# design 1

==> design_1/layers.png <==
The bar under the picture is 20 um long.
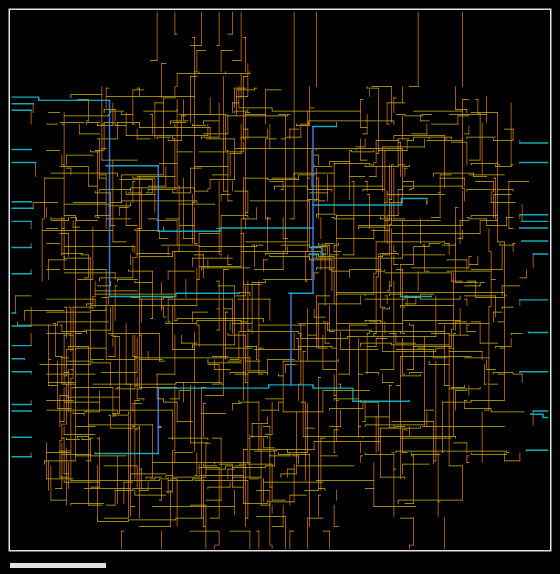

[config.mk]
export PLATFORM = sky130hd
export DESIGN_NAME = sub_serial_flat
export DESIGN_NICKNAME = d
export VERILOG_FILES = /design/src/rtl/sub_serial_if.sv /design/src/rtl/sub_serial.sv /design/src/flat_wrapper.sv
export SDC_FILE = /design/constraint.sdc
export NUM_CORES = 1
export LEC_CHECK = 0
export ABC_AREA = 1
export CAP_MARGIN = 20
export CELL_PAD_IN_SITES_DETAIL_PLACEMENT = 2
export CELL_PAD_IN_SITES_GLOBAL_PLACEMENT = 2
export CORE_UTILIZATION = 25
export CTS_CLUSTER_DIAMETER = 60
export DETAILED_ROUTE_END_ITERATION = 10
export PLACE_DENSITY_LB_ADDON = 0.3
export SLEW_MARGIN = 5
export SYNTH_ARGS = -nofsm -noshare
export SYNTH_HDL_FRONTEND = slang
export SYNTH_SLANG_ARGS = --single-unit
[constraint.sdc]
create_clock -name clk -period 2.66 [get_ports clk]
set_input_delay 0.665 -clock clk [delete_from_list [all_inputs] [get_ports clk]]
set_output_delay 0.665 -clock clk [all_outputs]
set_load 0.1 [all_outputs]
[src/rtl/sub_serial_if.sv]
// Start/done handshake bundle for the bit-serial subtractor: operands in, result and flags out.
interface sub_serial_if #(
    parameter int WIDTH = 16
);
    logic             start;
    logic [WIDTH-1:0] a;
    logic [WIDTH-1:0] b;
    logic             busy;
    logic             done;
    logic [WIDTH-1:0] diff;
    logic             borrow;
    logic             zero;

    modport master (
        output start, a, b,
        input  busy, done, diff, borrow, zero
    );

    modport slave (
        input  start, a, b,
        output busy, done, diff, borrow, zero
    );
endinterface

[src/rtl/sub_serial.sv]
// Bit-serial unsigned subtractor: diff = a - b, one bit per clock, ripple borrow held in a flop.
// Optional macro SUB_SATURATE_EN clamps diff to 0 whenever the final borrow is set.
module sub_serial #(
    parameter int WIDTH = 16
) (
    input  logic        clk,
    input  logic        rst,
    sub_serial_if.slave bus
);
    localparam int CW = (WIDTH > 2) ? $clog2(WIDTH) : 1;

    typedef enum logic [1:0] {
        IDLE = 2'd0,
        RUN  = 2'd1,
        DONE = 2'd2
    } state_t;

    state_t           state;
    state_t           state_nxt;
    logic [WIDTH-1:0] a_sh;
    logic [WIDTH-1:0] b_sh;
    logic [WIDTH-1:0] res_sh;
    logic [CW-1:0]    cnt;
    logic             br;
    logic [WIDTH-1:0] diff_q;
    logic             borrow_q;
    logic             zero_q;

    logic             accept;
    logic             last;
    logic             bit_d;
    logic             br_nxt;
    logic [WIDTH-1:0] full_diff;
    logic [WIDTH-1:0] diff_load;

    // Starts are honoured only when no subtraction is in flight.
    assign accept = bus.start && ((state == IDLE) || (state == DONE));
    assign last   = (cnt == CW'(WIDTH - 1));

    // One full-subtractor slice on the current LSBs.
    assign bit_d     = a_sh[0] ^ b_sh[0] ^ br;
    assign br_nxt    = (~a_sh[0] & b_sh[0]) | (~(a_sh[0] ^ b_sh[0]) & br);
    assign full_diff = {bit_d, res_sh[WIDTH-1:1]};

`ifdef SUB_SATURATE_EN
    assign diff_load = br_nxt ? '0 : full_diff;
`else
    assign diff_load = full_diff;
`endif

    // NOTE: state_nxt gets a default before the case so no path leaves it unassigned (no latch).
    always_comb begin
        state_nxt = state;
        case (state)
            IDLE:    if (bus.start) state_nxt = RUN;
            RUN:     if (last)      state_nxt = DONE;
            DONE:    state_nxt = bus.start ? RUN : IDLE;
            default: state_nxt = IDLE;
        endcase
    end

    // NOTE: every flop below uses non-blocking assignment so all registers update from pre-edge values.
    always_ff @(posedge clk or posedge rst) begin
        if (rst) begin
            state <= IDLE;
        end else begin
            state <= state_nxt;
        end
    end

    always_ff @(posedge clk or posedge rst) begin
        if (rst) begin
            a_sh     <= '0;
            b_sh     <= '0;
            res_sh   <= '0;
            cnt      <= '0;
            br       <= 1'b0;
            diff_q   <= '0;
            borrow_q <= 1'b0;
            zero_q   <= 1'b0;
        end else if (accept) begin
            a_sh <= bus.a;
            b_sh <= bus.b;
            cnt  <= '0;
            br   <= 1'b0;
        end else if (state == RUN) begin
            a_sh   <= a_sh >> 1;
            b_sh   <= b_sh >> 1;
            res_sh <= full_diff;
            cnt    <= cnt + CW'(1);
            br     <= br_nxt;
            // Zero is judged on the value actually loaded, so saturation reports zero=1.
            if (last) begin
                diff_q   <= diff_load;
                borrow_q <= br_nxt;
                zero_q   <= (diff_load == '0);
            end
        end
    end

    assign bus.busy   = (state == RUN);
    assign bus.done   = (state == DONE);
    assign bus.diff   = diff_q;
    assign bus.borrow = borrow_q;
    assign bus.zero   = zero_q;
endmodule

[src/flat_wrapper.sv]
// flat-port wrapper written by rule: the top's interface ports become plain ports
module sub_serial_flat 
#(
    parameter int WIDTH = 16
)
  (clk, rst, bus_start, bus_a, bus_b, bus_busy, bus_done, bus_diff, bus_borrow, bus_zero);
  sub_serial_if #(.WIDTH(WIDTH)) bus_i ();
  input  logic clk;
  input  logic rst;
  input wire logic [$bits(bus_i.start)-1:0] bus_start;
  input wire logic [$bits(bus_i.a)-1:0] bus_a;
  input wire logic [$bits(bus_i.b)-1:0] bus_b;
  output wire logic [$bits(bus_i.busy)-1:0] bus_busy;
  output wire logic [$bits(bus_i.done)-1:0] bus_done;
  output wire logic [$bits(bus_i.diff)-1:0] bus_diff;
  output wire logic [$bits(bus_i.borrow)-1:0] bus_borrow;
  output wire logic [$bits(bus_i.zero)-1:0] bus_zero;
  assign bus_i.start = bus_start;
  assign bus_i.a = bus_a;
  assign bus_i.b = bus_b;
  assign bus_busy = bus_i.busy;
  assign bus_done = bus_i.done;
  assign bus_diff = bus_i.diff;
  assign bus_borrow = bus_i.borrow;
  assign bus_zero = bus_i.zero;
  sub_serial #(.WIDTH(WIDTH)) u_core (.clk(clk), .rst(rst), .bus(bus_i));
endmodule
# design 2

[src/rtl/hazard_ctrl.sv]
// Pipeline hazard/stall controller: load-use stalls, branch flushes, bus-busy
// freezes with a watchdog, and saturating stall/flush performance counters.
module hazard_ctrl #(
  parameter int REG_BITS = 5,
  parameter int MAX_WAIT = 255,
  parameter int CNT_BITS = 16
) (
  input  logic                clock,
  input  logic                reset,
  input  logic [REG_BITS-1:0] id_rs,
  input  logic [REG_BITS-1:0] id_rt,
  input  logic                id_uses_rt,
  input  logic                ex_mem_read,
  input  logic [REG_BITS-1:0] ex_rt,
  input  logic                branch_taken,
  input  logic                mem_busy,
  output logic                pc_write,
  output logic                ifid_write,
  output logic                ifid_flush,
  output logic                idex_bubble,
  output logic                pipe_hold,
  output logic                mem_timeout,
  output logic [CNT_BITS-1:0] stall_cnt,
  output logic [CNT_BITS-1:0] flush_cnt,
  output logic [1:0]          state
);

  typedef enum logic [1:0] {
    ST_RUN      = 2'd0,
    ST_MEM_WAIT = 2'd1,
    ST_ERROR    = 2'd2
  } state_t;

  localparam int WAIT_BITS = $clog2(MAX_WAIT + 1);
  localparam logic [CNT_BITS-1:0]  CNT_MAX = {CNT_BITS{1'b1}};
  localparam logic [WAIT_BITS-1:0] WAIT_LIMIT = WAIT_BITS'(MAX_WAIT);

  state_t               state_q, state_d;
  logic [WAIT_BITS-1:0] wait_q, wait_d;
  logic [CNT_BITS-1:0]  stall_cnt_q, stall_cnt_d;
  logic [CNT_BITS-1:0]  flush_cnt_q, flush_cnt_d;
  logic                 mem_timeout_q, mem_timeout_d;
  logic                 load_use_s;
  logic                 frozen_s;
  logic [WAIT_BITS-1:0] wait_inc_s;

  // Load-use hazard detection; r0 is hardwired zero so never creates a dependency.
  always_comb begin
    load_use_s = ex_mem_read && (ex_rt != {REG_BITS{1'b0}}) &&
                 ((ex_rt == id_rs) || (id_uses_rt && (ex_rt == id_rt)));
  end

  // Next-state, counter and pipeline-control logic in priority order.
  always_comb begin
    pc_write      = 1'b1;
    ifid_write    = 1'b1;
    ifid_flush    = 1'b0;
    idex_bubble   = 1'b0;
    pipe_hold     = 1'b0;
    state_d       = state_q;
    wait_d        = wait_q;
    stall_cnt_d   = stall_cnt_q;
    flush_cnt_d   = flush_cnt_q;
    mem_timeout_d = mem_timeout_q;
    wait_inc_s    = wait_q + WAIT_BITS'(1);

    // Any encoding other than RUN/MEM_WAIT is treated as the locked error state.
    case (state_q)
      ST_RUN:      frozen_s = 1'b0;
      ST_MEM_WAIT: frozen_s = 1'b0;
      default:     frozen_s = 1'b1;
    endcase

    if (reset) begin
      pc_write      = 1'b0;
      ifid_write    = 1'b0;
      ifid_flush    = 1'b1;
      idex_bubble   = 1'b1;
      pipe_hold     = 1'b0;
      state_d       = ST_RUN;
      wait_d        = {WAIT_BITS{1'b0}};
      stall_cnt_d   = {CNT_BITS{1'b0}};
      flush_cnt_d   = {CNT_BITS{1'b0}};
      mem_timeout_d = 1'b0;
    end else if (frozen_s) begin
      pc_write   = 1'b0;
      ifid_write = 1'b0;
      pipe_hold  = 1'b1;
      state_d    = ST_ERROR;
    end else if (mem_busy) begin
      // Branch/load-use are ignored: the frozen EX stage re-presents them later.
      pc_write   = 1'b0;
      ifid_write = 1'b0;
      pipe_hold  = 1'b1;
      wait_d     = wait_inc_s;
      if (stall_cnt_q != CNT_MAX) begin
        stall_cnt_d = stall_cnt_q + CNT_BITS'(1);
      end else begin
        stall_cnt_d = stall_cnt_q;
      end
      if (wait_inc_s >= WAIT_LIMIT) begin
        state_d       = ST_ERROR;
        mem_timeout_d = 1'b1;
      end else begin
        state_d = ST_MEM_WAIT;
      end
    end else begin
      state_d = ST_RUN;
      wait_d  = {WAIT_BITS{1'b0}};
      if (branch_taken) begin
        ifid_flush  = 1'b1;
        idex_bubble = 1'b1;
        if (flush_cnt_q != CNT_MAX) begin
          flush_cnt_d = flush_cnt_q + CNT_BITS'(1);
        end else begin
          flush_cnt_d = flush_cnt_q;
        end
      end else if (load_use_s) begin
        pc_write    = 1'b0;
        ifid_write  = 1'b0;
        idex_bubble = 1'b1;
        if (stall_cnt_q != CNT_MAX) begin
          stall_cnt_d = stall_cnt_q + CNT_BITS'(1);
        end else begin
          stall_cnt_d = stall_cnt_q;
        end
      end else begin
        pc_write = 1'b1;
      end
    end
  end

  // State, watchdog and counter registers (reset is folded into the _d logic).
  always_ff @(posedge clock) begin
    state_q       <= state_d;
    wait_q        <= wait_d;
    stall_cnt_q   <= stall_cnt_d;
    flush_cnt_q   <= flush_cnt_d;
    mem_timeout_q <= mem_timeout_d;
  end

  assign state       = state_q;
  assign stall_cnt   = stall_cnt_q;
  assign flush_cnt   = flush_cnt_q;
  assign mem_timeout = mem_timeout_q;

endmodule

[config.mk]
export PLATFORM = sky130hd
export DESIGN_NAME = hazard_ctrl
export DESIGN_NICKNAME = d
export VERILOG_FILES = /design/src/rtl/hazard_ctrl.sv
export SDC_FILE = /design/constraint.sdc
export NUM_CORES = 1
export LEC_CHECK = 0
export ABC_AREA = 0
export CORE_ASPECT_RATIO = 1.4
export CORE_UTILIZATION = 52
export DETAILED_ROUTE_END_ITERATION = 10
export GPL_TIMING_DRIVEN = 0
export PLACE_DENSITY = 0.85
export SYNTH_ARGS = -nofsm -noshare
export SYNTH_HDL_FRONTEND = slang
export SYNTH_SLANG_ARGS = --single-unit
[constraint.sdc]
create_clock -name clock -period 6.2 [get_ports clock]
set_input_delay 1.24 -clock clock [delete_from_list [all_inputs] [get_ports clock]]
set_output_delay 1.24 -clock clock [all_outputs]
set_load 0.05 [all_outputs]
# design 3

--- config.mk ---
export PLATFORM = sky130hd
export DESIGN_NAME = univ_shift_reg
export DESIGN_NICKNAME = d
export VERILOG_FILES = /design/src/rtl/univ_shift_reg_pkg.sv /design/src/rtl/univ_shift_reg_shift_step.sv /design/src/rtl/univ_shift_reg.sv
export SDC_FILE = /design/constraint.sdc
export NUM_CORES = 1
export LEC_CHECK = 0
export CORE_ASPECT_RATIO = 0.8
export CORE_MARGIN = 5
export CORE_UTILIZATION = 49
export CTS_CLUSTER_DIAMETER = 30
export DETAILED_ROUTE_END_ITERATION = 16
export GPL_TIMING_DRIVEN = 0
export PLACE_DENSITY = 0.82
export SYNTH_ARGS = -nofsm -noshare
export SYNTH_HDL_FRONTEND = slang
export SYNTH_SLANG_ARGS = --single-unit
--- constraint.sdc ---
create_clock -name Clk -period 2.5 [get_ports Clk]
set_clock_uncertainty 0.2 [all_clocks]
set_input_delay 0.5 -clock Clk [delete_from_list [all_inputs] [get_ports Clk]]
set_output_delay 0.5 -clock Clk [all_outputs]
set_load 0.02 [all_outputs]
--- src/rtl/univ_shift_reg_pkg.sv ---
// Shared definitions for the universal shift register: operation codes,
// burst sequencer state encoding and a shift-mode classification helper.
package univ_shift_reg_pkg;

  localparam logic [2:0] MODE_HOLD = 3'b000;
  localparam logic [2:0] MODE_LOAD = 3'b001;
  localparam logic [2:0] MODE_SHL  = 3'b010;
  localparam logic [2:0] MODE_SHR  = 3'b011;
  localparam logic [2:0] MODE_ROL  = 3'b100;
  localparam logic [2:0] MODE_ROR  = 3'b101;
  localparam logic [2:0] MODE_CLR  = 3'b110;
  localparam logic [2:0] MODE_SET  = 3'b111;

  typedef enum logic [1:0] {
    ST_IDLE  = 2'b00,
    ST_SHIFT = 2'b01,
    ST_DONE  = 2'b10
  } state_t;

  // True for the four modes a burst is allowed to repeat (SHL..ROR).
  function automatic logic is_shift_mode(input logic [2:0] m);
    return (m >= MODE_SHL) && (m <= MODE_ROR);
  endfunction

endpackage

--- src/rtl/univ_shift_reg_shift_step.sv ---
// One combinational step of the universal register: given the current value
// and an operation code, produce the value the register takes next.
module shift_step
  import univ_shift_reg_pkg::*;
#(
  parameter int WIDTH = 8
) (
  input  logic [WIDTH-1:0] q,
  input  logic [2:0]       op,
  input  logic [WIDTH-1:0] d,
  input  logic             sin_l,
  input  logic             sin_r,
  output logic [WIDTH-1:0] nxt
);

  // Next-value selection for every operation code.
  always_comb begin
    nxt = q;
    case (op)
      MODE_HOLD: nxt = q;
      MODE_LOAD: nxt = d;
      MODE_SHL:  nxt = {q[WIDTH-2:0], sin_r};
      MODE_SHR:  nxt = {sin_l, q[WIDTH-1:1]};
      MODE_ROL:  nxt = {q[WIDTH-2:0], q[WIDTH-1]};
      MODE_ROR:  nxt = {q[0], q[WIDTH-1:1]};
      MODE_CLR:  nxt = {WIDTH{1'b0}};
      MODE_SET:  nxt = {WIDTH{1'b1}};
      default:   nxt = q;
    endcase
  end

endmodule

--- src/rtl/univ_shift_reg.sv ---
// WIDTH-bit universal register with hold/load/shift/rotate/clear/set modes
// and a burst sequencer that repeats one shift or rotate cnt times after a
// single start pulse. Optional registered parity output is enabled with the
// UNIV_SHIFT_REG_PARITY_EN macro.
module univ_shift_reg
  import univ_shift_reg_pkg::*;
#(
  parameter int WIDTH = 8,
  parameter int CNT_W = 4
) (
  input  logic             Clk,
  input  logic             rst,
  input  logic             en,
  input  logic [2:0]       mode,
  input  logic [WIDTH-1:0] D,
  input  logic             sin_l,
  input  logic             sin_r,
  input  logic             start,
  input  logic [CNT_W-1:0] cnt,
  output logic [WIDTH-1:0] Q,
  output logic [WIDTH-1:0] nQ,
  output logic             sout_l,
  output logic             sout_r,
  output logic             busy,
  output logic             done
`ifdef UNIV_SHIFT_REG_PARITY_EN
  ,
  output logic             parity
`endif
);

  state_t           state_r;
  state_t           state_nxt_s;
  logic [CNT_W-1:0] rem_r;
  logic [CNT_W-1:0] rem_nxt_s;
  logic [2:0]       dir_r;
  logic [2:0]       dir_nxt_s;
  logic [2:0]       op_s;
  logic [WIDTH-1:0] next_q_s;

  // Single datapath step shared by direct modes and burst steps.
  shift_step #(.WIDTH(WIDTH)) u_step (
    .q     (Q),
    .op    (op_s),
    .d     (D),
    .sin_l (sin_l),
    .sin_r (sin_r),
    .nxt   (next_q_s)
  );

  // Sequencer next state and selection of the operation applied to Q.
  always_comb begin
    state_nxt_s = state_r;
    rem_nxt_s   = rem_r;
    dir_nxt_s   = dir_r;
    op_s        = MODE_HOLD;
    case (state_r)
      ST_IDLE: begin
        if (start) begin
          // Q is left untouched on the edge that accepts a start.
          op_s = MODE_HOLD;
          if (is_shift_mode(mode) && (cnt != {CNT_W{1'b0}})) begin
            state_nxt_s = ST_SHIFT;
            rem_nxt_s   = cnt;
            dir_nxt_s   = mode;
          end else begin
            state_nxt_s = ST_DONE;
          end
        end else begin
          op_s = mode;
        end
      end
      ST_SHIFT: begin
        op_s      = dir_r;
        rem_nxt_s = rem_r - CNT_W'(1);
        if (rem_r == CNT_W'(1)) begin
          state_nxt_s = ST_DONE;
        end else begin
          state_nxt_s = ST_SHIFT;
        end
      end
      ST_DONE: begin
        op_s        = MODE_HOLD;
        state_nxt_s = ST_IDLE;
      end
      default: begin
        op_s        = MODE_HOLD;
        state_nxt_s = ST_IDLE;
      end
    endcase
  end

  // Register, complement, status flags and sequencer state; en=0 freezes all.
  always_ff @(posedge Clk) begin
    if (rst) begin
      Q       <= {WIDTH{1'b0}};
      nQ      <= {WIDTH{1'b1}};
      state_r <= ST_IDLE;
      rem_r   <= {CNT_W{1'b0}};
      dir_r   <= MODE_HOLD;
      busy    <= 1'b0;
      done    <= 1'b0;
`ifdef UNIV_SHIFT_REG_PARITY_EN
      parity  <= 1'b0;
`endif
    end else if (en) begin
      Q       <= next_q_s;
      nQ      <= ~next_q_s;
      state_r <= state_nxt_s;
      rem_r   <= rem_nxt_s;
      dir_r   <= dir_nxt_s;
      busy    <= (state_nxt_s != ST_IDLE);
      done    <= (state_nxt_s == ST_DONE);
`ifdef UNIV_SHIFT_REG_PARITY_EN
      parity  <= ^next_q_s;
`endif
    end
  end

  assign sout_l = Q[WIDTH-1];
  assign sout_r = Q[0];

endmodule

# design 4

$ cat src/rtl/snap_capture_ctrl.sv
// rtl/snap_capture_ctrl.sv - one-shot snapshot BRAM capture sequencer
//
// Purpose: arms on a rising edge of the start bit in the control word. It then
// optionally waits for a trigger and writes len_m1+1 valid samples into the
// snapshot BRAM. It reports busy, done and a sample count for status readback.
//
// Ports:
//   user_clk, user_rst     fabric clock, synchronous active-high reset
//   ctrl_reg[31:0]         bit0 start (edge), bit1 use_trig, bit2 abort (level),
//                          bits[16 +: ADDR_W] len_m1
//   trig                   capture trigger from the datapath
//   din_valid, din         sample strobe and data
//   bram_we/addr/data      BRAM write port, one cycle after sample acceptance
//   busy                   high in ARMED or CAPTURE
//   done                   high once a capture has completed, until restart/abort
//   count                  samples written in the current or last capture
module snap_capture_ctrl #(
    parameter int ADDR_W = 10,
    parameter int DATA_W = 32
) (
    input  logic              user_clk,
    input  logic              user_rst,
    input  logic [31:0]       ctrl_reg,
    input  logic              trig,
    input  logic              din_valid,
    input  logic [DATA_W-1:0] din,
    output logic              bram_we,
    output logic [ADDR_W-1:0] bram_addr,
    output logic [DATA_W-1:0] bram_data,
    output logic              busy,
    output logic              done,
    output logic [ADDR_W:0]   count
);

    typedef enum logic [1:0] {
        S_IDLE    = 2'd0,
        S_ARMED   = 2'd1,
        S_CAPTURE = 2'd2,
        S_DONE    = 2'd3
    } state_t;

    state_t state_q, state_d;

    logic              start_q;
    logic              start_edge;
    logic              abort;
    logic              use_trig;
    logic [ADDR_W-1:0] len_q;
    logic [ADDR_W-1:0] ptr;
    logic              last;
    logic              accept;
    logic              launch;

    assign start_edge = ctrl_reg[0] & ~start_q;
    assign abort      = ctrl_reg[2];
    assign use_trig   = ctrl_reg[1];

    // The write pointer always equals the number of samples already written,
    // so it is simply the low bits of count; the top bit only sets on the
    // final sample of a full-depth capture, after which no further writes occur.
    assign ptr  = count[ADDR_W-1:0];
    assign last = (ptr == len_q);

    // State register
    always_ff @(posedge user_clk) begin
        if (user_rst) begin
            state_q <= S_IDLE;
        end else begin
            state_q <= state_d;
        end
    end

    // Next-state logic; abort overrides everything
    always_comb begin
        state_d = state_q;
        if (abort) begin
            state_d = S_IDLE;
        end else begin
            case (state_q)
                S_IDLE, S_DONE: begin
                    if (start_edge) begin
                        state_d = use_trig ? S_ARMED : S_CAPTURE;
                    end
                end
                S_ARMED: begin
                    // A sample coincident with the trigger is sample 0, so a
                    // one-sample capture can finish straight from ARMED.
                    if (trig) begin
                        state_d = (din_valid && last) ? S_DONE : S_CAPTURE;
                    end
                end
                S_CAPTURE: begin
                    if (din_valid && last) begin
                        state_d = S_DONE;
                    end
                end
                default: state_d = S_IDLE;
            endcase
        end
    end

    // Output / control decode
    always_comb begin
        busy   = 1'b0;
        done   = 1'b0;
        accept = 1'b0;
        launch = 1'b0;
        case (state_q)
            S_ARMED:   busy = 1'b1;
            S_CAPTURE: busy = 1'b1;
            S_DONE:    done = 1'b1;
            default:   ;
        endcase
        if (!abort) begin
            accept = din_valid &&
                     ((state_q == S_CAPTURE) || ((state_q == S_ARMED) && trig));
            launch = start_edge && ((state_q == S_IDLE) || (state_q == S_DONE));
        end
    end

    // Datapath registers: start edge detect, length latch, write port, count
    always_ff @(posedge user_clk) begin
        if (user_rst) begin
            // start_q resets high so a start bit already set at reset release
            // does not launch a capture.
            start_q   <= 1'b1;
            len_q     <= '0;
            bram_we   <= 1'b0;
            bram_addr <= '0;
            bram_data <= '0;
            count     <= '0;
        end else begin
            start_q <= ctrl_reg[0];
            bram_we <= accept;
            if (launch) begin
                len_q <= ctrl_reg[16 +: ADDR_W];
                count <= '0;
            end else if (accept) begin
                bram_addr <= ptr;
                bram_data <= din;
                count     <= count + {{ADDR_W{1'b0}}, 1'b1};
            end
        end
    end

endmodule

$ cat config.mk
export PLATFORM = sky130hd
export DESIGN_NAME = snap_capture_ctrl
export DESIGN_NICKNAME = d
export VERILOG_FILES = /design/src/rtl/snap_capture_ctrl.sv
export SDC_FILE = /design/constraint.sdc
export NUM_CORES = 1
export LEC_CHECK = 0
export CORE_MARGIN = 10
export CORE_UTILIZATION = 40
export CTS_CLUSTER_SIZE = 10
export DETAILED_ROUTE_END_ITERATION = 8
export GPL_ROUTABILITY_DRIVEN = 0
export GPL_TIMING_DRIVEN = 0
export PLACE_DENSITY = 0.82
export SYNTH_ARGS = -nofsm -noshare
export SYNTH_HDL_FRONTEND = slang
export SYNTH_SLANG_ARGS = --single-unit
$ cat constraint.sdc
create_clock -name user_clk -period 5.3 [get_ports user_clk]
set_input_delay 1.06 -clock user_clk [delete_from_list [all_inputs] [get_ports user_clk]]
set_output_delay 1.06 -clock user_clk [all_outputs]
set_load 0.05 [all_outputs]
# design 5

$ cat src/rtl/msg_queue.sv
// Message FIFO behind the parser: holds bursts of parsed messages, hands them out on a valid/ready port, counts drops.
// Optional MSG_QUEUE_DROP_ERR_EN: errored messages are never stored; they are counted on err_drop_cnt.
module msg_queue #(
   parameter int MAX_MSG_BYTES = 32,
   parameter int DEPTH         = 4,
   parameter int CNT_WIDTH     = 16
) (
   input  logic                         clk,
   input  logic                         rst,
   input  logic                         msg_valid,
   input  logic [15:0]                  msg_length,
   input  logic [8*MAX_MSG_BYTES-1:0]   msg_data,
   input  logic                         msg_error,
   output logic                         out_valid,
   input  logic                         out_ready,
   output logic [15:0]                  out_length,
   output logic [8*MAX_MSG_BYTES-1:0]   out_data,
   output logic                         out_error,
   output logic [$clog2(DEPTH):0]       q_count,
   output logic                         q_full,
   output logic                         q_empty,
   output logic [CNT_WIDTH-1:0]         ovf_drop_cnt,
`ifdef MSG_QUEUE_DROP_ERR_EN
   output logic [CNT_WIDTH-1:0]         err_drop_cnt,
`endif
   output logic                         ovf_pulse
);

   localparam int PW = $clog2(DEPTH);
   localparam int DW = 8*MAX_MSG_BYTES;
   localparam logic [PW:0] FULL_CNT = (PW+1)'(DEPTH);

   logic [15:0]          r_len  [DEPTH];
   logic [DW-1:0]        r_data [DEPTH];
   logic [PW-1:0]        r_wr_ptr;
   logic [PW-1:0]        r_rd_ptr;
   logic [PW:0]          r_count;
   logic [CNT_WIDTH-1:0] r_ovf_cnt;
   logic                 r_ovf_pulse;

   logic w_accept;
   logic w_push;
   logic w_pop;
   logic w_ovf;
   logic w_full;
   logic w_empty;

   assign w_full  = (r_count == FULL_CNT);
   assign w_empty = (r_count == '0);
   assign w_pop   = ~w_empty & out_ready;

`ifdef MSG_QUEUE_DROP_ERR_EN
   logic                 w_err_drop;
   logic [CNT_WIDTH-1:0] r_err_cnt;

   // Filtering wins over overflow, so an errored message never reaches the full check.
   assign w_err_drop = msg_valid & msg_error;
   assign w_accept   = msg_valid & ~msg_error;

   always_ff @(posedge clk) begin
      if (rst) begin
         r_err_cnt <= '0;
      end else if (w_err_drop && (r_err_cnt != '1)) begin
         r_err_cnt <= r_err_cnt + 1'b1;
      end
   end

   assign err_drop_cnt = r_err_cnt;
   assign out_error    = 1'b0;
`else
   logic r_err [DEPTH];

   assign w_accept  = msg_valid;
   assign out_error = w_empty ? 1'b0 : r_err[r_rd_ptr];

   always_ff @(posedge clk) begin
      if (!rst && w_push) begin
         r_err[r_wr_ptr] <= msg_error;
      end
   end
`endif

   assign w_push = w_accept & (~w_full | w_pop);
   assign w_ovf  = w_accept & w_full & ~w_pop;

   // Payload storage is not reset; the outputs are masked while empty instead.
   always_ff @(posedge clk) begin
      if (!rst && w_push) begin
         r_len[r_wr_ptr]  <= msg_length;
         r_data[r_wr_ptr] <= msg_data;
      end
   end

   always_ff @(posedge clk) begin
      if (rst) begin
         r_wr_ptr <= '0;
         r_rd_ptr <= '0;
         r_count  <= '0;
      end else begin
         if (w_push) begin
            r_wr_ptr <= r_wr_ptr + 1'b1;
         end
         if (w_pop) begin
            r_rd_ptr <= r_rd_ptr + 1'b1;
         end
         case ({w_push, w_pop})
            2'b10:   r_count <= r_count + 1'b1;
            2'b01:   r_count <= r_count - 1'b1;
            default: r_count <= r_count;
         endcase
      end
   end

   always_ff @(posedge clk) begin
      if (rst) begin
         r_ovf_cnt   <= '0;
         r_ovf_pulse <= 1'b0;
      end else begin
         r_ovf_pulse <= w_ovf;
         if (w_ovf && (r_ovf_cnt != '1)) begin
            r_ovf_cnt <= r_ovf_cnt + 1'b1;
         end
      end
   end

   assign out_valid    = ~w_empty;
   assign out_length   = w_empty ? '0 : r_len[r_rd_ptr];
   assign out_data     = w_empty ? '0 : r_data[r_rd_ptr];
   assign q_count      = r_count;
   assign q_full       = w_full;
   assign q_empty      = w_empty;
   assign ovf_drop_cnt = r_ovf_cnt;
   assign ovf_pulse    = r_ovf_pulse;

endmodule
$ cat config.mk
export PLATFORM = sky130hd
export DESIGN_NAME = msg_queue
export DESIGN_NICKNAME = d
export VERILOG_FILES = /design/src/rtl/msg_queue.sv
export SDC_FILE = /design/constraint.sdc
export NUM_CORES = 1
export LEC_CHECK = 0
export ABC_AREA = 1
export CAP_MARGIN = 20
export CORE_MARGIN = 5
export CORE_UTILIZATION = 45
export CTS_CLUSTER_SIZE = 28
export DETAILED_ROUTE_END_ITERATION = 10
export GPL_TIMING_DRIVEN = 1
export PLACE_DENSITY = 0.71
export RECOVER_POWER = 25
export SETUP_SLACK_MARGIN = 0.4
export SYNTH_ARGS = -nofsm -noshare
export SYNTH_HDL_FRONTEND = slang
export SYNTH_SLANG_ARGS = --single-unit
export TNS_END_PERCENT = 50
$ cat constraint.sdc
create_clock -name clk -period 23.8 [get_ports clk]
set_clock_uncertainty 0.05 [all_clocks]
set_input_delay 5.95 -clock clk [delete_from_list [all_inputs] [get_ports clk]]
set_output_delay 5.95 -clock clk [all_outputs]
set_load 0.01 [all_outputs]
==> design_3/clock_wires.png <==
The bar under the picture is 20 um long.
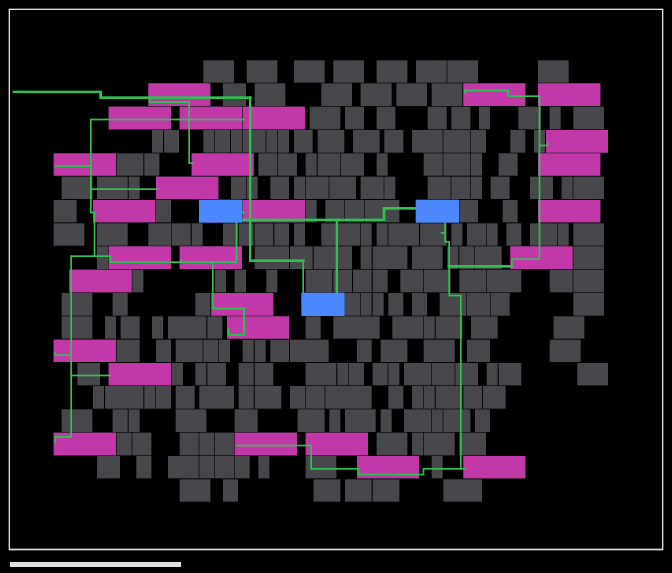
legend:
  flip-flops:
    colour: magenta
    count: 27
  clock-net drivers:
    colour: blue
    count: 3
  clock wires:
    colour: green
    length: 334 um
flops lie: spread over the die
source-to-sink clock delay at the later pin of the worst-skew pair: 0.28 ns
clk pwr: 266 uW
part of the total power dissipated in the clock network: 0.223

==> impl_metrics.ini, design 3 <==
; synthesis and place-and-route metrics
[drt]
drt_wl_total_mm = 4.754
drt_first_iter_violations = 256

[logic_synthesis]
post_synth_most_frequent_cells = sky130_fd_sc_hd__dfxtp_1 (27), sky130_fd_sc_hd__nor2_1 (23), sky130_fd_sc_hd__a21oi_1 (22)
post-synth-top-area-fraction = 0.3149
simple_gate_area_frac = 0.2558
yosys.cell_types.count = 55
yosys_most_used_dff = sky130_fd_sc_hd__dfxtp_1
post_synth_ao_oa_area_fraction = 0.3032

[global_routing]
global_route.peak_usage_layer = met2

[power_and_ir_drop]
power_frac_comb = 0.347

[worst_hold_path]
worstHoldStart = nQ[6]

[sta]
worst_slew_pin_slew_ns = 0.5366
rsz0062_at_grt = false
maxClockFrequency_mhz = 426.5

[floorplanning]
number_of_core_rows = 19

[layout]
multi_input_comb_cells = 165
postLayoutCoreUtil = 0.6632
finalInstanceArea_um2 = 2255

[placement]
detailedPlacementHpwl_mm = 3.456

[job]
maximum_capacitance_violations = 0

[outcome]
status = completed
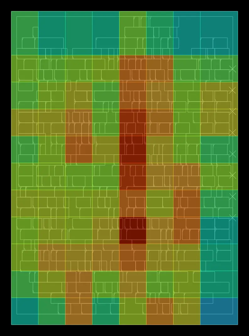
(design_2/congestion_map.png)
met2 GRT Util: 0.4287
average routed wire per standard cell: 13.90 um
routing usage on met1: 0.2754

==> impl_metrics.ini, design 2 <==
; synthesis and place-and-route metrics
[logic_synthesis]
netlist_instances = 265
yosys-stat-cells = 265
share_of_the_synthesized_netlist_area_taken_by_xor_and_xnor_gates = 0.1156
logic_family = simple AND/OR/NAND/NOR gates
synthesis.area_um2 = 2272
yosys.cell_types.count = 49
yosys_most_used_dff = sky130_fd_sc_hd__dfxtp_1
post-synth-top-area-fraction = 0.3789
synthMuxAreaShare = 0.01101
simple_gate_area_frac = 0.2885
synth_chip_area_um2 = 2272
synth-edff-count = 0
synth_top_cell_by_count = sky130_fd_sc_hd__dfxtp_1
yosysWarnings = 0
yosysTopAreaCell = sky130_fd_sc_hd__dfxtp_1

[outcome]
status = complete, but fails checks
violated_checks = design-rule violations

[layout]
multi_input_comb_cells = 203
clockBufferCount = 5
layout-drive-gt1-share = 0.08459
clk_share = 0.03725
final-seq-area_um2 = 860.8
nNonClkInverters = 6
numnets_final = 355
finalInstanceArea_um2 = 3023
fillCellCount = 351

[critical_path]
critical_path.startpoint = ex_rt[1]
crit_required_ns = 4.96
worst_r2r_endpoint = stall_cnt[13]
cpPeakStageDelay_ns = 0.79
cp.buffers_inverters = 3
timing.critical_path.slowest_stage_cell = sky130_fd_sc_hd__clkdlybuf4s50_1
cp_num_cells = 7
r2r_cells = 8
worst_setup_sp_type = primary input

[placement]
detailedPlacementHpwl_mm = 3.859
place_worst_setup_slack_ns = 0.9062

[global_routing]
global_route.usage.met3 = 0.05153
largest_net_degree_at_the_start_of_global_routing = 15
grt_overflow_total = 0

[drt]
drt_wl_total_mm = 5.228
drt_drc_violations_left = 8
total_vias_in_the_final_route = 2127
top_signal_layer_used = met4

[sta]
period_minus_ws_final_ns = 5.316
fin_setup_tns_ns = 0
final.setup.worst_slack_ns = 0.8843

[floorplanning]
design.portCount = 61
number_of_core_rows = 28
fp-utilization = 0.5405
fp.dieArea_um2 = 4642
tap_cells = 45

[job]
warning_count = 27
maximum_capacitance_violations = 0

[clocking]
clk_pin_slew_worst_paths_ns = 0.08
clock_tree.htree_level_count = 2
clock_tree.root_cell = sky130_fd_sc_hd__clkbuf_8

[power_and_ir_drop]
power.density_nw_per_um2 = 191.1
pwr-share-clk = 0.378
powerSeq_uw = 283
relative_contribution_of_sequential_cells_to_total_power = 0.490
largestPowerGroup = registers
static_leakage_power_nw = 1.049
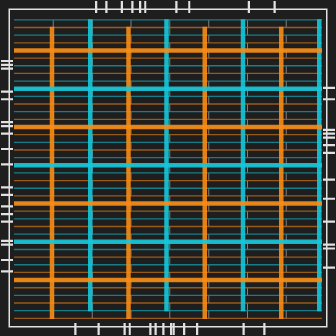
(design_1/floorplan.png)
Pins as bars on the die edge. Tap cells in grey.
legend:
  VSS:
    colour: orange
  VDD:
    colour: cyan
rows: 39
met1 rails: 40
tap cells: 143
met5 straps: 7
signal pins: 55

## Picture notes: design_1/layers.png
legend:
  M1:
    colour: yellow
    wire_length: 3460 um
  M4:
    colour: blue
    wire_length: 122 um
  M3:
    colour: cyan
    wire_length: 340 um
  M2:
    colour: orange
    wire_length: 3770 um
average routed wire per standard cell: 14.02 um
final WL: 7.685 mm

==> impl_metrics.ini, design 1 <==
; synthesis and place-and-route metrics
[power_and_ir_drop]
static_leakage_power_nw = 1.939
combinationalPower_mw = 2.54
power_clock_mw = 1.31
largestPowerGroup = combinational cells
swShare = 0.4583

[global_routing]
grt_use_total = 0.1358
global_route.usage.met3 = 0.04374
wire_length_of_the_first_global_routing_pass_mm = 13.17
grt_overflow_total = 0

[outcome]
violated_checks = design-rule violations
status = complete, but fails checks

[critical_path]
r2r_slack_ns = 0.98
critical_path_peak_fanout = 36
list_of_cells_traversed_by_the_critical_path = inv_1 -> nand2_4 -> inv_2 -> buf_12

[worst_hold_path]
worstHoldStart = u_core.bus.diff[4]
whs_path_depth = 2

[layout]
clk_share = 0.08105
area_growth_pct = 30.44
antenna_cells = 0
multi_input_comb_cells = 244
seq_area_frac = 0.4541
nNonClkInverters = 15
nonClkBufAreaFrac = 0.1375
seq_cells = 72

[sta]
final_setup_skew_ns = 0.004206
final.setup.worst_slack_ns = 0.5564

[floorplanning]
tap_cells = 143
fp-utilization = 0.2619
die_height_um = 112.3

[clocking]
clock_tree.root_cell = sky130_fd_sc_hd__clkbuf_16
worst_skew_pair.late_latency_ns = 0.34

[drt]
drt_drc_violations_left = 1

[logic_synthesis]
logic_family = simple AND/OR/NAND/NOR gates
synthArstFlopShare = 1.000
yosys-stat-cells = 346
topCellsByArea = sky130_fd_sc_hd__dfrtp_1 (59%), sky130_fd_sc_hd__nand2_1 (18%), sky130_fd_sc_hd__nor2_1 (5.6%)
simple_gate_area_frac = 0.2838
synth-adder-area-share = 0.01070
yosysTopAreaCell = sky130_fd_sc_hd__dfrtp_1

[placement]
place_worst_setup_slack_ns = 0.5073
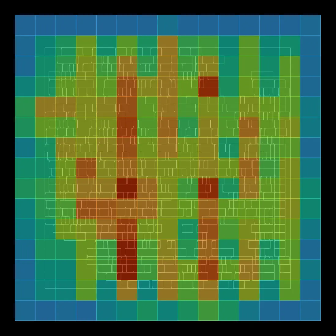
(design_4/congestion_map.png)
average routed wire per standard cell: 13.84 um
met2 GRT Util: 0.2356

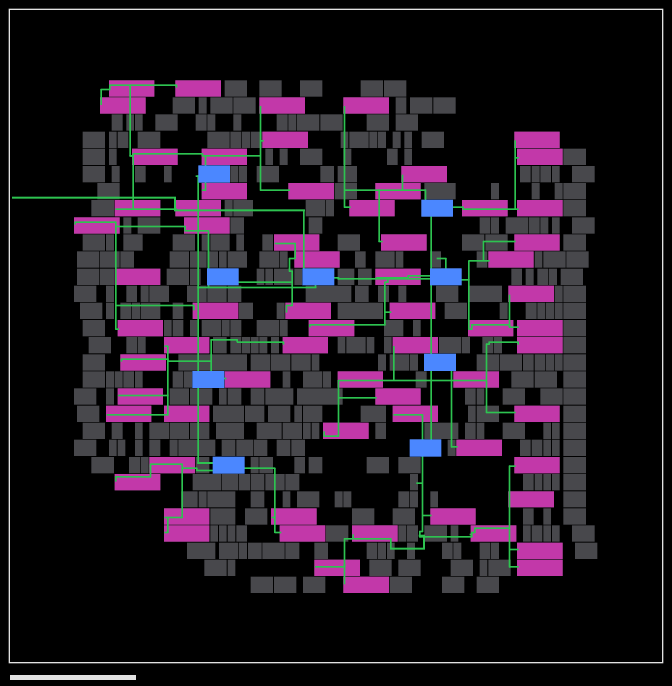
(design_4/clock_wires.png)
The bar under the picture is 20 um long.
legend:
  clock-net drivers:
    colour: blue
    count: 9
  clock wires:
    colour: green
    length: 822 um
  flip-flops:
    colour: magenta
    count: 67
routed clock nets: 10
final setup skew: 0.009422 ns
source-to-sink clock delay at the later pin of the worst-skew pair: 0.33 ns
part of the total power dissipated in the clock network: 0.402
clk pwr: 417 uW

==> impl_metrics.ini, design 4 <==
; synthesis and place-and-route metrics
[layout]
comb_area_um2 = 1262
registers.top_by_ff_count = bram_data
multi_input_comb_cells = 235
finalInstanceArea_um2 = 4149

[sta]
final.setup.worst_slack_ns = 2.218
worst_slew_pin_slew_ns = 0.6273
maxClockFrequency_mhz = 324.4
final_min_period_over_clock_period = 0.5816

[logic_synthesis]
synth_chip_area_um2 = 2794
synthArstFlopShare = 0
ys_seq_frac = 0.4801
synthMuxAreaShare = 0.003583
synth-adder-area-share = 0.01791
fp_nets = 399
post_synth_most_frequent_cells = sky130_fd_sc_hd__nand2_1 (102), sky130_fd_sc_hd__dfxtp_1 (67), sky130_fd_sc_hd__a21oi_1 (42)
netlist_instances = 327

[power_and_ir_drop]
static_leakage_power_nw = 1.393
largestPowerGroup = registers
power_frac_comb = 0.103
relative_contribution_of_sequential_cells_to_total_power = 0.496

[clocking]
clkSinkCount = 67
clock_tree.htree_level_count = 3

[drt]
drt_first_iter_violations = 69
drt_wl_total_mm = 7.515

[global_routing]
routing_usage_on_met1 = 0.1615
grt_antenna_before_repair = 0
global_route.peak_usage_layer = met2

[outcome]
status = completed

[floorplanning]
fp-utilization = 0.4112
design.portCount = 124

[critical_path]
r2r_slack_ns = 3.47
crit_required_ns = 4.24
critical_path_peak_fanout = 4
cp_num_cells = 4

[worst_hold_path]
worstHoldStart = bram_data[7]
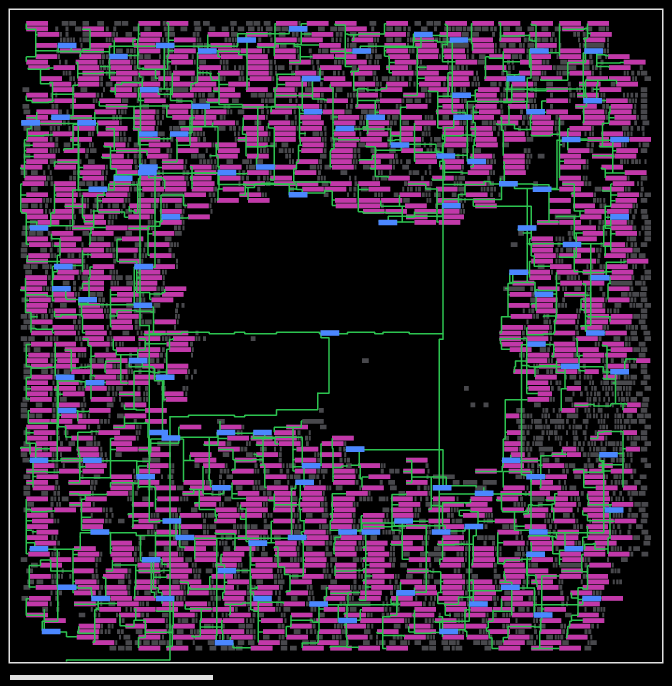
(design_5/clock_wires.png)
The bar under the picture is 100 um long.
legend:
  clock-net drivers:
    colour: blue
    count: 113
  flip-flops:
    colour: magenta
    count: 1118
  clock wires:
    colour: green
    length: 11900 um
routed clock nets: 114
part of the total power dissipated in the clock network: 0.349
source-to-sink clock delay at the later pin of the worst-skew pair: 0.66 ns
clk pwr: 1.75 mW

==> impl_metrics.ini, design 5 <==
; synthesis and place-and-route metrics
[layout]
area_growth_pct = 24.10
mostFrequentLayoutCell = sky130_fd_sc_hd__nor2_1
comb_area_um2 = 9060
layout_top_cells = sky130_fd_sc_hd__nor2_1 (1123), sky130_fd_sc_hd__edfxtp_1 (1092), sky130_fd_sc_hd__o21ai_0 (546)
numnets_final = 4228
postLayoutCoreUtil = 0.5600
antenna_cells = 29
multi_input_comb_cells = 2074
n_all_buffers = 606

[power_and_ir_drop]
power_frac_comb = 0.201
fin_total_pwr_mw = 4.998
largestPowerGroup = registers
static_leakage_power_nw = 17.86

[logic_synthesis]
synth-adder-area-share = 0.001901
yosysTopAreaCell = sky130_fd_sc_hd__edfxtp_1
simple_gate_area_frac = 0.1071
synthesis.area_um2 = 43450
synth_chip_area_um2 = 43450
yosys-stat-cells = 3439
synthesis.area_per_instance_um2 = 12.63
synthArstFlopShare = 0
fp_nets = 3722
ys_seq_frac = 0.7667
synthMuxAreaShare = 0

[global_routing]
global_route.peak_usage_layer = met2
wire_length_of_the_first_global_routing_pass_mm = 159.9
routing_usage_on_met1 = 0.2550
largest_net_degree_at_the_start_of_global_routing = 171

[drt]
vias_per_cell = 5.251
route.antenna.remaining_nets = 0
detailedRoute.firstPassIterationCount = 7

[clocking]
clock_tree.root_cell = sky130_fd_sc_hd__clkbuf_16

[worst_hold_path]
whs_path_depth = 2

[critical_path]
crit_required_ns = 17.80
cp_common_cell = sky130_fd_sc_hd__buf_4
critical_path_start_end_classification = reg -> out
cp-end-kind = output pin
cp.buffers_inverters = 4

[placement]
gp_weighted_congestion = 0.8083
placedInstanceArea_um2 = 50140
detailedPlacementHpwl_mm = 60.53

[floorplanning]
design.portCount = 573

[sta]
maxClockFrequency_mhz = 88.59
timing.final.hold_violations = 0

[outcome]
status = completed

[job]
warning_count = 54

==> notes/layouts.md <==
Pictures saved along the way, in no particular order.

Cells coloured by class.
(a)
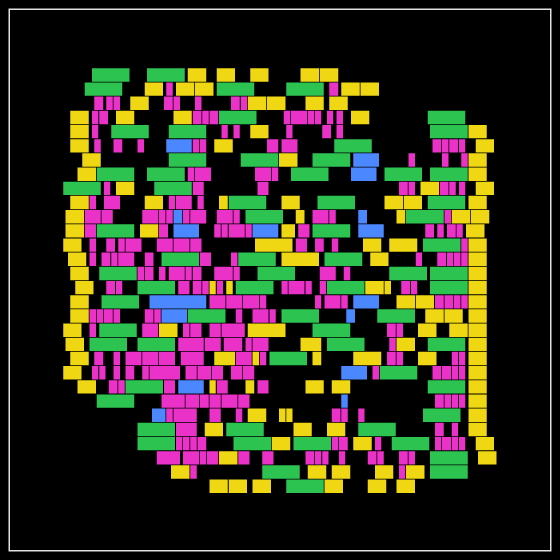
(b)
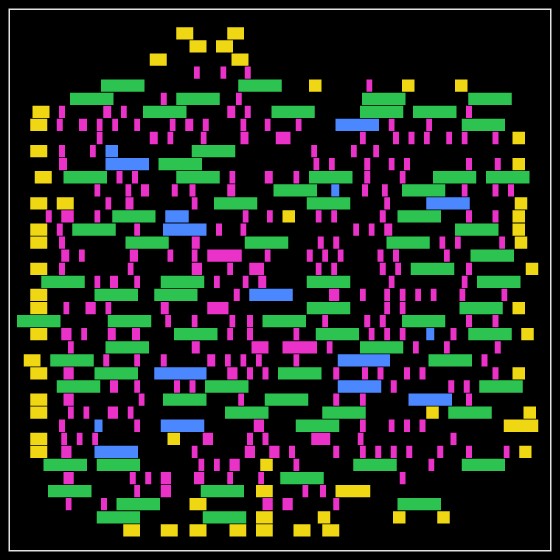
(c)
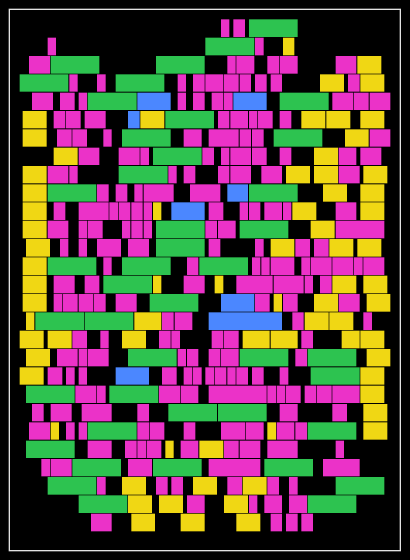
(d)
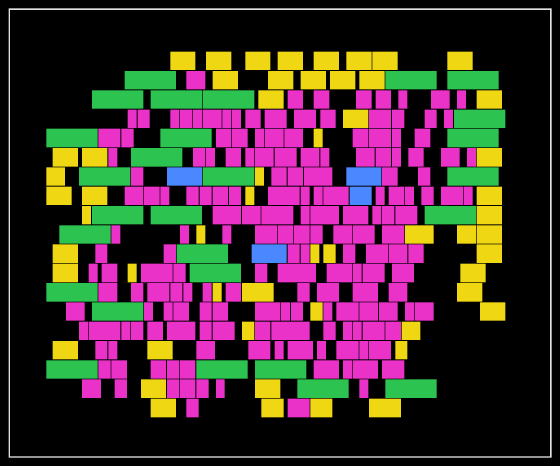
(e)
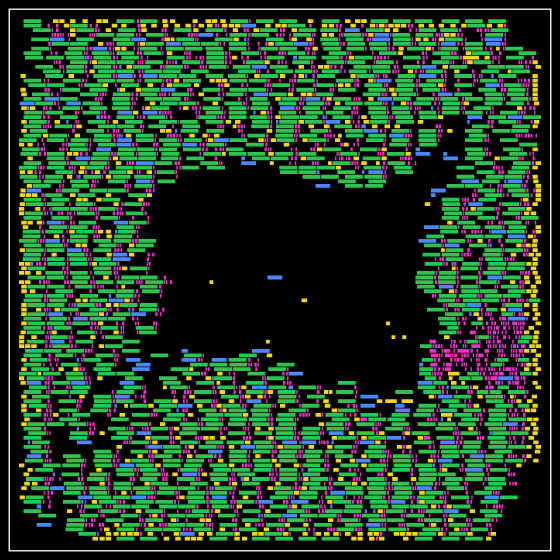
| from | picture |
|---|---|
| design 3 | (d) |
| design 2 | (c) |
| design 5 | (e) |
| design 4 | (a) |
| design 1 | (b) |
- lowest utilization: (b)
- fewest cells: (d)

Key to (e):
legend:
  remaining buffers and delay cells:
    colour: yellow
    cells: 606
    share_of_their_area: 12%
  clock drivers and dummy loads:
    colour: blue
    cells: 201
    share_of_their_area: 7.0%
  registers:
    colour: green
    cells: 1118
    share_of_their_area: 64%
  remaining logic cells:
    colour: magenta
    cells: 2106
    share_of_their_area: 18%


# design 6

==> design_6/congestion_map.png <==
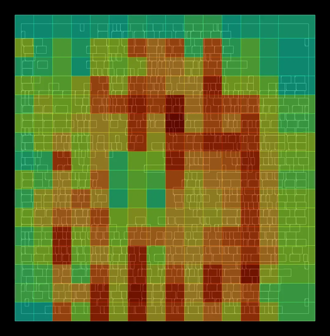

### config.mk
export PLATFORM = sky130hd
export DESIGN_NAME = pc_ras_unit
export DESIGN_NICKNAME = d
export VERILOG_FILES = /design/src/rtl/cpu_types_pkg.sv /design/src/rtl/ras_stack.sv /design/src/rtl/pc_ras_unit.sv
export SDC_FILE = /design/constraint.sdc
export NUM_CORES = 1
export LEC_CHECK = 0
export CAP_MARGIN = 5
export CORE_AREA = 2 2 108 110
export DETAILED_ROUTE_END_ITERATION = 7
export DIE_AREA = 0 0 110 112
export PLACE_DENSITY = 0.9
export SLEW_MARGIN = 0
export SYNTH_ARGS = -nofsm -noshare
export SYNTH_HDL_FRONTEND = slang
export SYNTH_SLANG_ARGS = --single-unit
### constraint.sdc
create_clock -name CLK -period 5.78 [get_ports CLK]
set_input_delay 1.445 -clock CLK [delete_from_list [all_inputs] [get_ports CLK]]
set_output_delay 1.445 -clock CLK [all_outputs]
set_load 0.005 [all_outputs]
### src/rtl/cpu_types_pkg.sv
// Shared CPU word type, address-step constants and PC source selection helper.
// Used by pc_ras_unit; the return-address stack is built only when PC_RAS_EN is defined.
package cpu_types_pkg;

    typedef logic [31:0] word_t;

    localparam int PC_INCR    = 4;
    localparam int WORD_SHIFT = 2;

    typedef enum logic [2:0] {
        SRC_SEQ,
        SRC_REDIRECT,
        SRC_BRANCH,
        SRC_JR,
        SRC_JUMP
    } pc_src_e;

    // Fixed priority: redirect > branch > jr > jump > sequential.
    function automatic pc_src_e pick_src(input logic redirect, input logic branch_taken,
                                         input logic jr, input logic jump);
        if (redirect)          return SRC_REDIRECT;
        else if (branch_taken) return SRC_BRANCH;
        else if (jr)           return SRC_JR;
        else if (jump)         return SRC_JUMP;
        else                   return SRC_SEQ;
    endfunction

endpackage

### src/rtl/ras_stack.sv
// Circular return-address stack: a push at full overwrites the oldest entry and sets a
// sticky overflow flag; a pop at empty does nothing.
module ras_stack #(
    parameter int WORD_W    = 32,
    parameter int RAS_DEPTH = 4
) (
    input  logic                         CLK,
    input  logic                         RST,
    input  logic                         push,
    input  logic                         pop,
    input  logic [WORD_W-1:0]            push_data,
    output logic [WORD_W-1:0]            top,
    output logic [$clog2(RAS_DEPTH):0]   count,
    output logic                         empty,
    output logic                         full,
    output logic                         ovf
);

    localparam int PTR_W = $clog2(RAS_DEPTH);
    localparam int CNT_W = PTR_W + 1;
    localparam logic [CNT_W-1:0] CNT_MAX = CNT_W'(RAS_DEPTH);

    logic [WORD_W-1:0] mem [RAS_DEPTH];
    logic [PTR_W-1:0]  wr_ptr;
    logic [PTR_W-1:0]  top_idx;

    // wr_ptr names the next free slot; at full it wraps onto the oldest entry.
    always_ff @(posedge CLK) begin
        if (RST) begin
            wr_ptr <= '0;
            count  <= '0;
            ovf    <= 1'b0;
            for (int i = 0; i < RAS_DEPTH; i++) begin
                mem[i] <= '0;
            end
        end else if (push) begin
            mem[wr_ptr] <= push_data;
            wr_ptr      <= wr_ptr + 1'b1;
            if (count == CNT_MAX) begin
                ovf <= 1'b1;
            end else begin
                count <= count + 1'b1;
            end
        end else if (pop && (count != '0)) begin
            wr_ptr <= wr_ptr - 1'b1;
            count  <= count - 1'b1;
        end
    end

    assign top_idx = wr_ptr - 1'b1;
    assign empty   = (count == '0);
    assign full    = (count == CNT_MAX);
    assign top     = empty ? '0 : mem[top_idx];

endmodule

### src/rtl/pc_ras_unit.sv
// Program counter with prioritised next-PC selection and an optional return-address
// stack; define PC_RAS_EN to build the stack, otherwise jr always uses jraddr.
module pc_ras_unit
    import cpu_types_pkg::*;
#(
    parameter word_t PC_INIT   = 32'h0000_0000,
    parameter int    WORD_W    = 32,
    parameter int    RAS_DEPTH = 4
) (
    input  logic              CLK,
    input  logic              RST,
    input  logic              pc_en,
    input  logic              redirect,
    input  logic [WORD_W-1:0] redirect_pc,
    input  logic              branch_taken,
    input  logic [WORD_W-1:0] branch_pc,
    input  logic [WORD_W-1:0] bimm,
    input  logic              jr,
    input  logic [WORD_W-1:0] jraddr,
    input  logic              ret,
    input  logic              jump,
    input  logic              call,
    input  logic [WORD_W-7:0] jimm,
    output logic [WORD_W-1:0] pcaddr,
    output logic [WORD_W-1:0] nxt_pc,
    output logic [WORD_W-1:0] ras_top,
    output logic              ras_empty,
    output logic              ras_full,
    output logic              ras_ovf
);

    pc_src_e           src;
    logic [WORD_W-1:0] br_tgt;
    logic [WORD_W-1:0] jmp_tgt;
    logic [WORD_W-1:0] jr_tgt;
    logic [WORD_W-1:0] pc_tgt;

    assign nxt_pc  = pcaddr + WORD_W'(PC_INCR);
    assign br_tgt  = branch_pc + (bimm << WORD_SHIFT);
    assign jmp_tgt = {pcaddr[WORD_W-1:WORD_W-4], jimm, 2'b00};
    assign src     = pick_src(redirect, branch_taken, jr, jump);

    always_comb begin
        pc_tgt = nxt_pc;
        case (src)
            SRC_REDIRECT: pc_tgt = redirect_pc;
            SRC_BRANCH:   pc_tgt = br_tgt;
            SRC_JR:       pc_tgt = jr_tgt;
            SRC_JUMP:     pc_tgt = jmp_tgt;
            default:      pc_tgt = nxt_pc;
        endcase
    end

    always_ff @(posedge CLK) begin
        if (RST) begin
            pcaddr <= WORD_W'(PC_INIT);
        end else if (pc_en) begin
            pcaddr <= pc_tgt;
        end
    end

`ifdef PC_RAS_EN
    logic                       do_push;
    logic                       do_pop;
    logic [$clog2(RAS_DEPTH):0] unused_ras_count;

    // Stack moves only when the call/return actually steers the PC this cycle.
    assign do_push = pc_en && (src == SRC_JUMP) && call;
    assign do_pop  = pc_en && (src == SRC_JR) && ret && !ras_empty;
    assign jr_tgt  = (ret && !ras_empty) ? ras_top : jraddr;

    ras_stack #(
        .WORD_W    (WORD_W),
        .RAS_DEPTH (RAS_DEPTH)
    ) u_ras (
        .CLK       (CLK),
        .RST       (RST),
        .push      (do_push),
        .pop       (do_pop),
        .push_data (nxt_pc),
        .top       (ras_top),
        .count     (unused_ras_count),
        .empty     (ras_empty),
        .full      (ras_full),
        .ovf       (ras_ovf)
    );
`else
    logic unused_ras_ctl;

    assign unused_ras_ctl = call ^ ret;
    assign jr_tgt         = jraddr;
    assign ras_top        = '0;
    assign ras_empty      = 1'b1;
    assign ras_full       = 1'b0;
    assign ras_ovf        = 1'b0;
`endif

endmodule
# design 7

$ cat src/rtl/mem_stage_pkg.sv
// Shared types for the memory-stage controller: FSM states, default widths,
// and the write-buffer entry layout.
package mem_stage_pkg;

  localparam int unsigned AW_DEFAULT = 32;
  localparam int unsigned DW_DEFAULT = 32;

  typedef enum logic [1:0] {
    IDLE   = 2'd0,
    WDRAIN = 2'd1,
    RREQ   = 2'd2,
    RDONE  = 2'd3
  } state_e;

  typedef struct packed {
    logic [AW_DEFAULT-1:0] addr;
    logic [DW_DEFAULT-1:0] data;
  } wb_entry_t;

endpackage

$ cat src/rtl/wb_fifo.sv
// Write-buffer FIFO; a push is still accepted when full if a pop happens in
// the same cycle.
module wb_fifo #(
  parameter int unsigned DEPTH = 2,
  parameter int unsigned W     = 64
) (
  input  logic                   clk,
  input  logic                   rst_n,
  input  logic                   push,
  input  logic                   pop,
  input  logic [W-1:0]           din,
  output logic                   full,
  output logic                   empty,
  output logic [$clog2(DEPTH):0] count,
  output logic [W-1:0]           head
);

  localparam int unsigned PW = $clog2(DEPTH);
  localparam int unsigned CW = PW + 1;

  logic [W-1:0]  mem_q [DEPTH];
  logic [W-1:0]  mem_d [DEPTH];
  logic [PW-1:0] wr_q, wr_d, rd_q, rd_d;
  logic [CW-1:0] count_q, count_d;
  logic          do_push, do_pop;

  assign full  = (count_q == CW'(DEPTH));
  assign empty = (count_q == '0);
  assign count = count_q;
  assign head  = mem_q[rd_q];

  // Pointers wrap naturally because DEPTH is a power of two.
  always_comb begin
    mem_d   = mem_q;
    wr_d    = wr_q;
    rd_d    = rd_q;
    do_push = push && (!full || pop);
    do_pop  = pop && !empty;
    if (do_push) begin
      mem_d[wr_q] = din;
      wr_d        = wr_q + PW'(1);
    end
    if (do_pop) begin
      rd_d = rd_q + PW'(1);
    end
    count_d = count_q + CW'(do_push) - CW'(do_pop);
  end

  always_ff @(posedge clk or negedge rst_n) begin
    if (!rst_n) begin
      for (int i = 0; i < int'(DEPTH); i++) begin
        mem_q[i] <= '0;
      end
      wr_q    <= '0;
      rd_q    <= '0;
      count_q <= '0;
    end else begin
      mem_q   <= mem_d;
      wr_q    <= wr_d;
      rd_q    <= rd_d;
      count_q <= count_d;
    end
  end

endmodule

$ cat src/rtl/mem_stage_ctrl.sv
// MEM-stage controller: posts stores into a write buffer, drains it to the
// external memory, and serialises loads behind pending stores.
module mem_stage_ctrl
  import mem_stage_pkg::*;
#(
  parameter int unsigned WB_DEPTH = 2,
  parameter int unsigned AW       = AW_DEFAULT,
  parameter int unsigned DW       = DW_DEFAULT
) (
  input  logic          clk,
  input  logic          reset,
  input  logic          memreadm,
  input  logic          memwritem,
  input  logic [AW-1:0] addrm,
  input  logic [DW-1:0] wdatam,
  output logic [DW-1:0] rdatam,
  output logic          memready,
  output logic          bus_req,
  output logic          bus_we,
  output logic [AW-1:0] bus_addr,
  output logic [DW-1:0] bus_wdata,
  input  logic          bus_ack,
  input  logic [DW-1:0] bus_rdata
);

  localparam int unsigned EW = AW + DW;
  localparam int unsigned CW = $clog2(WB_DEPTH) + 1;

  state_e        state_q, state_d;
  logic [DW-1:0] rdata_q, rdata_d;
  logic          push, drain_ack, full, empty;
  logic [CW-1:0] count;
  logic [EW-1:0] head;

  // A simultaneous load request wins; the store is dropped.
  assign drain_ack = (state_q == WDRAIN) && bus_ack;
  assign push      = memwritem && !memreadm && (!full || drain_ack);
  assign rdatam    = rdata_q;

  wb_fifo #(
    .DEPTH(WB_DEPTH),
    .W    (EW)
  ) u_wb_fifo (
    .clk  (clk),
    .rst_n(reset),
    .push (push),
    .pop  (drain_ack),
    .din  ({addrm, wdatam}),
    .full (full),
    .empty(empty),
    .count(count),
    .head (head)
  );

  always_comb begin
    state_d   = state_q;
    rdata_d   = rdata_q;
    bus_req   = 1'b0;
    bus_we    = 1'b0;
    bus_addr  = '0;
    bus_wdata = '0;
    case (state_q)
      IDLE: begin
        if (!empty) begin
          state_d = WDRAIN;
        end else if (memreadm) begin
          state_d = RREQ;
        end
      end
      WDRAIN: begin
        bus_req   = 1'b1;
        bus_we    = 1'b1;
        bus_addr  = head[EW-1 -: AW];
        bus_wdata = head[DW-1:0];
        if (bus_ack) begin
          if (count > CW'(1) || push) begin
            state_d = WDRAIN;
          end else if (memreadm) begin
            state_d = RREQ;
          end else begin
            state_d = IDLE;
          end
        end
      end
      RREQ: begin
        bus_req  = 1'b1;
        bus_addr = addrm;
        if (bus_ack) begin
          rdata_d = bus_rdata;
          state_d = RDONE;
        end
      end
      RDONE: begin
        state_d = IDLE;
      end
      default: begin
        state_d = IDLE;
      end
    endcase

    // Stall policy seen by the pipeline.
    if (memreadm) begin
      memready = (state_q == RDONE);
    end else if (memwritem) begin
      memready = push;
    end else begin
      memready = 1'b1;
    end
  end

  always_ff @(posedge clk or negedge reset) begin
    if (!reset) begin
      state_q <= IDLE;
      rdata_q <= '0;
    end else begin
      state_q <= state_d;
      rdata_q <= rdata_d;
    end
  end

endmodule
$ cat config.mk
export PLATFORM = sky130hd
export DESIGN_NAME = mem_stage_ctrl
export DESIGN_NICKNAME = d
export VERILOG_FILES = /design/src/rtl/mem_stage_pkg.sv /design/src/rtl/wb_fifo.sv /design/src/rtl/mem_stage_ctrl.sv
export SDC_FILE = /design/constraint.sdc
export NUM_CORES = 1
export LEC_CHECK = 0
export CAP_MARGIN = 10
export CORE_MARGIN = 2
export CORE_UTILIZATION = 47
export CTS_CLUSTER_SIZE = 20
export DETAILED_ROUTE_END_ITERATION = 7
export PLACE_DENSITY_LB_ADDON = 0.12
export SKIP_LAST_GASP = 1
export SLEW_MARGIN = 20
export SYNTH_ARGS = -nofsm -noshare
export SYNTH_HDL_FRONTEND = slang
export SYNTH_SLANG_ARGS = --single-unit
$ cat constraint.sdc
create_clock -name clk -period 2.25 [get_ports clk]
set_input_delay 0.225 -clock clk [delete_from_list [all_inputs] [get_ports clk]]
set_output_delay 0.225 -clock clk [all_outputs]
set_load 0.005 [all_outputs]
# design 8

$ cat src/rtl/match_grid_ctrl.sv
// match_grid_ctrl: tile-matching game controller driving a single-port tile RAM
// Ports: clk, clear (synchronous active-low reset); game_en/user_quit from the menu FSM;
//   btn_up/down/left/right/select debounced levels; mem_addr/mem_we/mem_wdata/mem_rdata
//   tile RAM port; moves/pairs score; game_won/game_lost sticky result; busy/state_dbg status.
module match_grid_ctrl #(
    parameter int ROWS = 4,
    parameter int COLS = 4,
    parameter int TILE_W = 8,
    parameter int RD_LAT = 1,
    parameter int REVEAL_CYCLES = 100000000,
    parameter int WRAP = 0,
    parameter int MAX_MOVES = 0,
    parameter int SCORE_W = 8,
    localparam int N = ROWS * COLS,
    localparam int ADDR_W = $clog2(N),
    localparam int PAIR_W = $clog2(N / 2 + 1)
) (
    input  logic               clk,
    input  logic               clear,
    input  logic               game_en,
    input  logic               user_quit,
    input  logic               btn_up,
    input  logic               btn_down,
    input  logic               btn_left,
    input  logic               btn_right,
    input  logic               btn_select,
    output logic [ADDR_W-1:0]  mem_addr,
    output logic               mem_we,
    output logic [TILE_W-1:0]  mem_wdata,
    input  logic [TILE_W-1:0]  mem_rdata,
    output logic [SCORE_W-1:0] moves,
    output logic [PAIR_W-1:0]  pairs,
    output logic               game_won,
    output logic               game_lost,
    output logic               busy,
    output logic [3:0]         state_dbg
);
    localparam int RC_W = REVEAL_CYCLES > 1 ? $clog2(REVEAL_CYCLES) : 1;
    typedef enum logic [3:0] {
        IDLE, CUR_INIT, SELECT, MOVE_OLD, MOVE_NEW, FLIP, REVEAL, COMPARE, HIDE_A, HIDE_B, CHECK, DONE
    } stateT;
    stateT state;
    logic [1:0] phase;
    logic [ADDR_W-1:0] cursor, newCursor, locA, locB, curRow, curCol, target;
    logic [TILE_W-3:0] idA, idB;
    logic [N-1:0] bitmap;
    logic [RC_W-1:0] revealCnt;
    logic [4:0] prevBtn, btnNow, pulse;
    logic holdFirst, enLow, abort, rmwState, rmwLast, moveOk, selOk;

    assign btnNow = {btn_up, btn_down, btn_left, btn_right, btn_select};
    assign pulse = btnNow & ~prevBtn;
    assign curRow = cursor / ADDR_W'(COLS);
    assign curCol = cursor % ADDR_W'(COLS);
    assign abort = state != DONE && (user_quit || !game_en);
    assign rmwState = state inside {CUR_INIT, MOVE_OLD, MOVE_NEW, FLIP};
    // the write beat of a read-modify-write lands exactly when the read data arrives
    assign rmwLast = rmwState && phase == 2'(RD_LAT);
    assign mem_we = !abort && (rmwLast || state == HIDE_A || state == HIDE_B);
    assign busy = state != IDLE && state != SELECT;
    assign state_dbg = state;
    assign selOk = pulse == 5'b00001 && !bitmap[cursor] && !(holdFirst && cursor == locA);

    // only the highest-priority pulse is considered; an illegal move drops the rest
    always_comb begin
        target = cursor;
        moveOk = 1'b0;
        if (pulse[4]) begin
            moveOk = curRow != '0 || WRAP != 0;
            target = curRow != '0 ? cursor - ADDR_W'(COLS) : cursor + ADDR_W'((ROWS - 1) * COLS);
        end else if (pulse[3]) begin
            moveOk = curRow != ADDR_W'(ROWS - 1) || WRAP != 0;
            target = curRow != ADDR_W'(ROWS - 1) ? cursor + ADDR_W'(COLS) : cursor - ADDR_W'((ROWS - 1) * COLS);
        end else if (pulse[2]) begin
            moveOk = curCol != '0 || WRAP != 0;
            target = curCol != '0 ? cursor - ADDR_W'(1) : cursor + ADDR_W'(COLS - 1);
        end else if (pulse[1]) begin
            moveOk = curCol != ADDR_W'(COLS - 1) || WRAP != 0;
            target = curCol != ADDR_W'(COLS - 1) ? cursor + ADDR_W'(1) : cursor - ADDR_W'(COLS - 1);
        end
    end

    // hide writes rebuild the tile from the latched ID, keeping the cursor bit where it sits now
    always_comb begin
        mem_wdata = (state == CUR_INIT || state == MOVE_NEW) ? mem_rdata | TILE_W'(1)
                  : state == MOVE_OLD ? mem_rdata & ~TILE_W'(1)
                  : state == FLIP ? mem_rdata | TILE_W'(2)
                  : state == HIDE_A ? {idA, 1'b0, locA == cursor}
                  : state == HIDE_B ? {idB, 1'b0, locB == cursor} : '0;
    end

    always_ff @(posedge clk) begin
        prevBtn <= btnNow;
        if (!clear) begin
            state <= IDLE;
            phase <= '0;
            mem_addr <= '0;
            cursor <= '0;
            newCursor <= '0;
            locA <= '0;
            locB <= '0;
            idA <= '0;
            idB <= '0;
            bitmap <= '0;
            revealCnt <= '0;
            holdFirst <= 1'b0;
            enLow <= 1'b0;
            moves <= '0;
            pairs <= '0;
            game_won <= 1'b0;
            game_lost <= 1'b0;
        end else if (abort) begin
            state <= IDLE;
            phase <= '0;
            holdFirst <= 1'b0;
        end else begin
            phase <= rmwState && !rmwLast ? phase + 2'd1 : 2'd0;
            case (state)
                IDLE: begin
                    state <= CUR_INIT;
                    mem_addr <= '0;
                    cursor <= '0;
                    bitmap <= '0;
                    holdFirst <= 1'b0;
                    moves <= '0;
                    pairs <= '0;
                    game_won <= 1'b0;
                    game_lost <= 1'b0;
                end
                CUR_INIT: if (rmwLast) state <= SELECT;
                SELECT: begin
                    if (moveOk) begin
                        newCursor <= target;
                        mem_addr <= cursor;
                        state <= MOVE_OLD;
                    end else if (selOk) begin
                        mem_addr <= cursor;
                        state <= FLIP;
                    end
                end
                MOVE_OLD: if (rmwLast) begin
                    mem_addr <= newCursor;
                    state <= MOVE_NEW;
                end
                MOVE_NEW: if (rmwLast) begin
                    cursor <= newCursor;
                    state <= SELECT;
                end
                FLIP: if (rmwLast) begin
                    holdFirst <= !holdFirst;
                    if (holdFirst) begin
                        idB <= mem_rdata[TILE_W-1:2];
                        locB <= cursor;
                        revealCnt <= RC_W'(REVEAL_CYCLES - 1);
                        state <= REVEAL;
                    end else begin
                        idA <= mem_rdata[TILE_W-1:2];
                        locA <= cursor;
                        state <= SELECT;
                    end
                end
                REVEAL: begin
                    if (revealCnt == '0) state <= COMPARE;
                    else revealCnt <= revealCnt - RC_W'(1);
                end
                COMPARE: begin
                    moves <= moves + SCORE_W'(moves != '1);
                    if (idA == idB) begin
                        bitmap[locA] <= 1'b1;
                        bitmap[locB] <= 1'b1;
                        pairs <= pairs + PAIR_W'(1);
                        state <= CHECK;
                    end else begin
                        mem_addr <= locA;
                        state <= HIDE_A;
                    end
                end
                HIDE_A: begin
                    mem_addr <= locB;
                    state <= HIDE_B;
                end
                HIDE_B: state <= CHECK;
                CHECK: begin
                    enLow <= 1'b0;
                    if (pairs == PAIR_W'(N / 2)) begin
                        game_won <= 1'b1;
                        state <= DONE;
                    end else if (MAX_MOVES != 0 && moves == SCORE_W'(MAX_MOVES)) begin
                        game_lost <= 1'b1;
                        state <= DONE;
                    end else state <= SELECT;
                end
                DONE: begin
                    // restart needs a quit or a full fall-then-rise of game_en
                    if (user_quit || (enLow && game_en)) begin
                        state <= IDLE;
                        game_won <= 1'b0;
                        game_lost <= 1'b0;
                    end else if (!game_en) enLow <= 1'b1;
                end
                default: state <= IDLE;
            endcase
        end
    end
endmodule

$ cat config.mk
export PLATFORM = sky130hd
export DESIGN_NAME = match_grid_ctrl
export DESIGN_NICKNAME = d
export VERILOG_FILES = /design/src/rtl/match_grid_ctrl.sv
export SDC_FILE = /design/constraint.sdc
export NUM_CORES = 1
export LEC_CHECK = 0
export CAP_MARGIN = 30
export CORE_MARGIN = 2
export CORE_UTILIZATION = 69
export DETAILED_ROUTE_END_ITERATION = 7
export DONT_BUFFER_PORTS = 1
export MAX_ROUTING_LAYER = met4
export PLACE_DENSITY = 0.95
export RECOVER_POWER = 100
export SYNTH_ARGS = -nofsm -noshare
export SYNTH_HDL_FRONTEND = slang
export SYNTH_SLANG_ARGS = --single-unit
$ cat constraint.sdc
create_clock -name clk -period 4.4 [get_ports clk]
set_input_delay 0.44 -clock clk [delete_from_list [all_inputs] [get_ports clk]]
set_output_delay 0.44 -clock clk [all_outputs]
set_load 0.02 [all_outputs]
# design 9

[config.mk]
export PLATFORM = sky130hd
export DESIGN_NAME = muldiv_issue_ctrl
export DESIGN_NICKNAME = d
export VERILOG_FILES = /design/src/rtl/muldiv_pkg.sv /design/src/rtl/muldiv_sat_cnt.sv /design/src/rtl/muldiv_issue_ctrl.sv
export SDC_FILE = /design/constraint.sdc
export NUM_CORES = 1
export LEC_CHECK = 0
export ABC_AREA = 1
export CAP_MARGIN = 0
export CORE_AREA = 2 2 86 105
export CTS_BUF_LIST = sky130_fd_sc_hd__clkbuf_4
export DETAILED_ROUTE_END_ITERATION = 7
export DIE_AREA = 0 0 88 107
export PLACE_DENSITY = 0.75
export SLEW_MARGIN = 5
export SYNTH_ARGS = -nofsm -noshare
export SYNTH_HDL_FRONTEND = slang
export SYNTH_SLANG_ARGS = --single-unit
[constraint.sdc]
create_clock -name clk -period 2.7 [get_ports clk]
set_clock_uncertainty 0.15 [all_clocks]
set_input_delay 0.405 -clock clk [delete_from_list [all_inputs] [get_ports clk]]
set_output_delay 0.405 -clock clk [all_outputs]
set_load 0.05 [all_outputs]
[src/rtl/muldiv_pkg.sv]
// Shared definitions for the multiply/divide issue controller: opcodes, flag bit positions, FSM states.
package muldiv_pkg;

  localparam logic [7:0] OP_NOP  = 8'h00;
  localparam logic [7:0] OP_MUL  = 8'h02;
  localparam logic [7:0] OP_SMUL = 8'h22;
  localparam logic [7:0] OP_DIV  = 8'h0F;

  localparam int FLAG_Z   = 3;
  localparam int FLAG_S   = 2;
  localparam int FLAG_C   = 1;
  localparam int FLAG_OVR = 0;

  typedef enum logic [1:0] {
    ST_IDLE = 2'd0,
    ST_BUSY = 2'd1,
    ST_DONE = 2'd2
  } state_t;

endpackage

[src/rtl/muldiv_sat_cnt.sv]
// 8-bit saturating counter with synchronous clear (priority) and count enable.
module muldiv_sat_cnt (
  input  logic       clk,
  input  logic       a_reset_l,
  input  logic       i_clr,
  input  logic       i_en,
  output logic [7:0] o_cnt
);

  logic [7:0] r_cnt;

  always_ff @(posedge clk or negedge a_reset_l) begin
    if (!a_reset_l) begin
      r_cnt <= 8'd0;
    end else if (i_clr) begin
      r_cnt <= 8'd0;
    end else if (i_en && (r_cnt != 8'hFF)) begin
      r_cnt <= r_cnt + 8'd1;
    end
  end

  assign o_cnt = r_cnt;

endmodule

[src/rtl/muldiv_issue_ctrl.sv]
// Issue-side controller for the multi-cycle multiply/divide unit.
// Optional BUSY watchdog is compiled in with MULDIV_TIMEOUT_EN.
module muldiv_issue_ctrl
  import muldiv_pkg::*;
#(
  parameter int data_wl        = 16,
  parameter int op_wl          = 8,
  parameter int TIMEOUT_CYCLES = 64
) (
  input  logic               clk,
  input  logic               a_reset_l,
  input  logic               req_valid,
  output logic               req_ready,
  input  logic [data_wl-1:0] req_a,
  input  logic [data_wl-1:0] req_b,
  input  logic [op_wl-1:0]   req_op,
  input  logic [3:0]         req_flags,
  output logic               rsp_valid,
  input  logic               rsp_ready,
  output logic [data_wl-1:0] rsp_c,
  output logic [3:0]         rsp_flags,
  output logic               rsp_err,
  output logic [7:0]         rsp_cycles,
  output logic [data_wl-1:0] md_a,
  output logic [data_wl-1:0] md_b,
  output logic [op_wl-1:0]   md_op,
  output logic [3:0]         md_flags,
  input  logic [data_wl-1:0] md_c,
  input  logic [3:0]         md_flags_in,
  input  logic               md_valid,
  input  logic               md_active
);

  state_t             r_state;
  state_t             w_next;
  logic [data_wl-1:0] r_a;
  logic [data_wl-1:0] r_b;
  logic [op_wl-1:0]   r_op;
  logic [3:0]         r_flags;
  logic [data_wl-1:0] r_rsp_c;
  logic [3:0]         r_rsp_flags;
  logic               r_rsp_err;
  logic [7:0]         w_cnt;
  logic               w_accept;
  logic               w_req_supported;
  logic               w_busy;
  logic               w_timeout;
  logic               w_abort;

  assign w_req_supported = (req_op == op_wl'(OP_MUL))  ||
                           (req_op == op_wl'(OP_SMUL)) ||
                           (req_op == op_wl'(OP_DIV));
  assign w_accept = (r_state == ST_IDLE) && req_valid;
  assign w_busy   = (r_state == ST_BUSY);

`ifdef MULDIV_TIMEOUT_EN
  localparam logic [7:0] TO_LAST = 8'(TIMEOUT_CYCLES - 1);
  // Counter still holds the pre-increment value, so the last allowed BUSY cycle is TIMEOUT_CYCLES-1.
  assign w_timeout = w_busy && (w_cnt >= TO_LAST);
`else
  assign w_timeout = 1'b0;
`endif

  assign w_abort = !md_active || w_timeout;

  always_ff @(posedge clk or negedge a_reset_l) begin
    if (!a_reset_l) begin
      r_state <= ST_IDLE;
    end else begin
      r_state <= w_next;
    end
  end

  always_comb begin
    w_next = r_state;
    unique case (r_state)
      ST_IDLE: if (req_valid) w_next = w_req_supported ? ST_BUSY : ST_DONE;
      ST_BUSY: if (md_valid || w_abort) w_next = ST_DONE;
      ST_DONE: if (rsp_ready) w_next = ST_IDLE;
      default: w_next = ST_IDLE;
    endcase
  end

  always_comb begin
    req_ready = 1'b0;
    rsp_valid = 1'b0;
    md_op     = op_wl'(OP_NOP);
    unique case (r_state)
      ST_IDLE: req_ready = 1'b1;
      ST_BUSY: md_op     = r_op;
      ST_DONE: rsp_valid = 1'b1;
      default: req_ready = 1'b0;
    endcase
  end

  always_ff @(posedge clk or negedge a_reset_l) begin
    if (!a_reset_l) begin
      r_a     <= '0;
      r_b     <= '0;
      r_op    <= '0;
      r_flags <= 4'd0;
    end else if (w_accept) begin
      r_a     <= req_a;
      r_b     <= req_b;
      r_op    <= req_op;
      r_flags <= req_flags;
    end
  end

  // Response payload is only written on entry to DONE, so it stays put while the consumer stalls.
  always_ff @(posedge clk or negedge a_reset_l) begin
    if (!a_reset_l) begin
      r_rsp_c     <= '0;
      r_rsp_flags <= 4'd0;
      r_rsp_err   <= 1'b0;
    end else if (w_accept && !w_req_supported) begin
      r_rsp_c     <= '0;
      r_rsp_flags <= req_flags;
      r_rsp_err   <= 1'b1;
    end else if (w_busy && md_valid) begin
      r_rsp_c     <= md_c;
      r_rsp_flags <= md_flags_in;
      r_rsp_err   <= 1'b0;
    end else if (w_busy && w_abort) begin
      r_rsp_c     <= '0;
      r_rsp_flags <= r_flags;
      r_rsp_err   <= 1'b1;
    end
  end

  muldiv_sat_cnt u_cnt (
    .clk       (clk),
    .a_reset_l (a_reset_l),
    .i_clr     (w_accept),
    .i_en      (w_busy),
    .o_cnt     (w_cnt)
  );

  assign md_a       = r_a;
  assign md_b       = r_b;
  assign md_flags   = r_flags;
  assign rsp_c      = r_rsp_c;
  assign rsp_flags  = r_rsp_flags;
  assign rsp_err    = r_rsp_err;
  assign rsp_cycles = w_cnt;

endmodule


## Gallery

Cells coloured by class.
Plate I
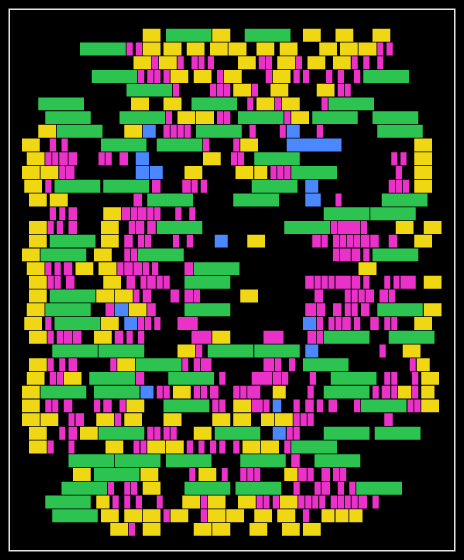
Plate II
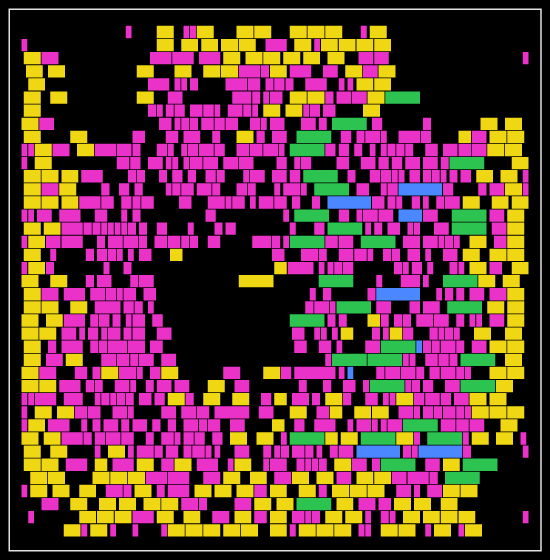
Plate III
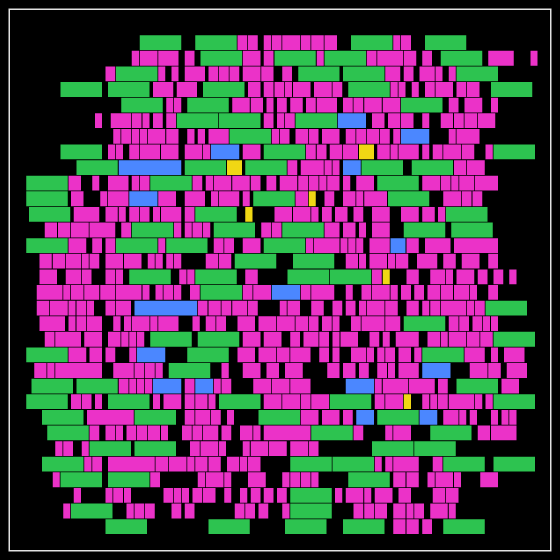
Plate IV
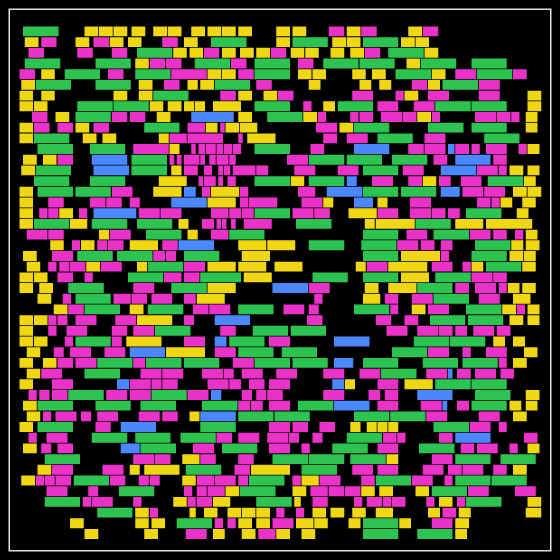
Plate III is design 8.
Plate II is design 6.
Plate IV is design 7.
Plate I is design 9.
Of these, fewest sequential cells: Plate II

==> design_9/floorplan.png <==
Pins as bars on the die edge. Tap cells in grey.
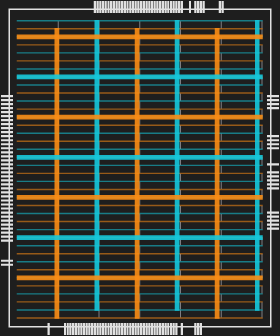
legend:
  VDD:
    colour: cyan
  VSS:
    colour: orange
rows: 37
met5 straps: 7
met1 rails: 38
met4 straps: 6

==> impl_metrics.ini, design 9 <==
; synthesis and place-and-route metrics
[layout]
seq_area_frac = 0.3823
multi_input_comb_cells = 270
fillCellCount = 755
layout-drive-gt1-share = 0.07143
nNonClkInverters = 38
postLayoutCoreUtil = 0.5859
numnets_final = 612
antenna_cells = 1
layout_top_cells = sky130_fd_sc_hd__nand2_1 (175), sky130_fd_sc_hd__clkdlybuf4s50_1 (135), sky130_fd_sc_hd__dfrtp_1 (75)

[placement]
place_worst_setup_slack_ns = 0.4919
place.detailed.instances = 646
placedInstanceArea_um2 = 4756
gp_weighted_congestion = 0.8429

[critical_path]
worst-endpoint-arrival_ns = 1.94
critical_path_peak_fanout = 4
cp-endpoint = rsp_valid
r2r_cells = 7
cpPeakStageDelay_ns = 0.85
cp.buffers_inverters = 2
critical_path.startpoint = r_state[1]
cp-end-kind = output pin
critical_path_start_end_classification = reg -> out

[logic_synthesis]
synthMuxAreaShare = 0
netlist_instances = 398
topCellsByArea = sky130_fd_sc_hd__dfrtp_1 (57%), sky130_fd_sc_hd__nand2_1 (20%), sky130_fd_sc_hd__nand3_1 (5.3%)
yosysTopAreaCell = sky130_fd_sc_hd__dfrtp_1
fp_nets = 469
ys_ff = 75
synthesis.area_per_instance_um2 = 8.233
synthesis.area_um2 = 3277
synth_top_cell_by_count = sky130_fd_sc_hd__nand2_1

[sta]
worst_slew_pin_slew_ns = 0.9294
final_min_period_over_clock_period = 0.9229
timing.final.setup_violations = 0
timing.hold.ws_ns = 0.3365
maxClockFrequency_mhz = 401.3

[worst_hold_path]
worstHoldStart = md_a[7]
hold_path.class = reg -> reg

[power_and_ir_drop]
combinationalPower_mw = 1.33
largestPowerGroup = registers
swShare = 0.4033
power.density_nw_per_um2 = 698.2
power_clock_uw = 690

[floorplanning]
fp-utilization = 0.3911
design.core.area_um2 = 8379
die_height_um = 107
design.portCount = 145

[drt]
drt_first_iter_violations = 121
wl_met2_mm = 4.276

[global_routing]
grtUsageMet2 = 0.3101
wire_length_of_the_first_global_routing_pass_mm = 13.93
global_route.usage.met3 = 0.05466
via_count_of_the_first_global_routing_pass = 2850
largest_net_degree_at_the_start_of_global_routing = 76

[clocking]
cts_hold_buf = 1

[outcome]
status = completed

[job]
warning_count = 26
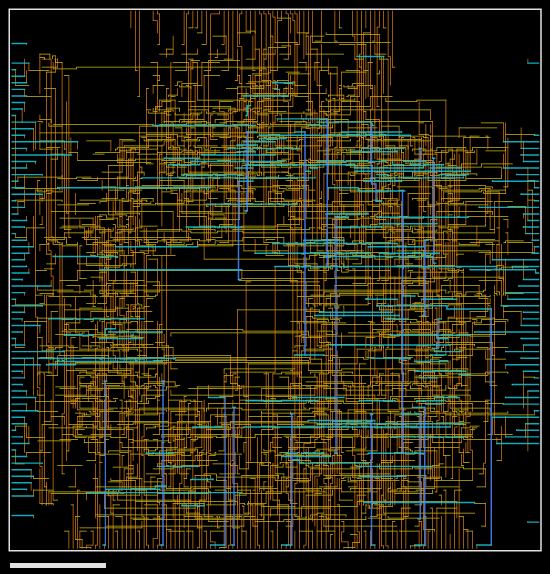
(design_6/layers.png)
The bar under the picture is 20 um long.
legend:
  M3:
    colour: cyan
    wire_length: 1850 um
  M2:
    colour: orange
    wire_length: 8840 um
  M1:
    colour: yellow
    wire_length: 7600 um
  M4:
    colour: blue
    wire_length: 561 um
overall global routing resource usage: 0.2974
average routed wire per standard cell: 18.90 um
final WL: 18.85 mm
total vias in the final route: 6062

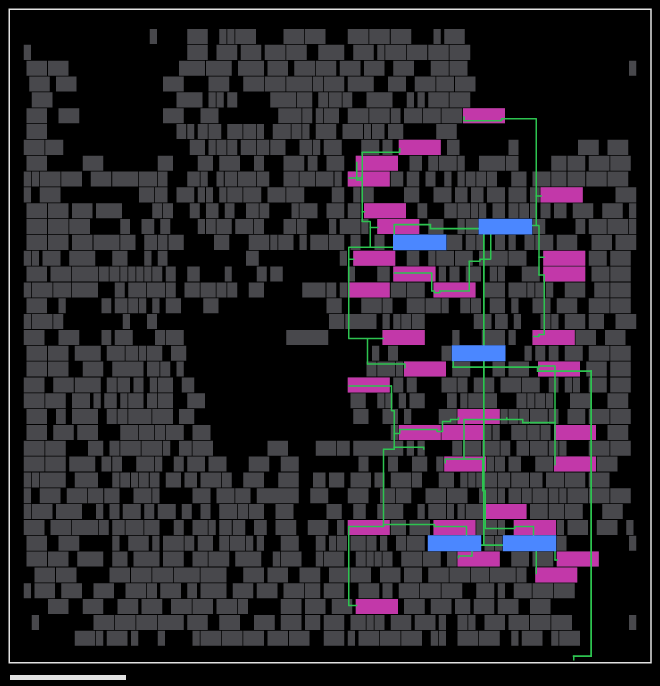
(design_6/clock_wires.png)
The bar under the picture is 20 um long.
legend:
  clock-net drivers:
    colour: blue
    count: 5
  clock wires:
    colour: green
    length: 525 um
  flip-flops:
    colour: magenta
    count: 32
routed clock nets: 6
source-to-sink clock delay at the later pin of the worst-skew pair: 0.28 ns
clk pwr: 271 uW

About design_6/congestion_map.png:
final core occ: 0.6326
met2 GRT Util: 0.4892
met3 track demand over resource in global routing: 0.03396
busiest metal layer after global routing: met2

==> impl_metrics.ini, design 6 <==
; synthesis and place-and-route metrics
[outcome]
status = completed

[layout]
largest_reg_flops = 32
leading_registers_by_flop_count = pcaddr (32)
comb_area_share = 0.5271
nNonClkInverters = 14
clk_share = 0.02071
fillCellCount = 983
comb_area_um2 = 3726
final-seq-area_um2 = 640.6

[power_and_ir_drop]
combinationalPower_uw = 530
power.density_nw_per_um2 = 151.8
power_frac_comb = 0.494
static_leakage_power_nw = 2.670
worst_ir_drop_vdd_v = 0.0001568
power.switching_uw = 379.2
power.internal_uw = 693.8
swShare = 0.3534
relative_contribution_of_sequential_cells_to_total_power = 0.254

[clocking]
cts_hold_buf = 0
post-cts-setup-buffer-count = 0
clk_pin_slew_worst_paths_ns = 0.05
cts.path.max_buffers = 2
cts_tree = yes

[critical_path]
r2r_slack_ns = 3.08
critical_path_peak_fanout = 5
crit_required_ns = 4.34
cp_top_family = simple AND/OR/NAND/NOR gates
cpPeakStageDelay_ns = 0.61
cp_num_cells = 7
r2r-start = pcaddr[3]

[placement]
place_worst_setup_slack_ns = 1.336
place.port_buffers = 222

[floorplanning]
fp-utilization = 0.4193
die_height_um = 112
fp.dieArea_um2 = 12320
design.core.area_um2 = 11170

[sta]
timing.hold.ws_ns = 0.5351
final_setup_skew_ns = 0.003938
worst_slew_pin_slew_ns = 0.8062
final-max-slew-violation-count = 0
timing.final.setup_violations = 0
final_min_period_over_clock_period = 0.7859

[logic_synthesis]
synth_chip_area_um2 = 4686
synthesis.area_um2 = 4686
yosys-stat-cells = 649
yosys_most_used_dff = sky130_fd_sc_hd__dfxtp_1
simple_gate_area_frac = 0.2203
yosysWarnings = 0
yosysTopAreaCell = sky130_fd_sc_hd__dfxtp_1
synth_top_cell_by_count = sky130_fd_sc_hd__a21oi_1
post_synth_ao_oa_area_fraction = 0.3634
ys_seq_frac = 0.1367
share_of_the_synthesized_netlist_area_taken_by_xor_and_xnor_gates = 0.08411
synthMuxAreaShare = 0.01121
synth-adder-area-share = 0.08438

[drt]
wl_met2_mm = 8.836
wl_met1_mm = 7.600
drt_first_iter_violations = 505
met3RoutedLength_mm = 1.850

[worst_hold_path]
hold_path.class = reg -> reg
whs_path_depth = 2

[global_routing]
largest_net_degree_at_the_start_of_global_routing = 27
routing_usage_on_met1 = 0.3999
grt_antenna_before_repair = 0
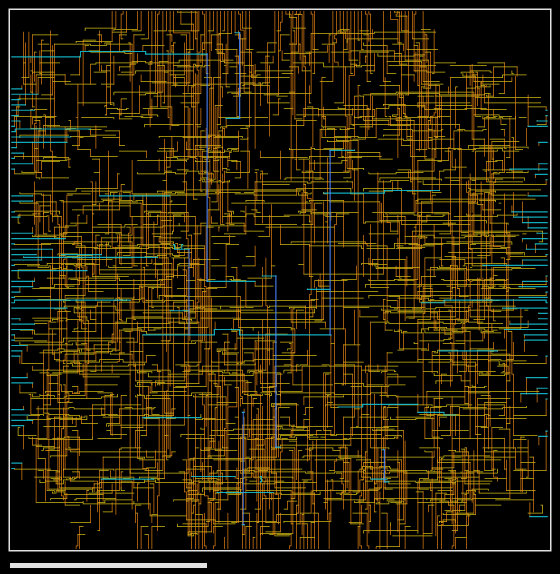
(design_7/layers.png)
The bar under the picture is 50 um long.
legend:
  M3:
    colour: cyan
    wire_length: 839 um
  M2:
    colour: orange
    wire_length: 10200 um
  M1:
    colour: yellow
    wire_length: 8840 um
  M4:
    colour: blue
    wire_length: 229 um
average routed wire per standard cell: 19.46 um
total vias in the final route: 5284
overall global routing resource usage: 0.2164
final WL: 20.16 mm

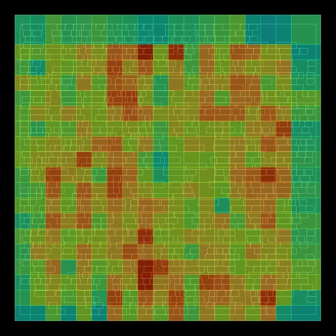
(design_7/congestion_map.png)
routing usage on met1: 0.2789
met2 GRT Util: 0.3648
final core occ: 0.6830

==> impl_metrics.ini, design 7 <==
; synthesis and place-and-route metrics
[critical_path]
critical_path_peak_fanout = 10
cp-end-kind = output pin
r2r_slack_ns = -0.02
cp-endpoint = bus_addr[23]

[sta]
final.setup.worst_slack_ns = -0.1366
timing.final.setup_violations = 51

[layout]
layout-drive-gt1-share = 0.3785
comb_area_share = 0.3364

[outcome]
status = complete, but fails checks
violated_checks = negative setup slack

[global_routing]
global_route.peak_usage_layer = met2

[power_and_ir_drop]
worst_ir_drop_vdd_v = 0.0008830

[drt]
wl_met2_mm = 10.25

[clocking]
cts.repair.resized = 60
post-cts-setup-buffer-count = 8

[logic_synthesis]
yosys_most_used_dff = sky130_fd_sc_hd__dfrtp_1
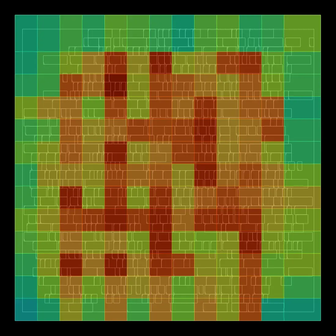
(design_8/congestion_map.png)
routing usage on met1: 0.4205
final core occ: 0.7426
average routed wire per standard cell: 17.85 um
busiest metal layer after global routing: met2

==> impl_metrics.ini, design 8 <==
; synthesis and place-and-route metrics
[outcome]
status = complete, but fails checks
violated_checks = max-capacitance violations, max-slew violations

[job]
maximum_capacitance_violations = 2

[power_and_ir_drop]
power.density_nw_per_um2 = 289.3
worst_ir_drop_vdd_v = 0.0002236
swShare = 0.2425
fin_total_pwr_mw = 1.678

[sta]
period_minus_ws_final_ns = 3.462
final-max-slew-violation-count = 20
final_setup_skew_ns = 0.01231
worst_slew_pin_slew_ns = 1.522

[critical_path]
cpPeakStageDelay_ns = 1.22
critical_path_peak_fanout = 20
list_of_cells_traversed_by_the_critical_path = and4b_1 -> o2111ai_1 -> clkbuf_1 -> nor2_1 -> a21oi_1 -> nor2_1

[global_routing]
grtUsageMet2 = 0.5262
via_count_of_the_first_global_routing_pass = 4733

[clocking]
post-cts-setup-buffer-count = 0

[logic_synthesis]
synth_top_cell_by_count = sky130_fd_sc_hd__dfxtp_1
ys_ff = 101
post_synth_ao_oa_area_fraction = 0.1892
simple_gate_area_frac = 0.2578
synth_chip_area_um2 = 5600
yosysWarnings = 0
netlist_instances = 696
synthesis.area_per_instance_um2 = 8.047
yosys_most_used_dff = sky130_fd_sc_hd__dfxtp_1
synthMuxAreaShare = 0.04870
fp_nets = 725

[floorplanning]
fp.dieArea_um2 = 8853
tap_cells = 102

[layout]
leading_registers_by_flop_count = revealCnt (27), bitmap (16), moves (8)
nonClkBufAreaFrac = 0.005179
seq_area_frac = 0.3487
clk_share = 0.03906
clockBufferCount = 9
antenna_cells = 0
fillCellCount = 571
comb_area_share = 0.5721
stdcell_count = 777

[drt]
route.antenna.remaining_nets = 0
total_vias_in_the_final_route = 5171
drt_first_iter_violations = 425

[worst_hold_path]
hold_path.class = in -> reg
worstHoldStart = btn_select

[placement]
place_worst_setup_slack_ns = 1.528


## Gallery

Metal layers overlaid.
panel A
The bar under the picture is 20 um long.
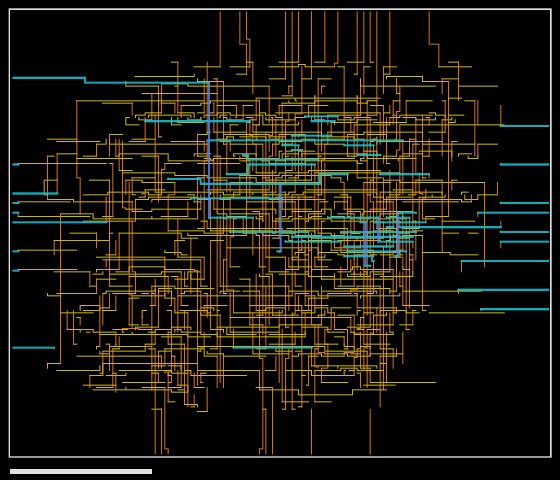
panel B
The bar under the picture is 20 um long.
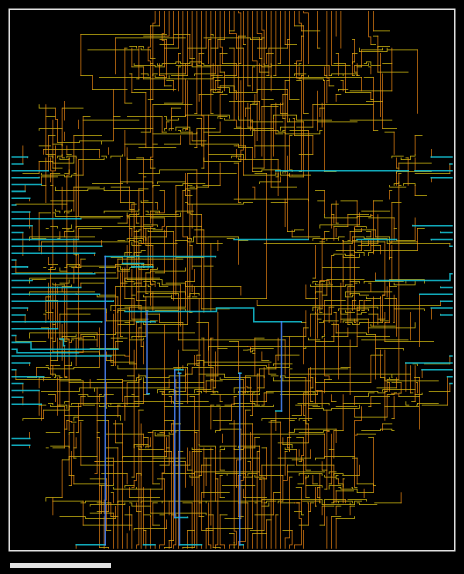
panel C
The bar under the picture is 20 um long.
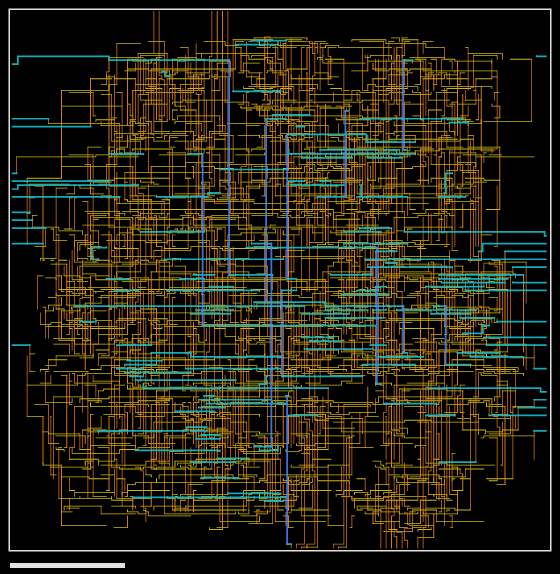
panel D
The bar under the picture is 20 um long.
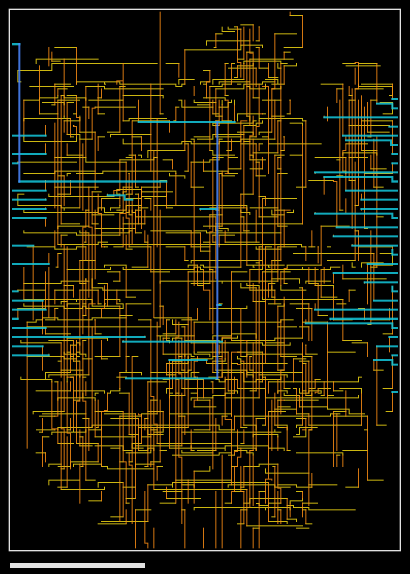
panel E
The bar under the picture is 20 um long.
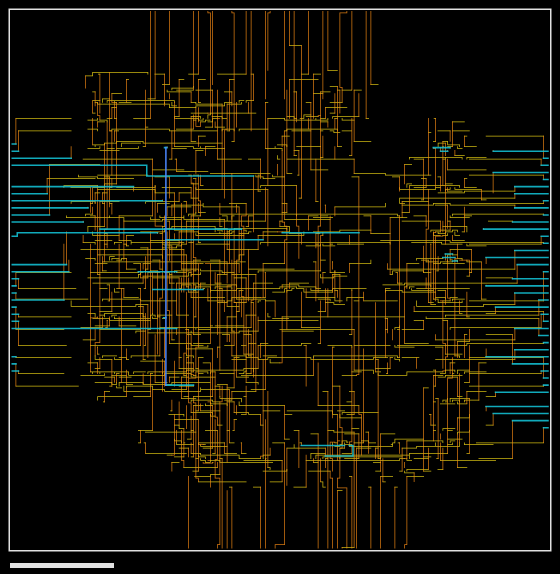
panel F
The bar under the picture is 100 um long.
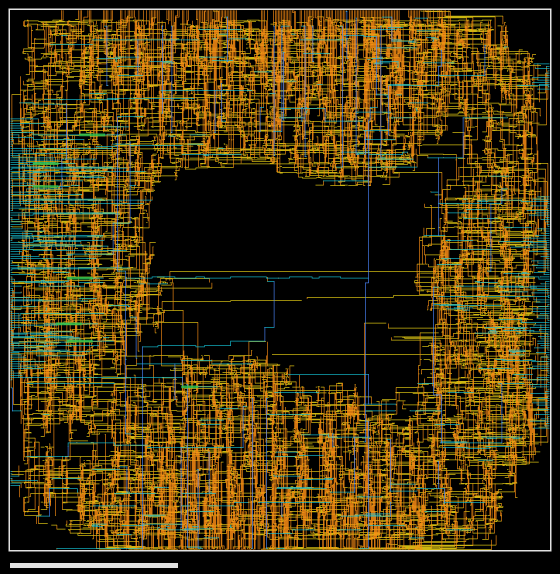
- panel F = design 5
- panel D = design 2
- panel B = design 9
- panel C = design 8
- panel A = design 3
- panel E = design 4
Of these, most wire: panel F

Key to panel D:
legend:
  M2:
    colour: orange
    wire_length: 2610 um
  M3:
    colour: cyan
    wire_length: 345 um
  M4:
    colour: blue
    wire_length: 58.5 um
  M1:
    colour: yellow
    wire_length: 2220 um


==> notes/layouts.md <==
Pictures saved along the way, in no particular order.

Clock distribution.
image #1
The bar under the picture is 20 um long.
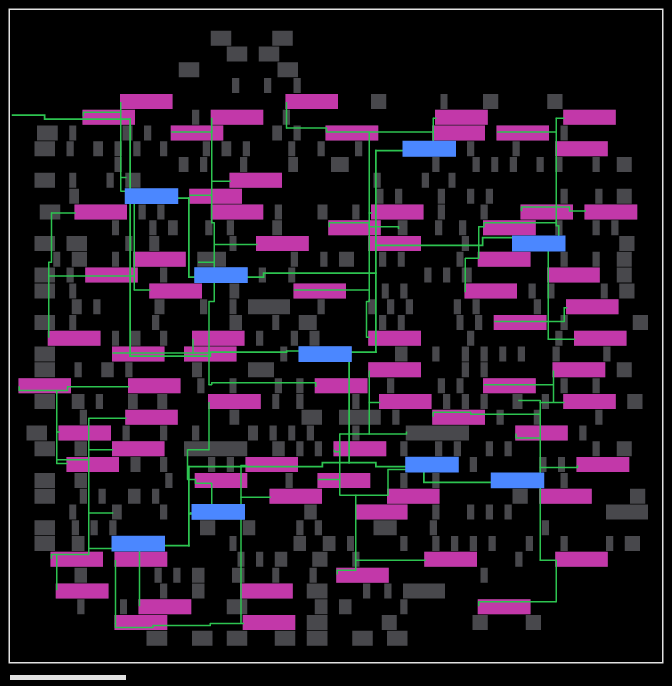
image #2
The bar under the picture is 50 um long.
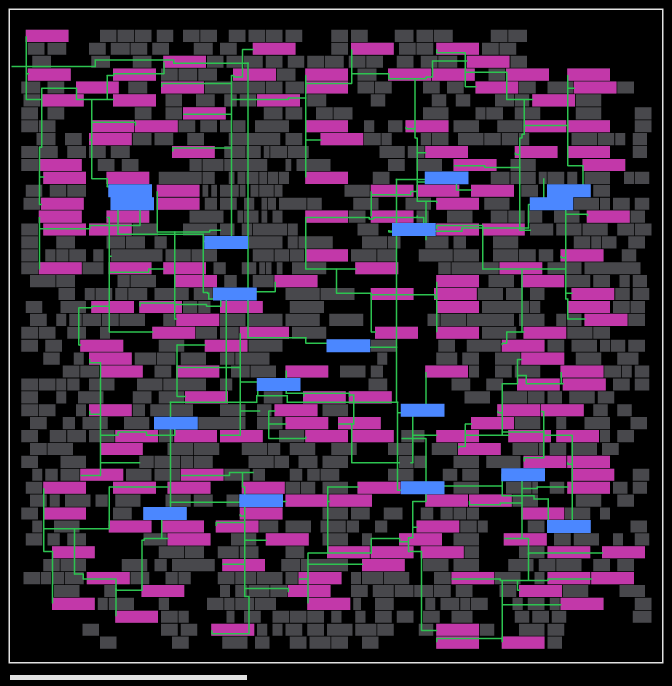
image #3
The bar under the picture is 20 um long.
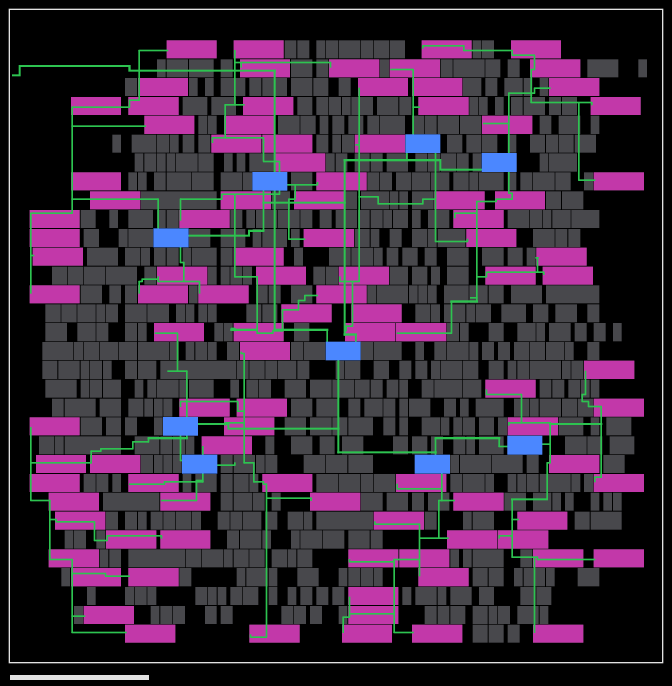
image #4
The bar under the picture is 20 um long.
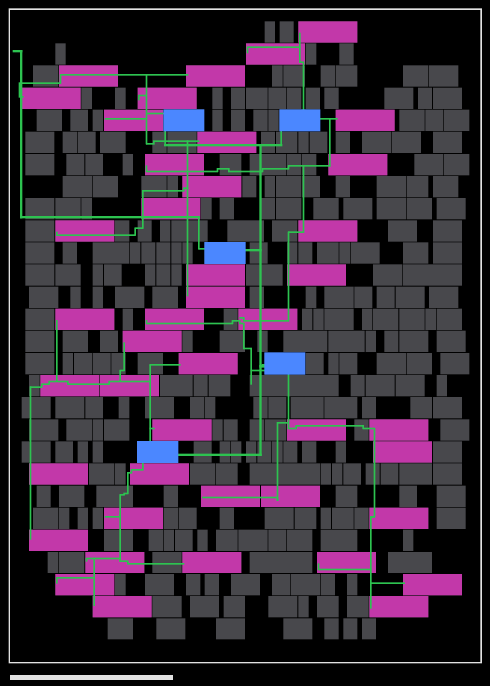
image #5
The bar under the picture is 20 um long.
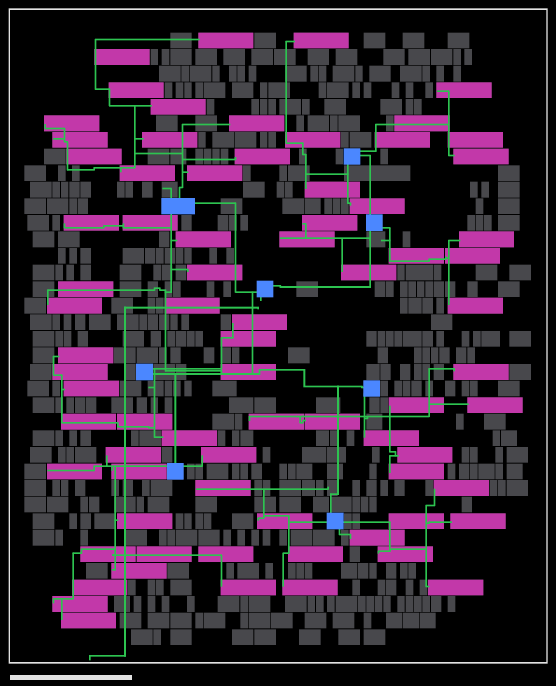
- largest die: image #2
- most sequential cells: image #2
For design 1, see image #1.
For design 9, see image #5.
For design 2, see image #4.
For design 7, see image #2.
For design 8, see image #3.

Power figures rest on the tool's default switching activity, not on a simulated workload.
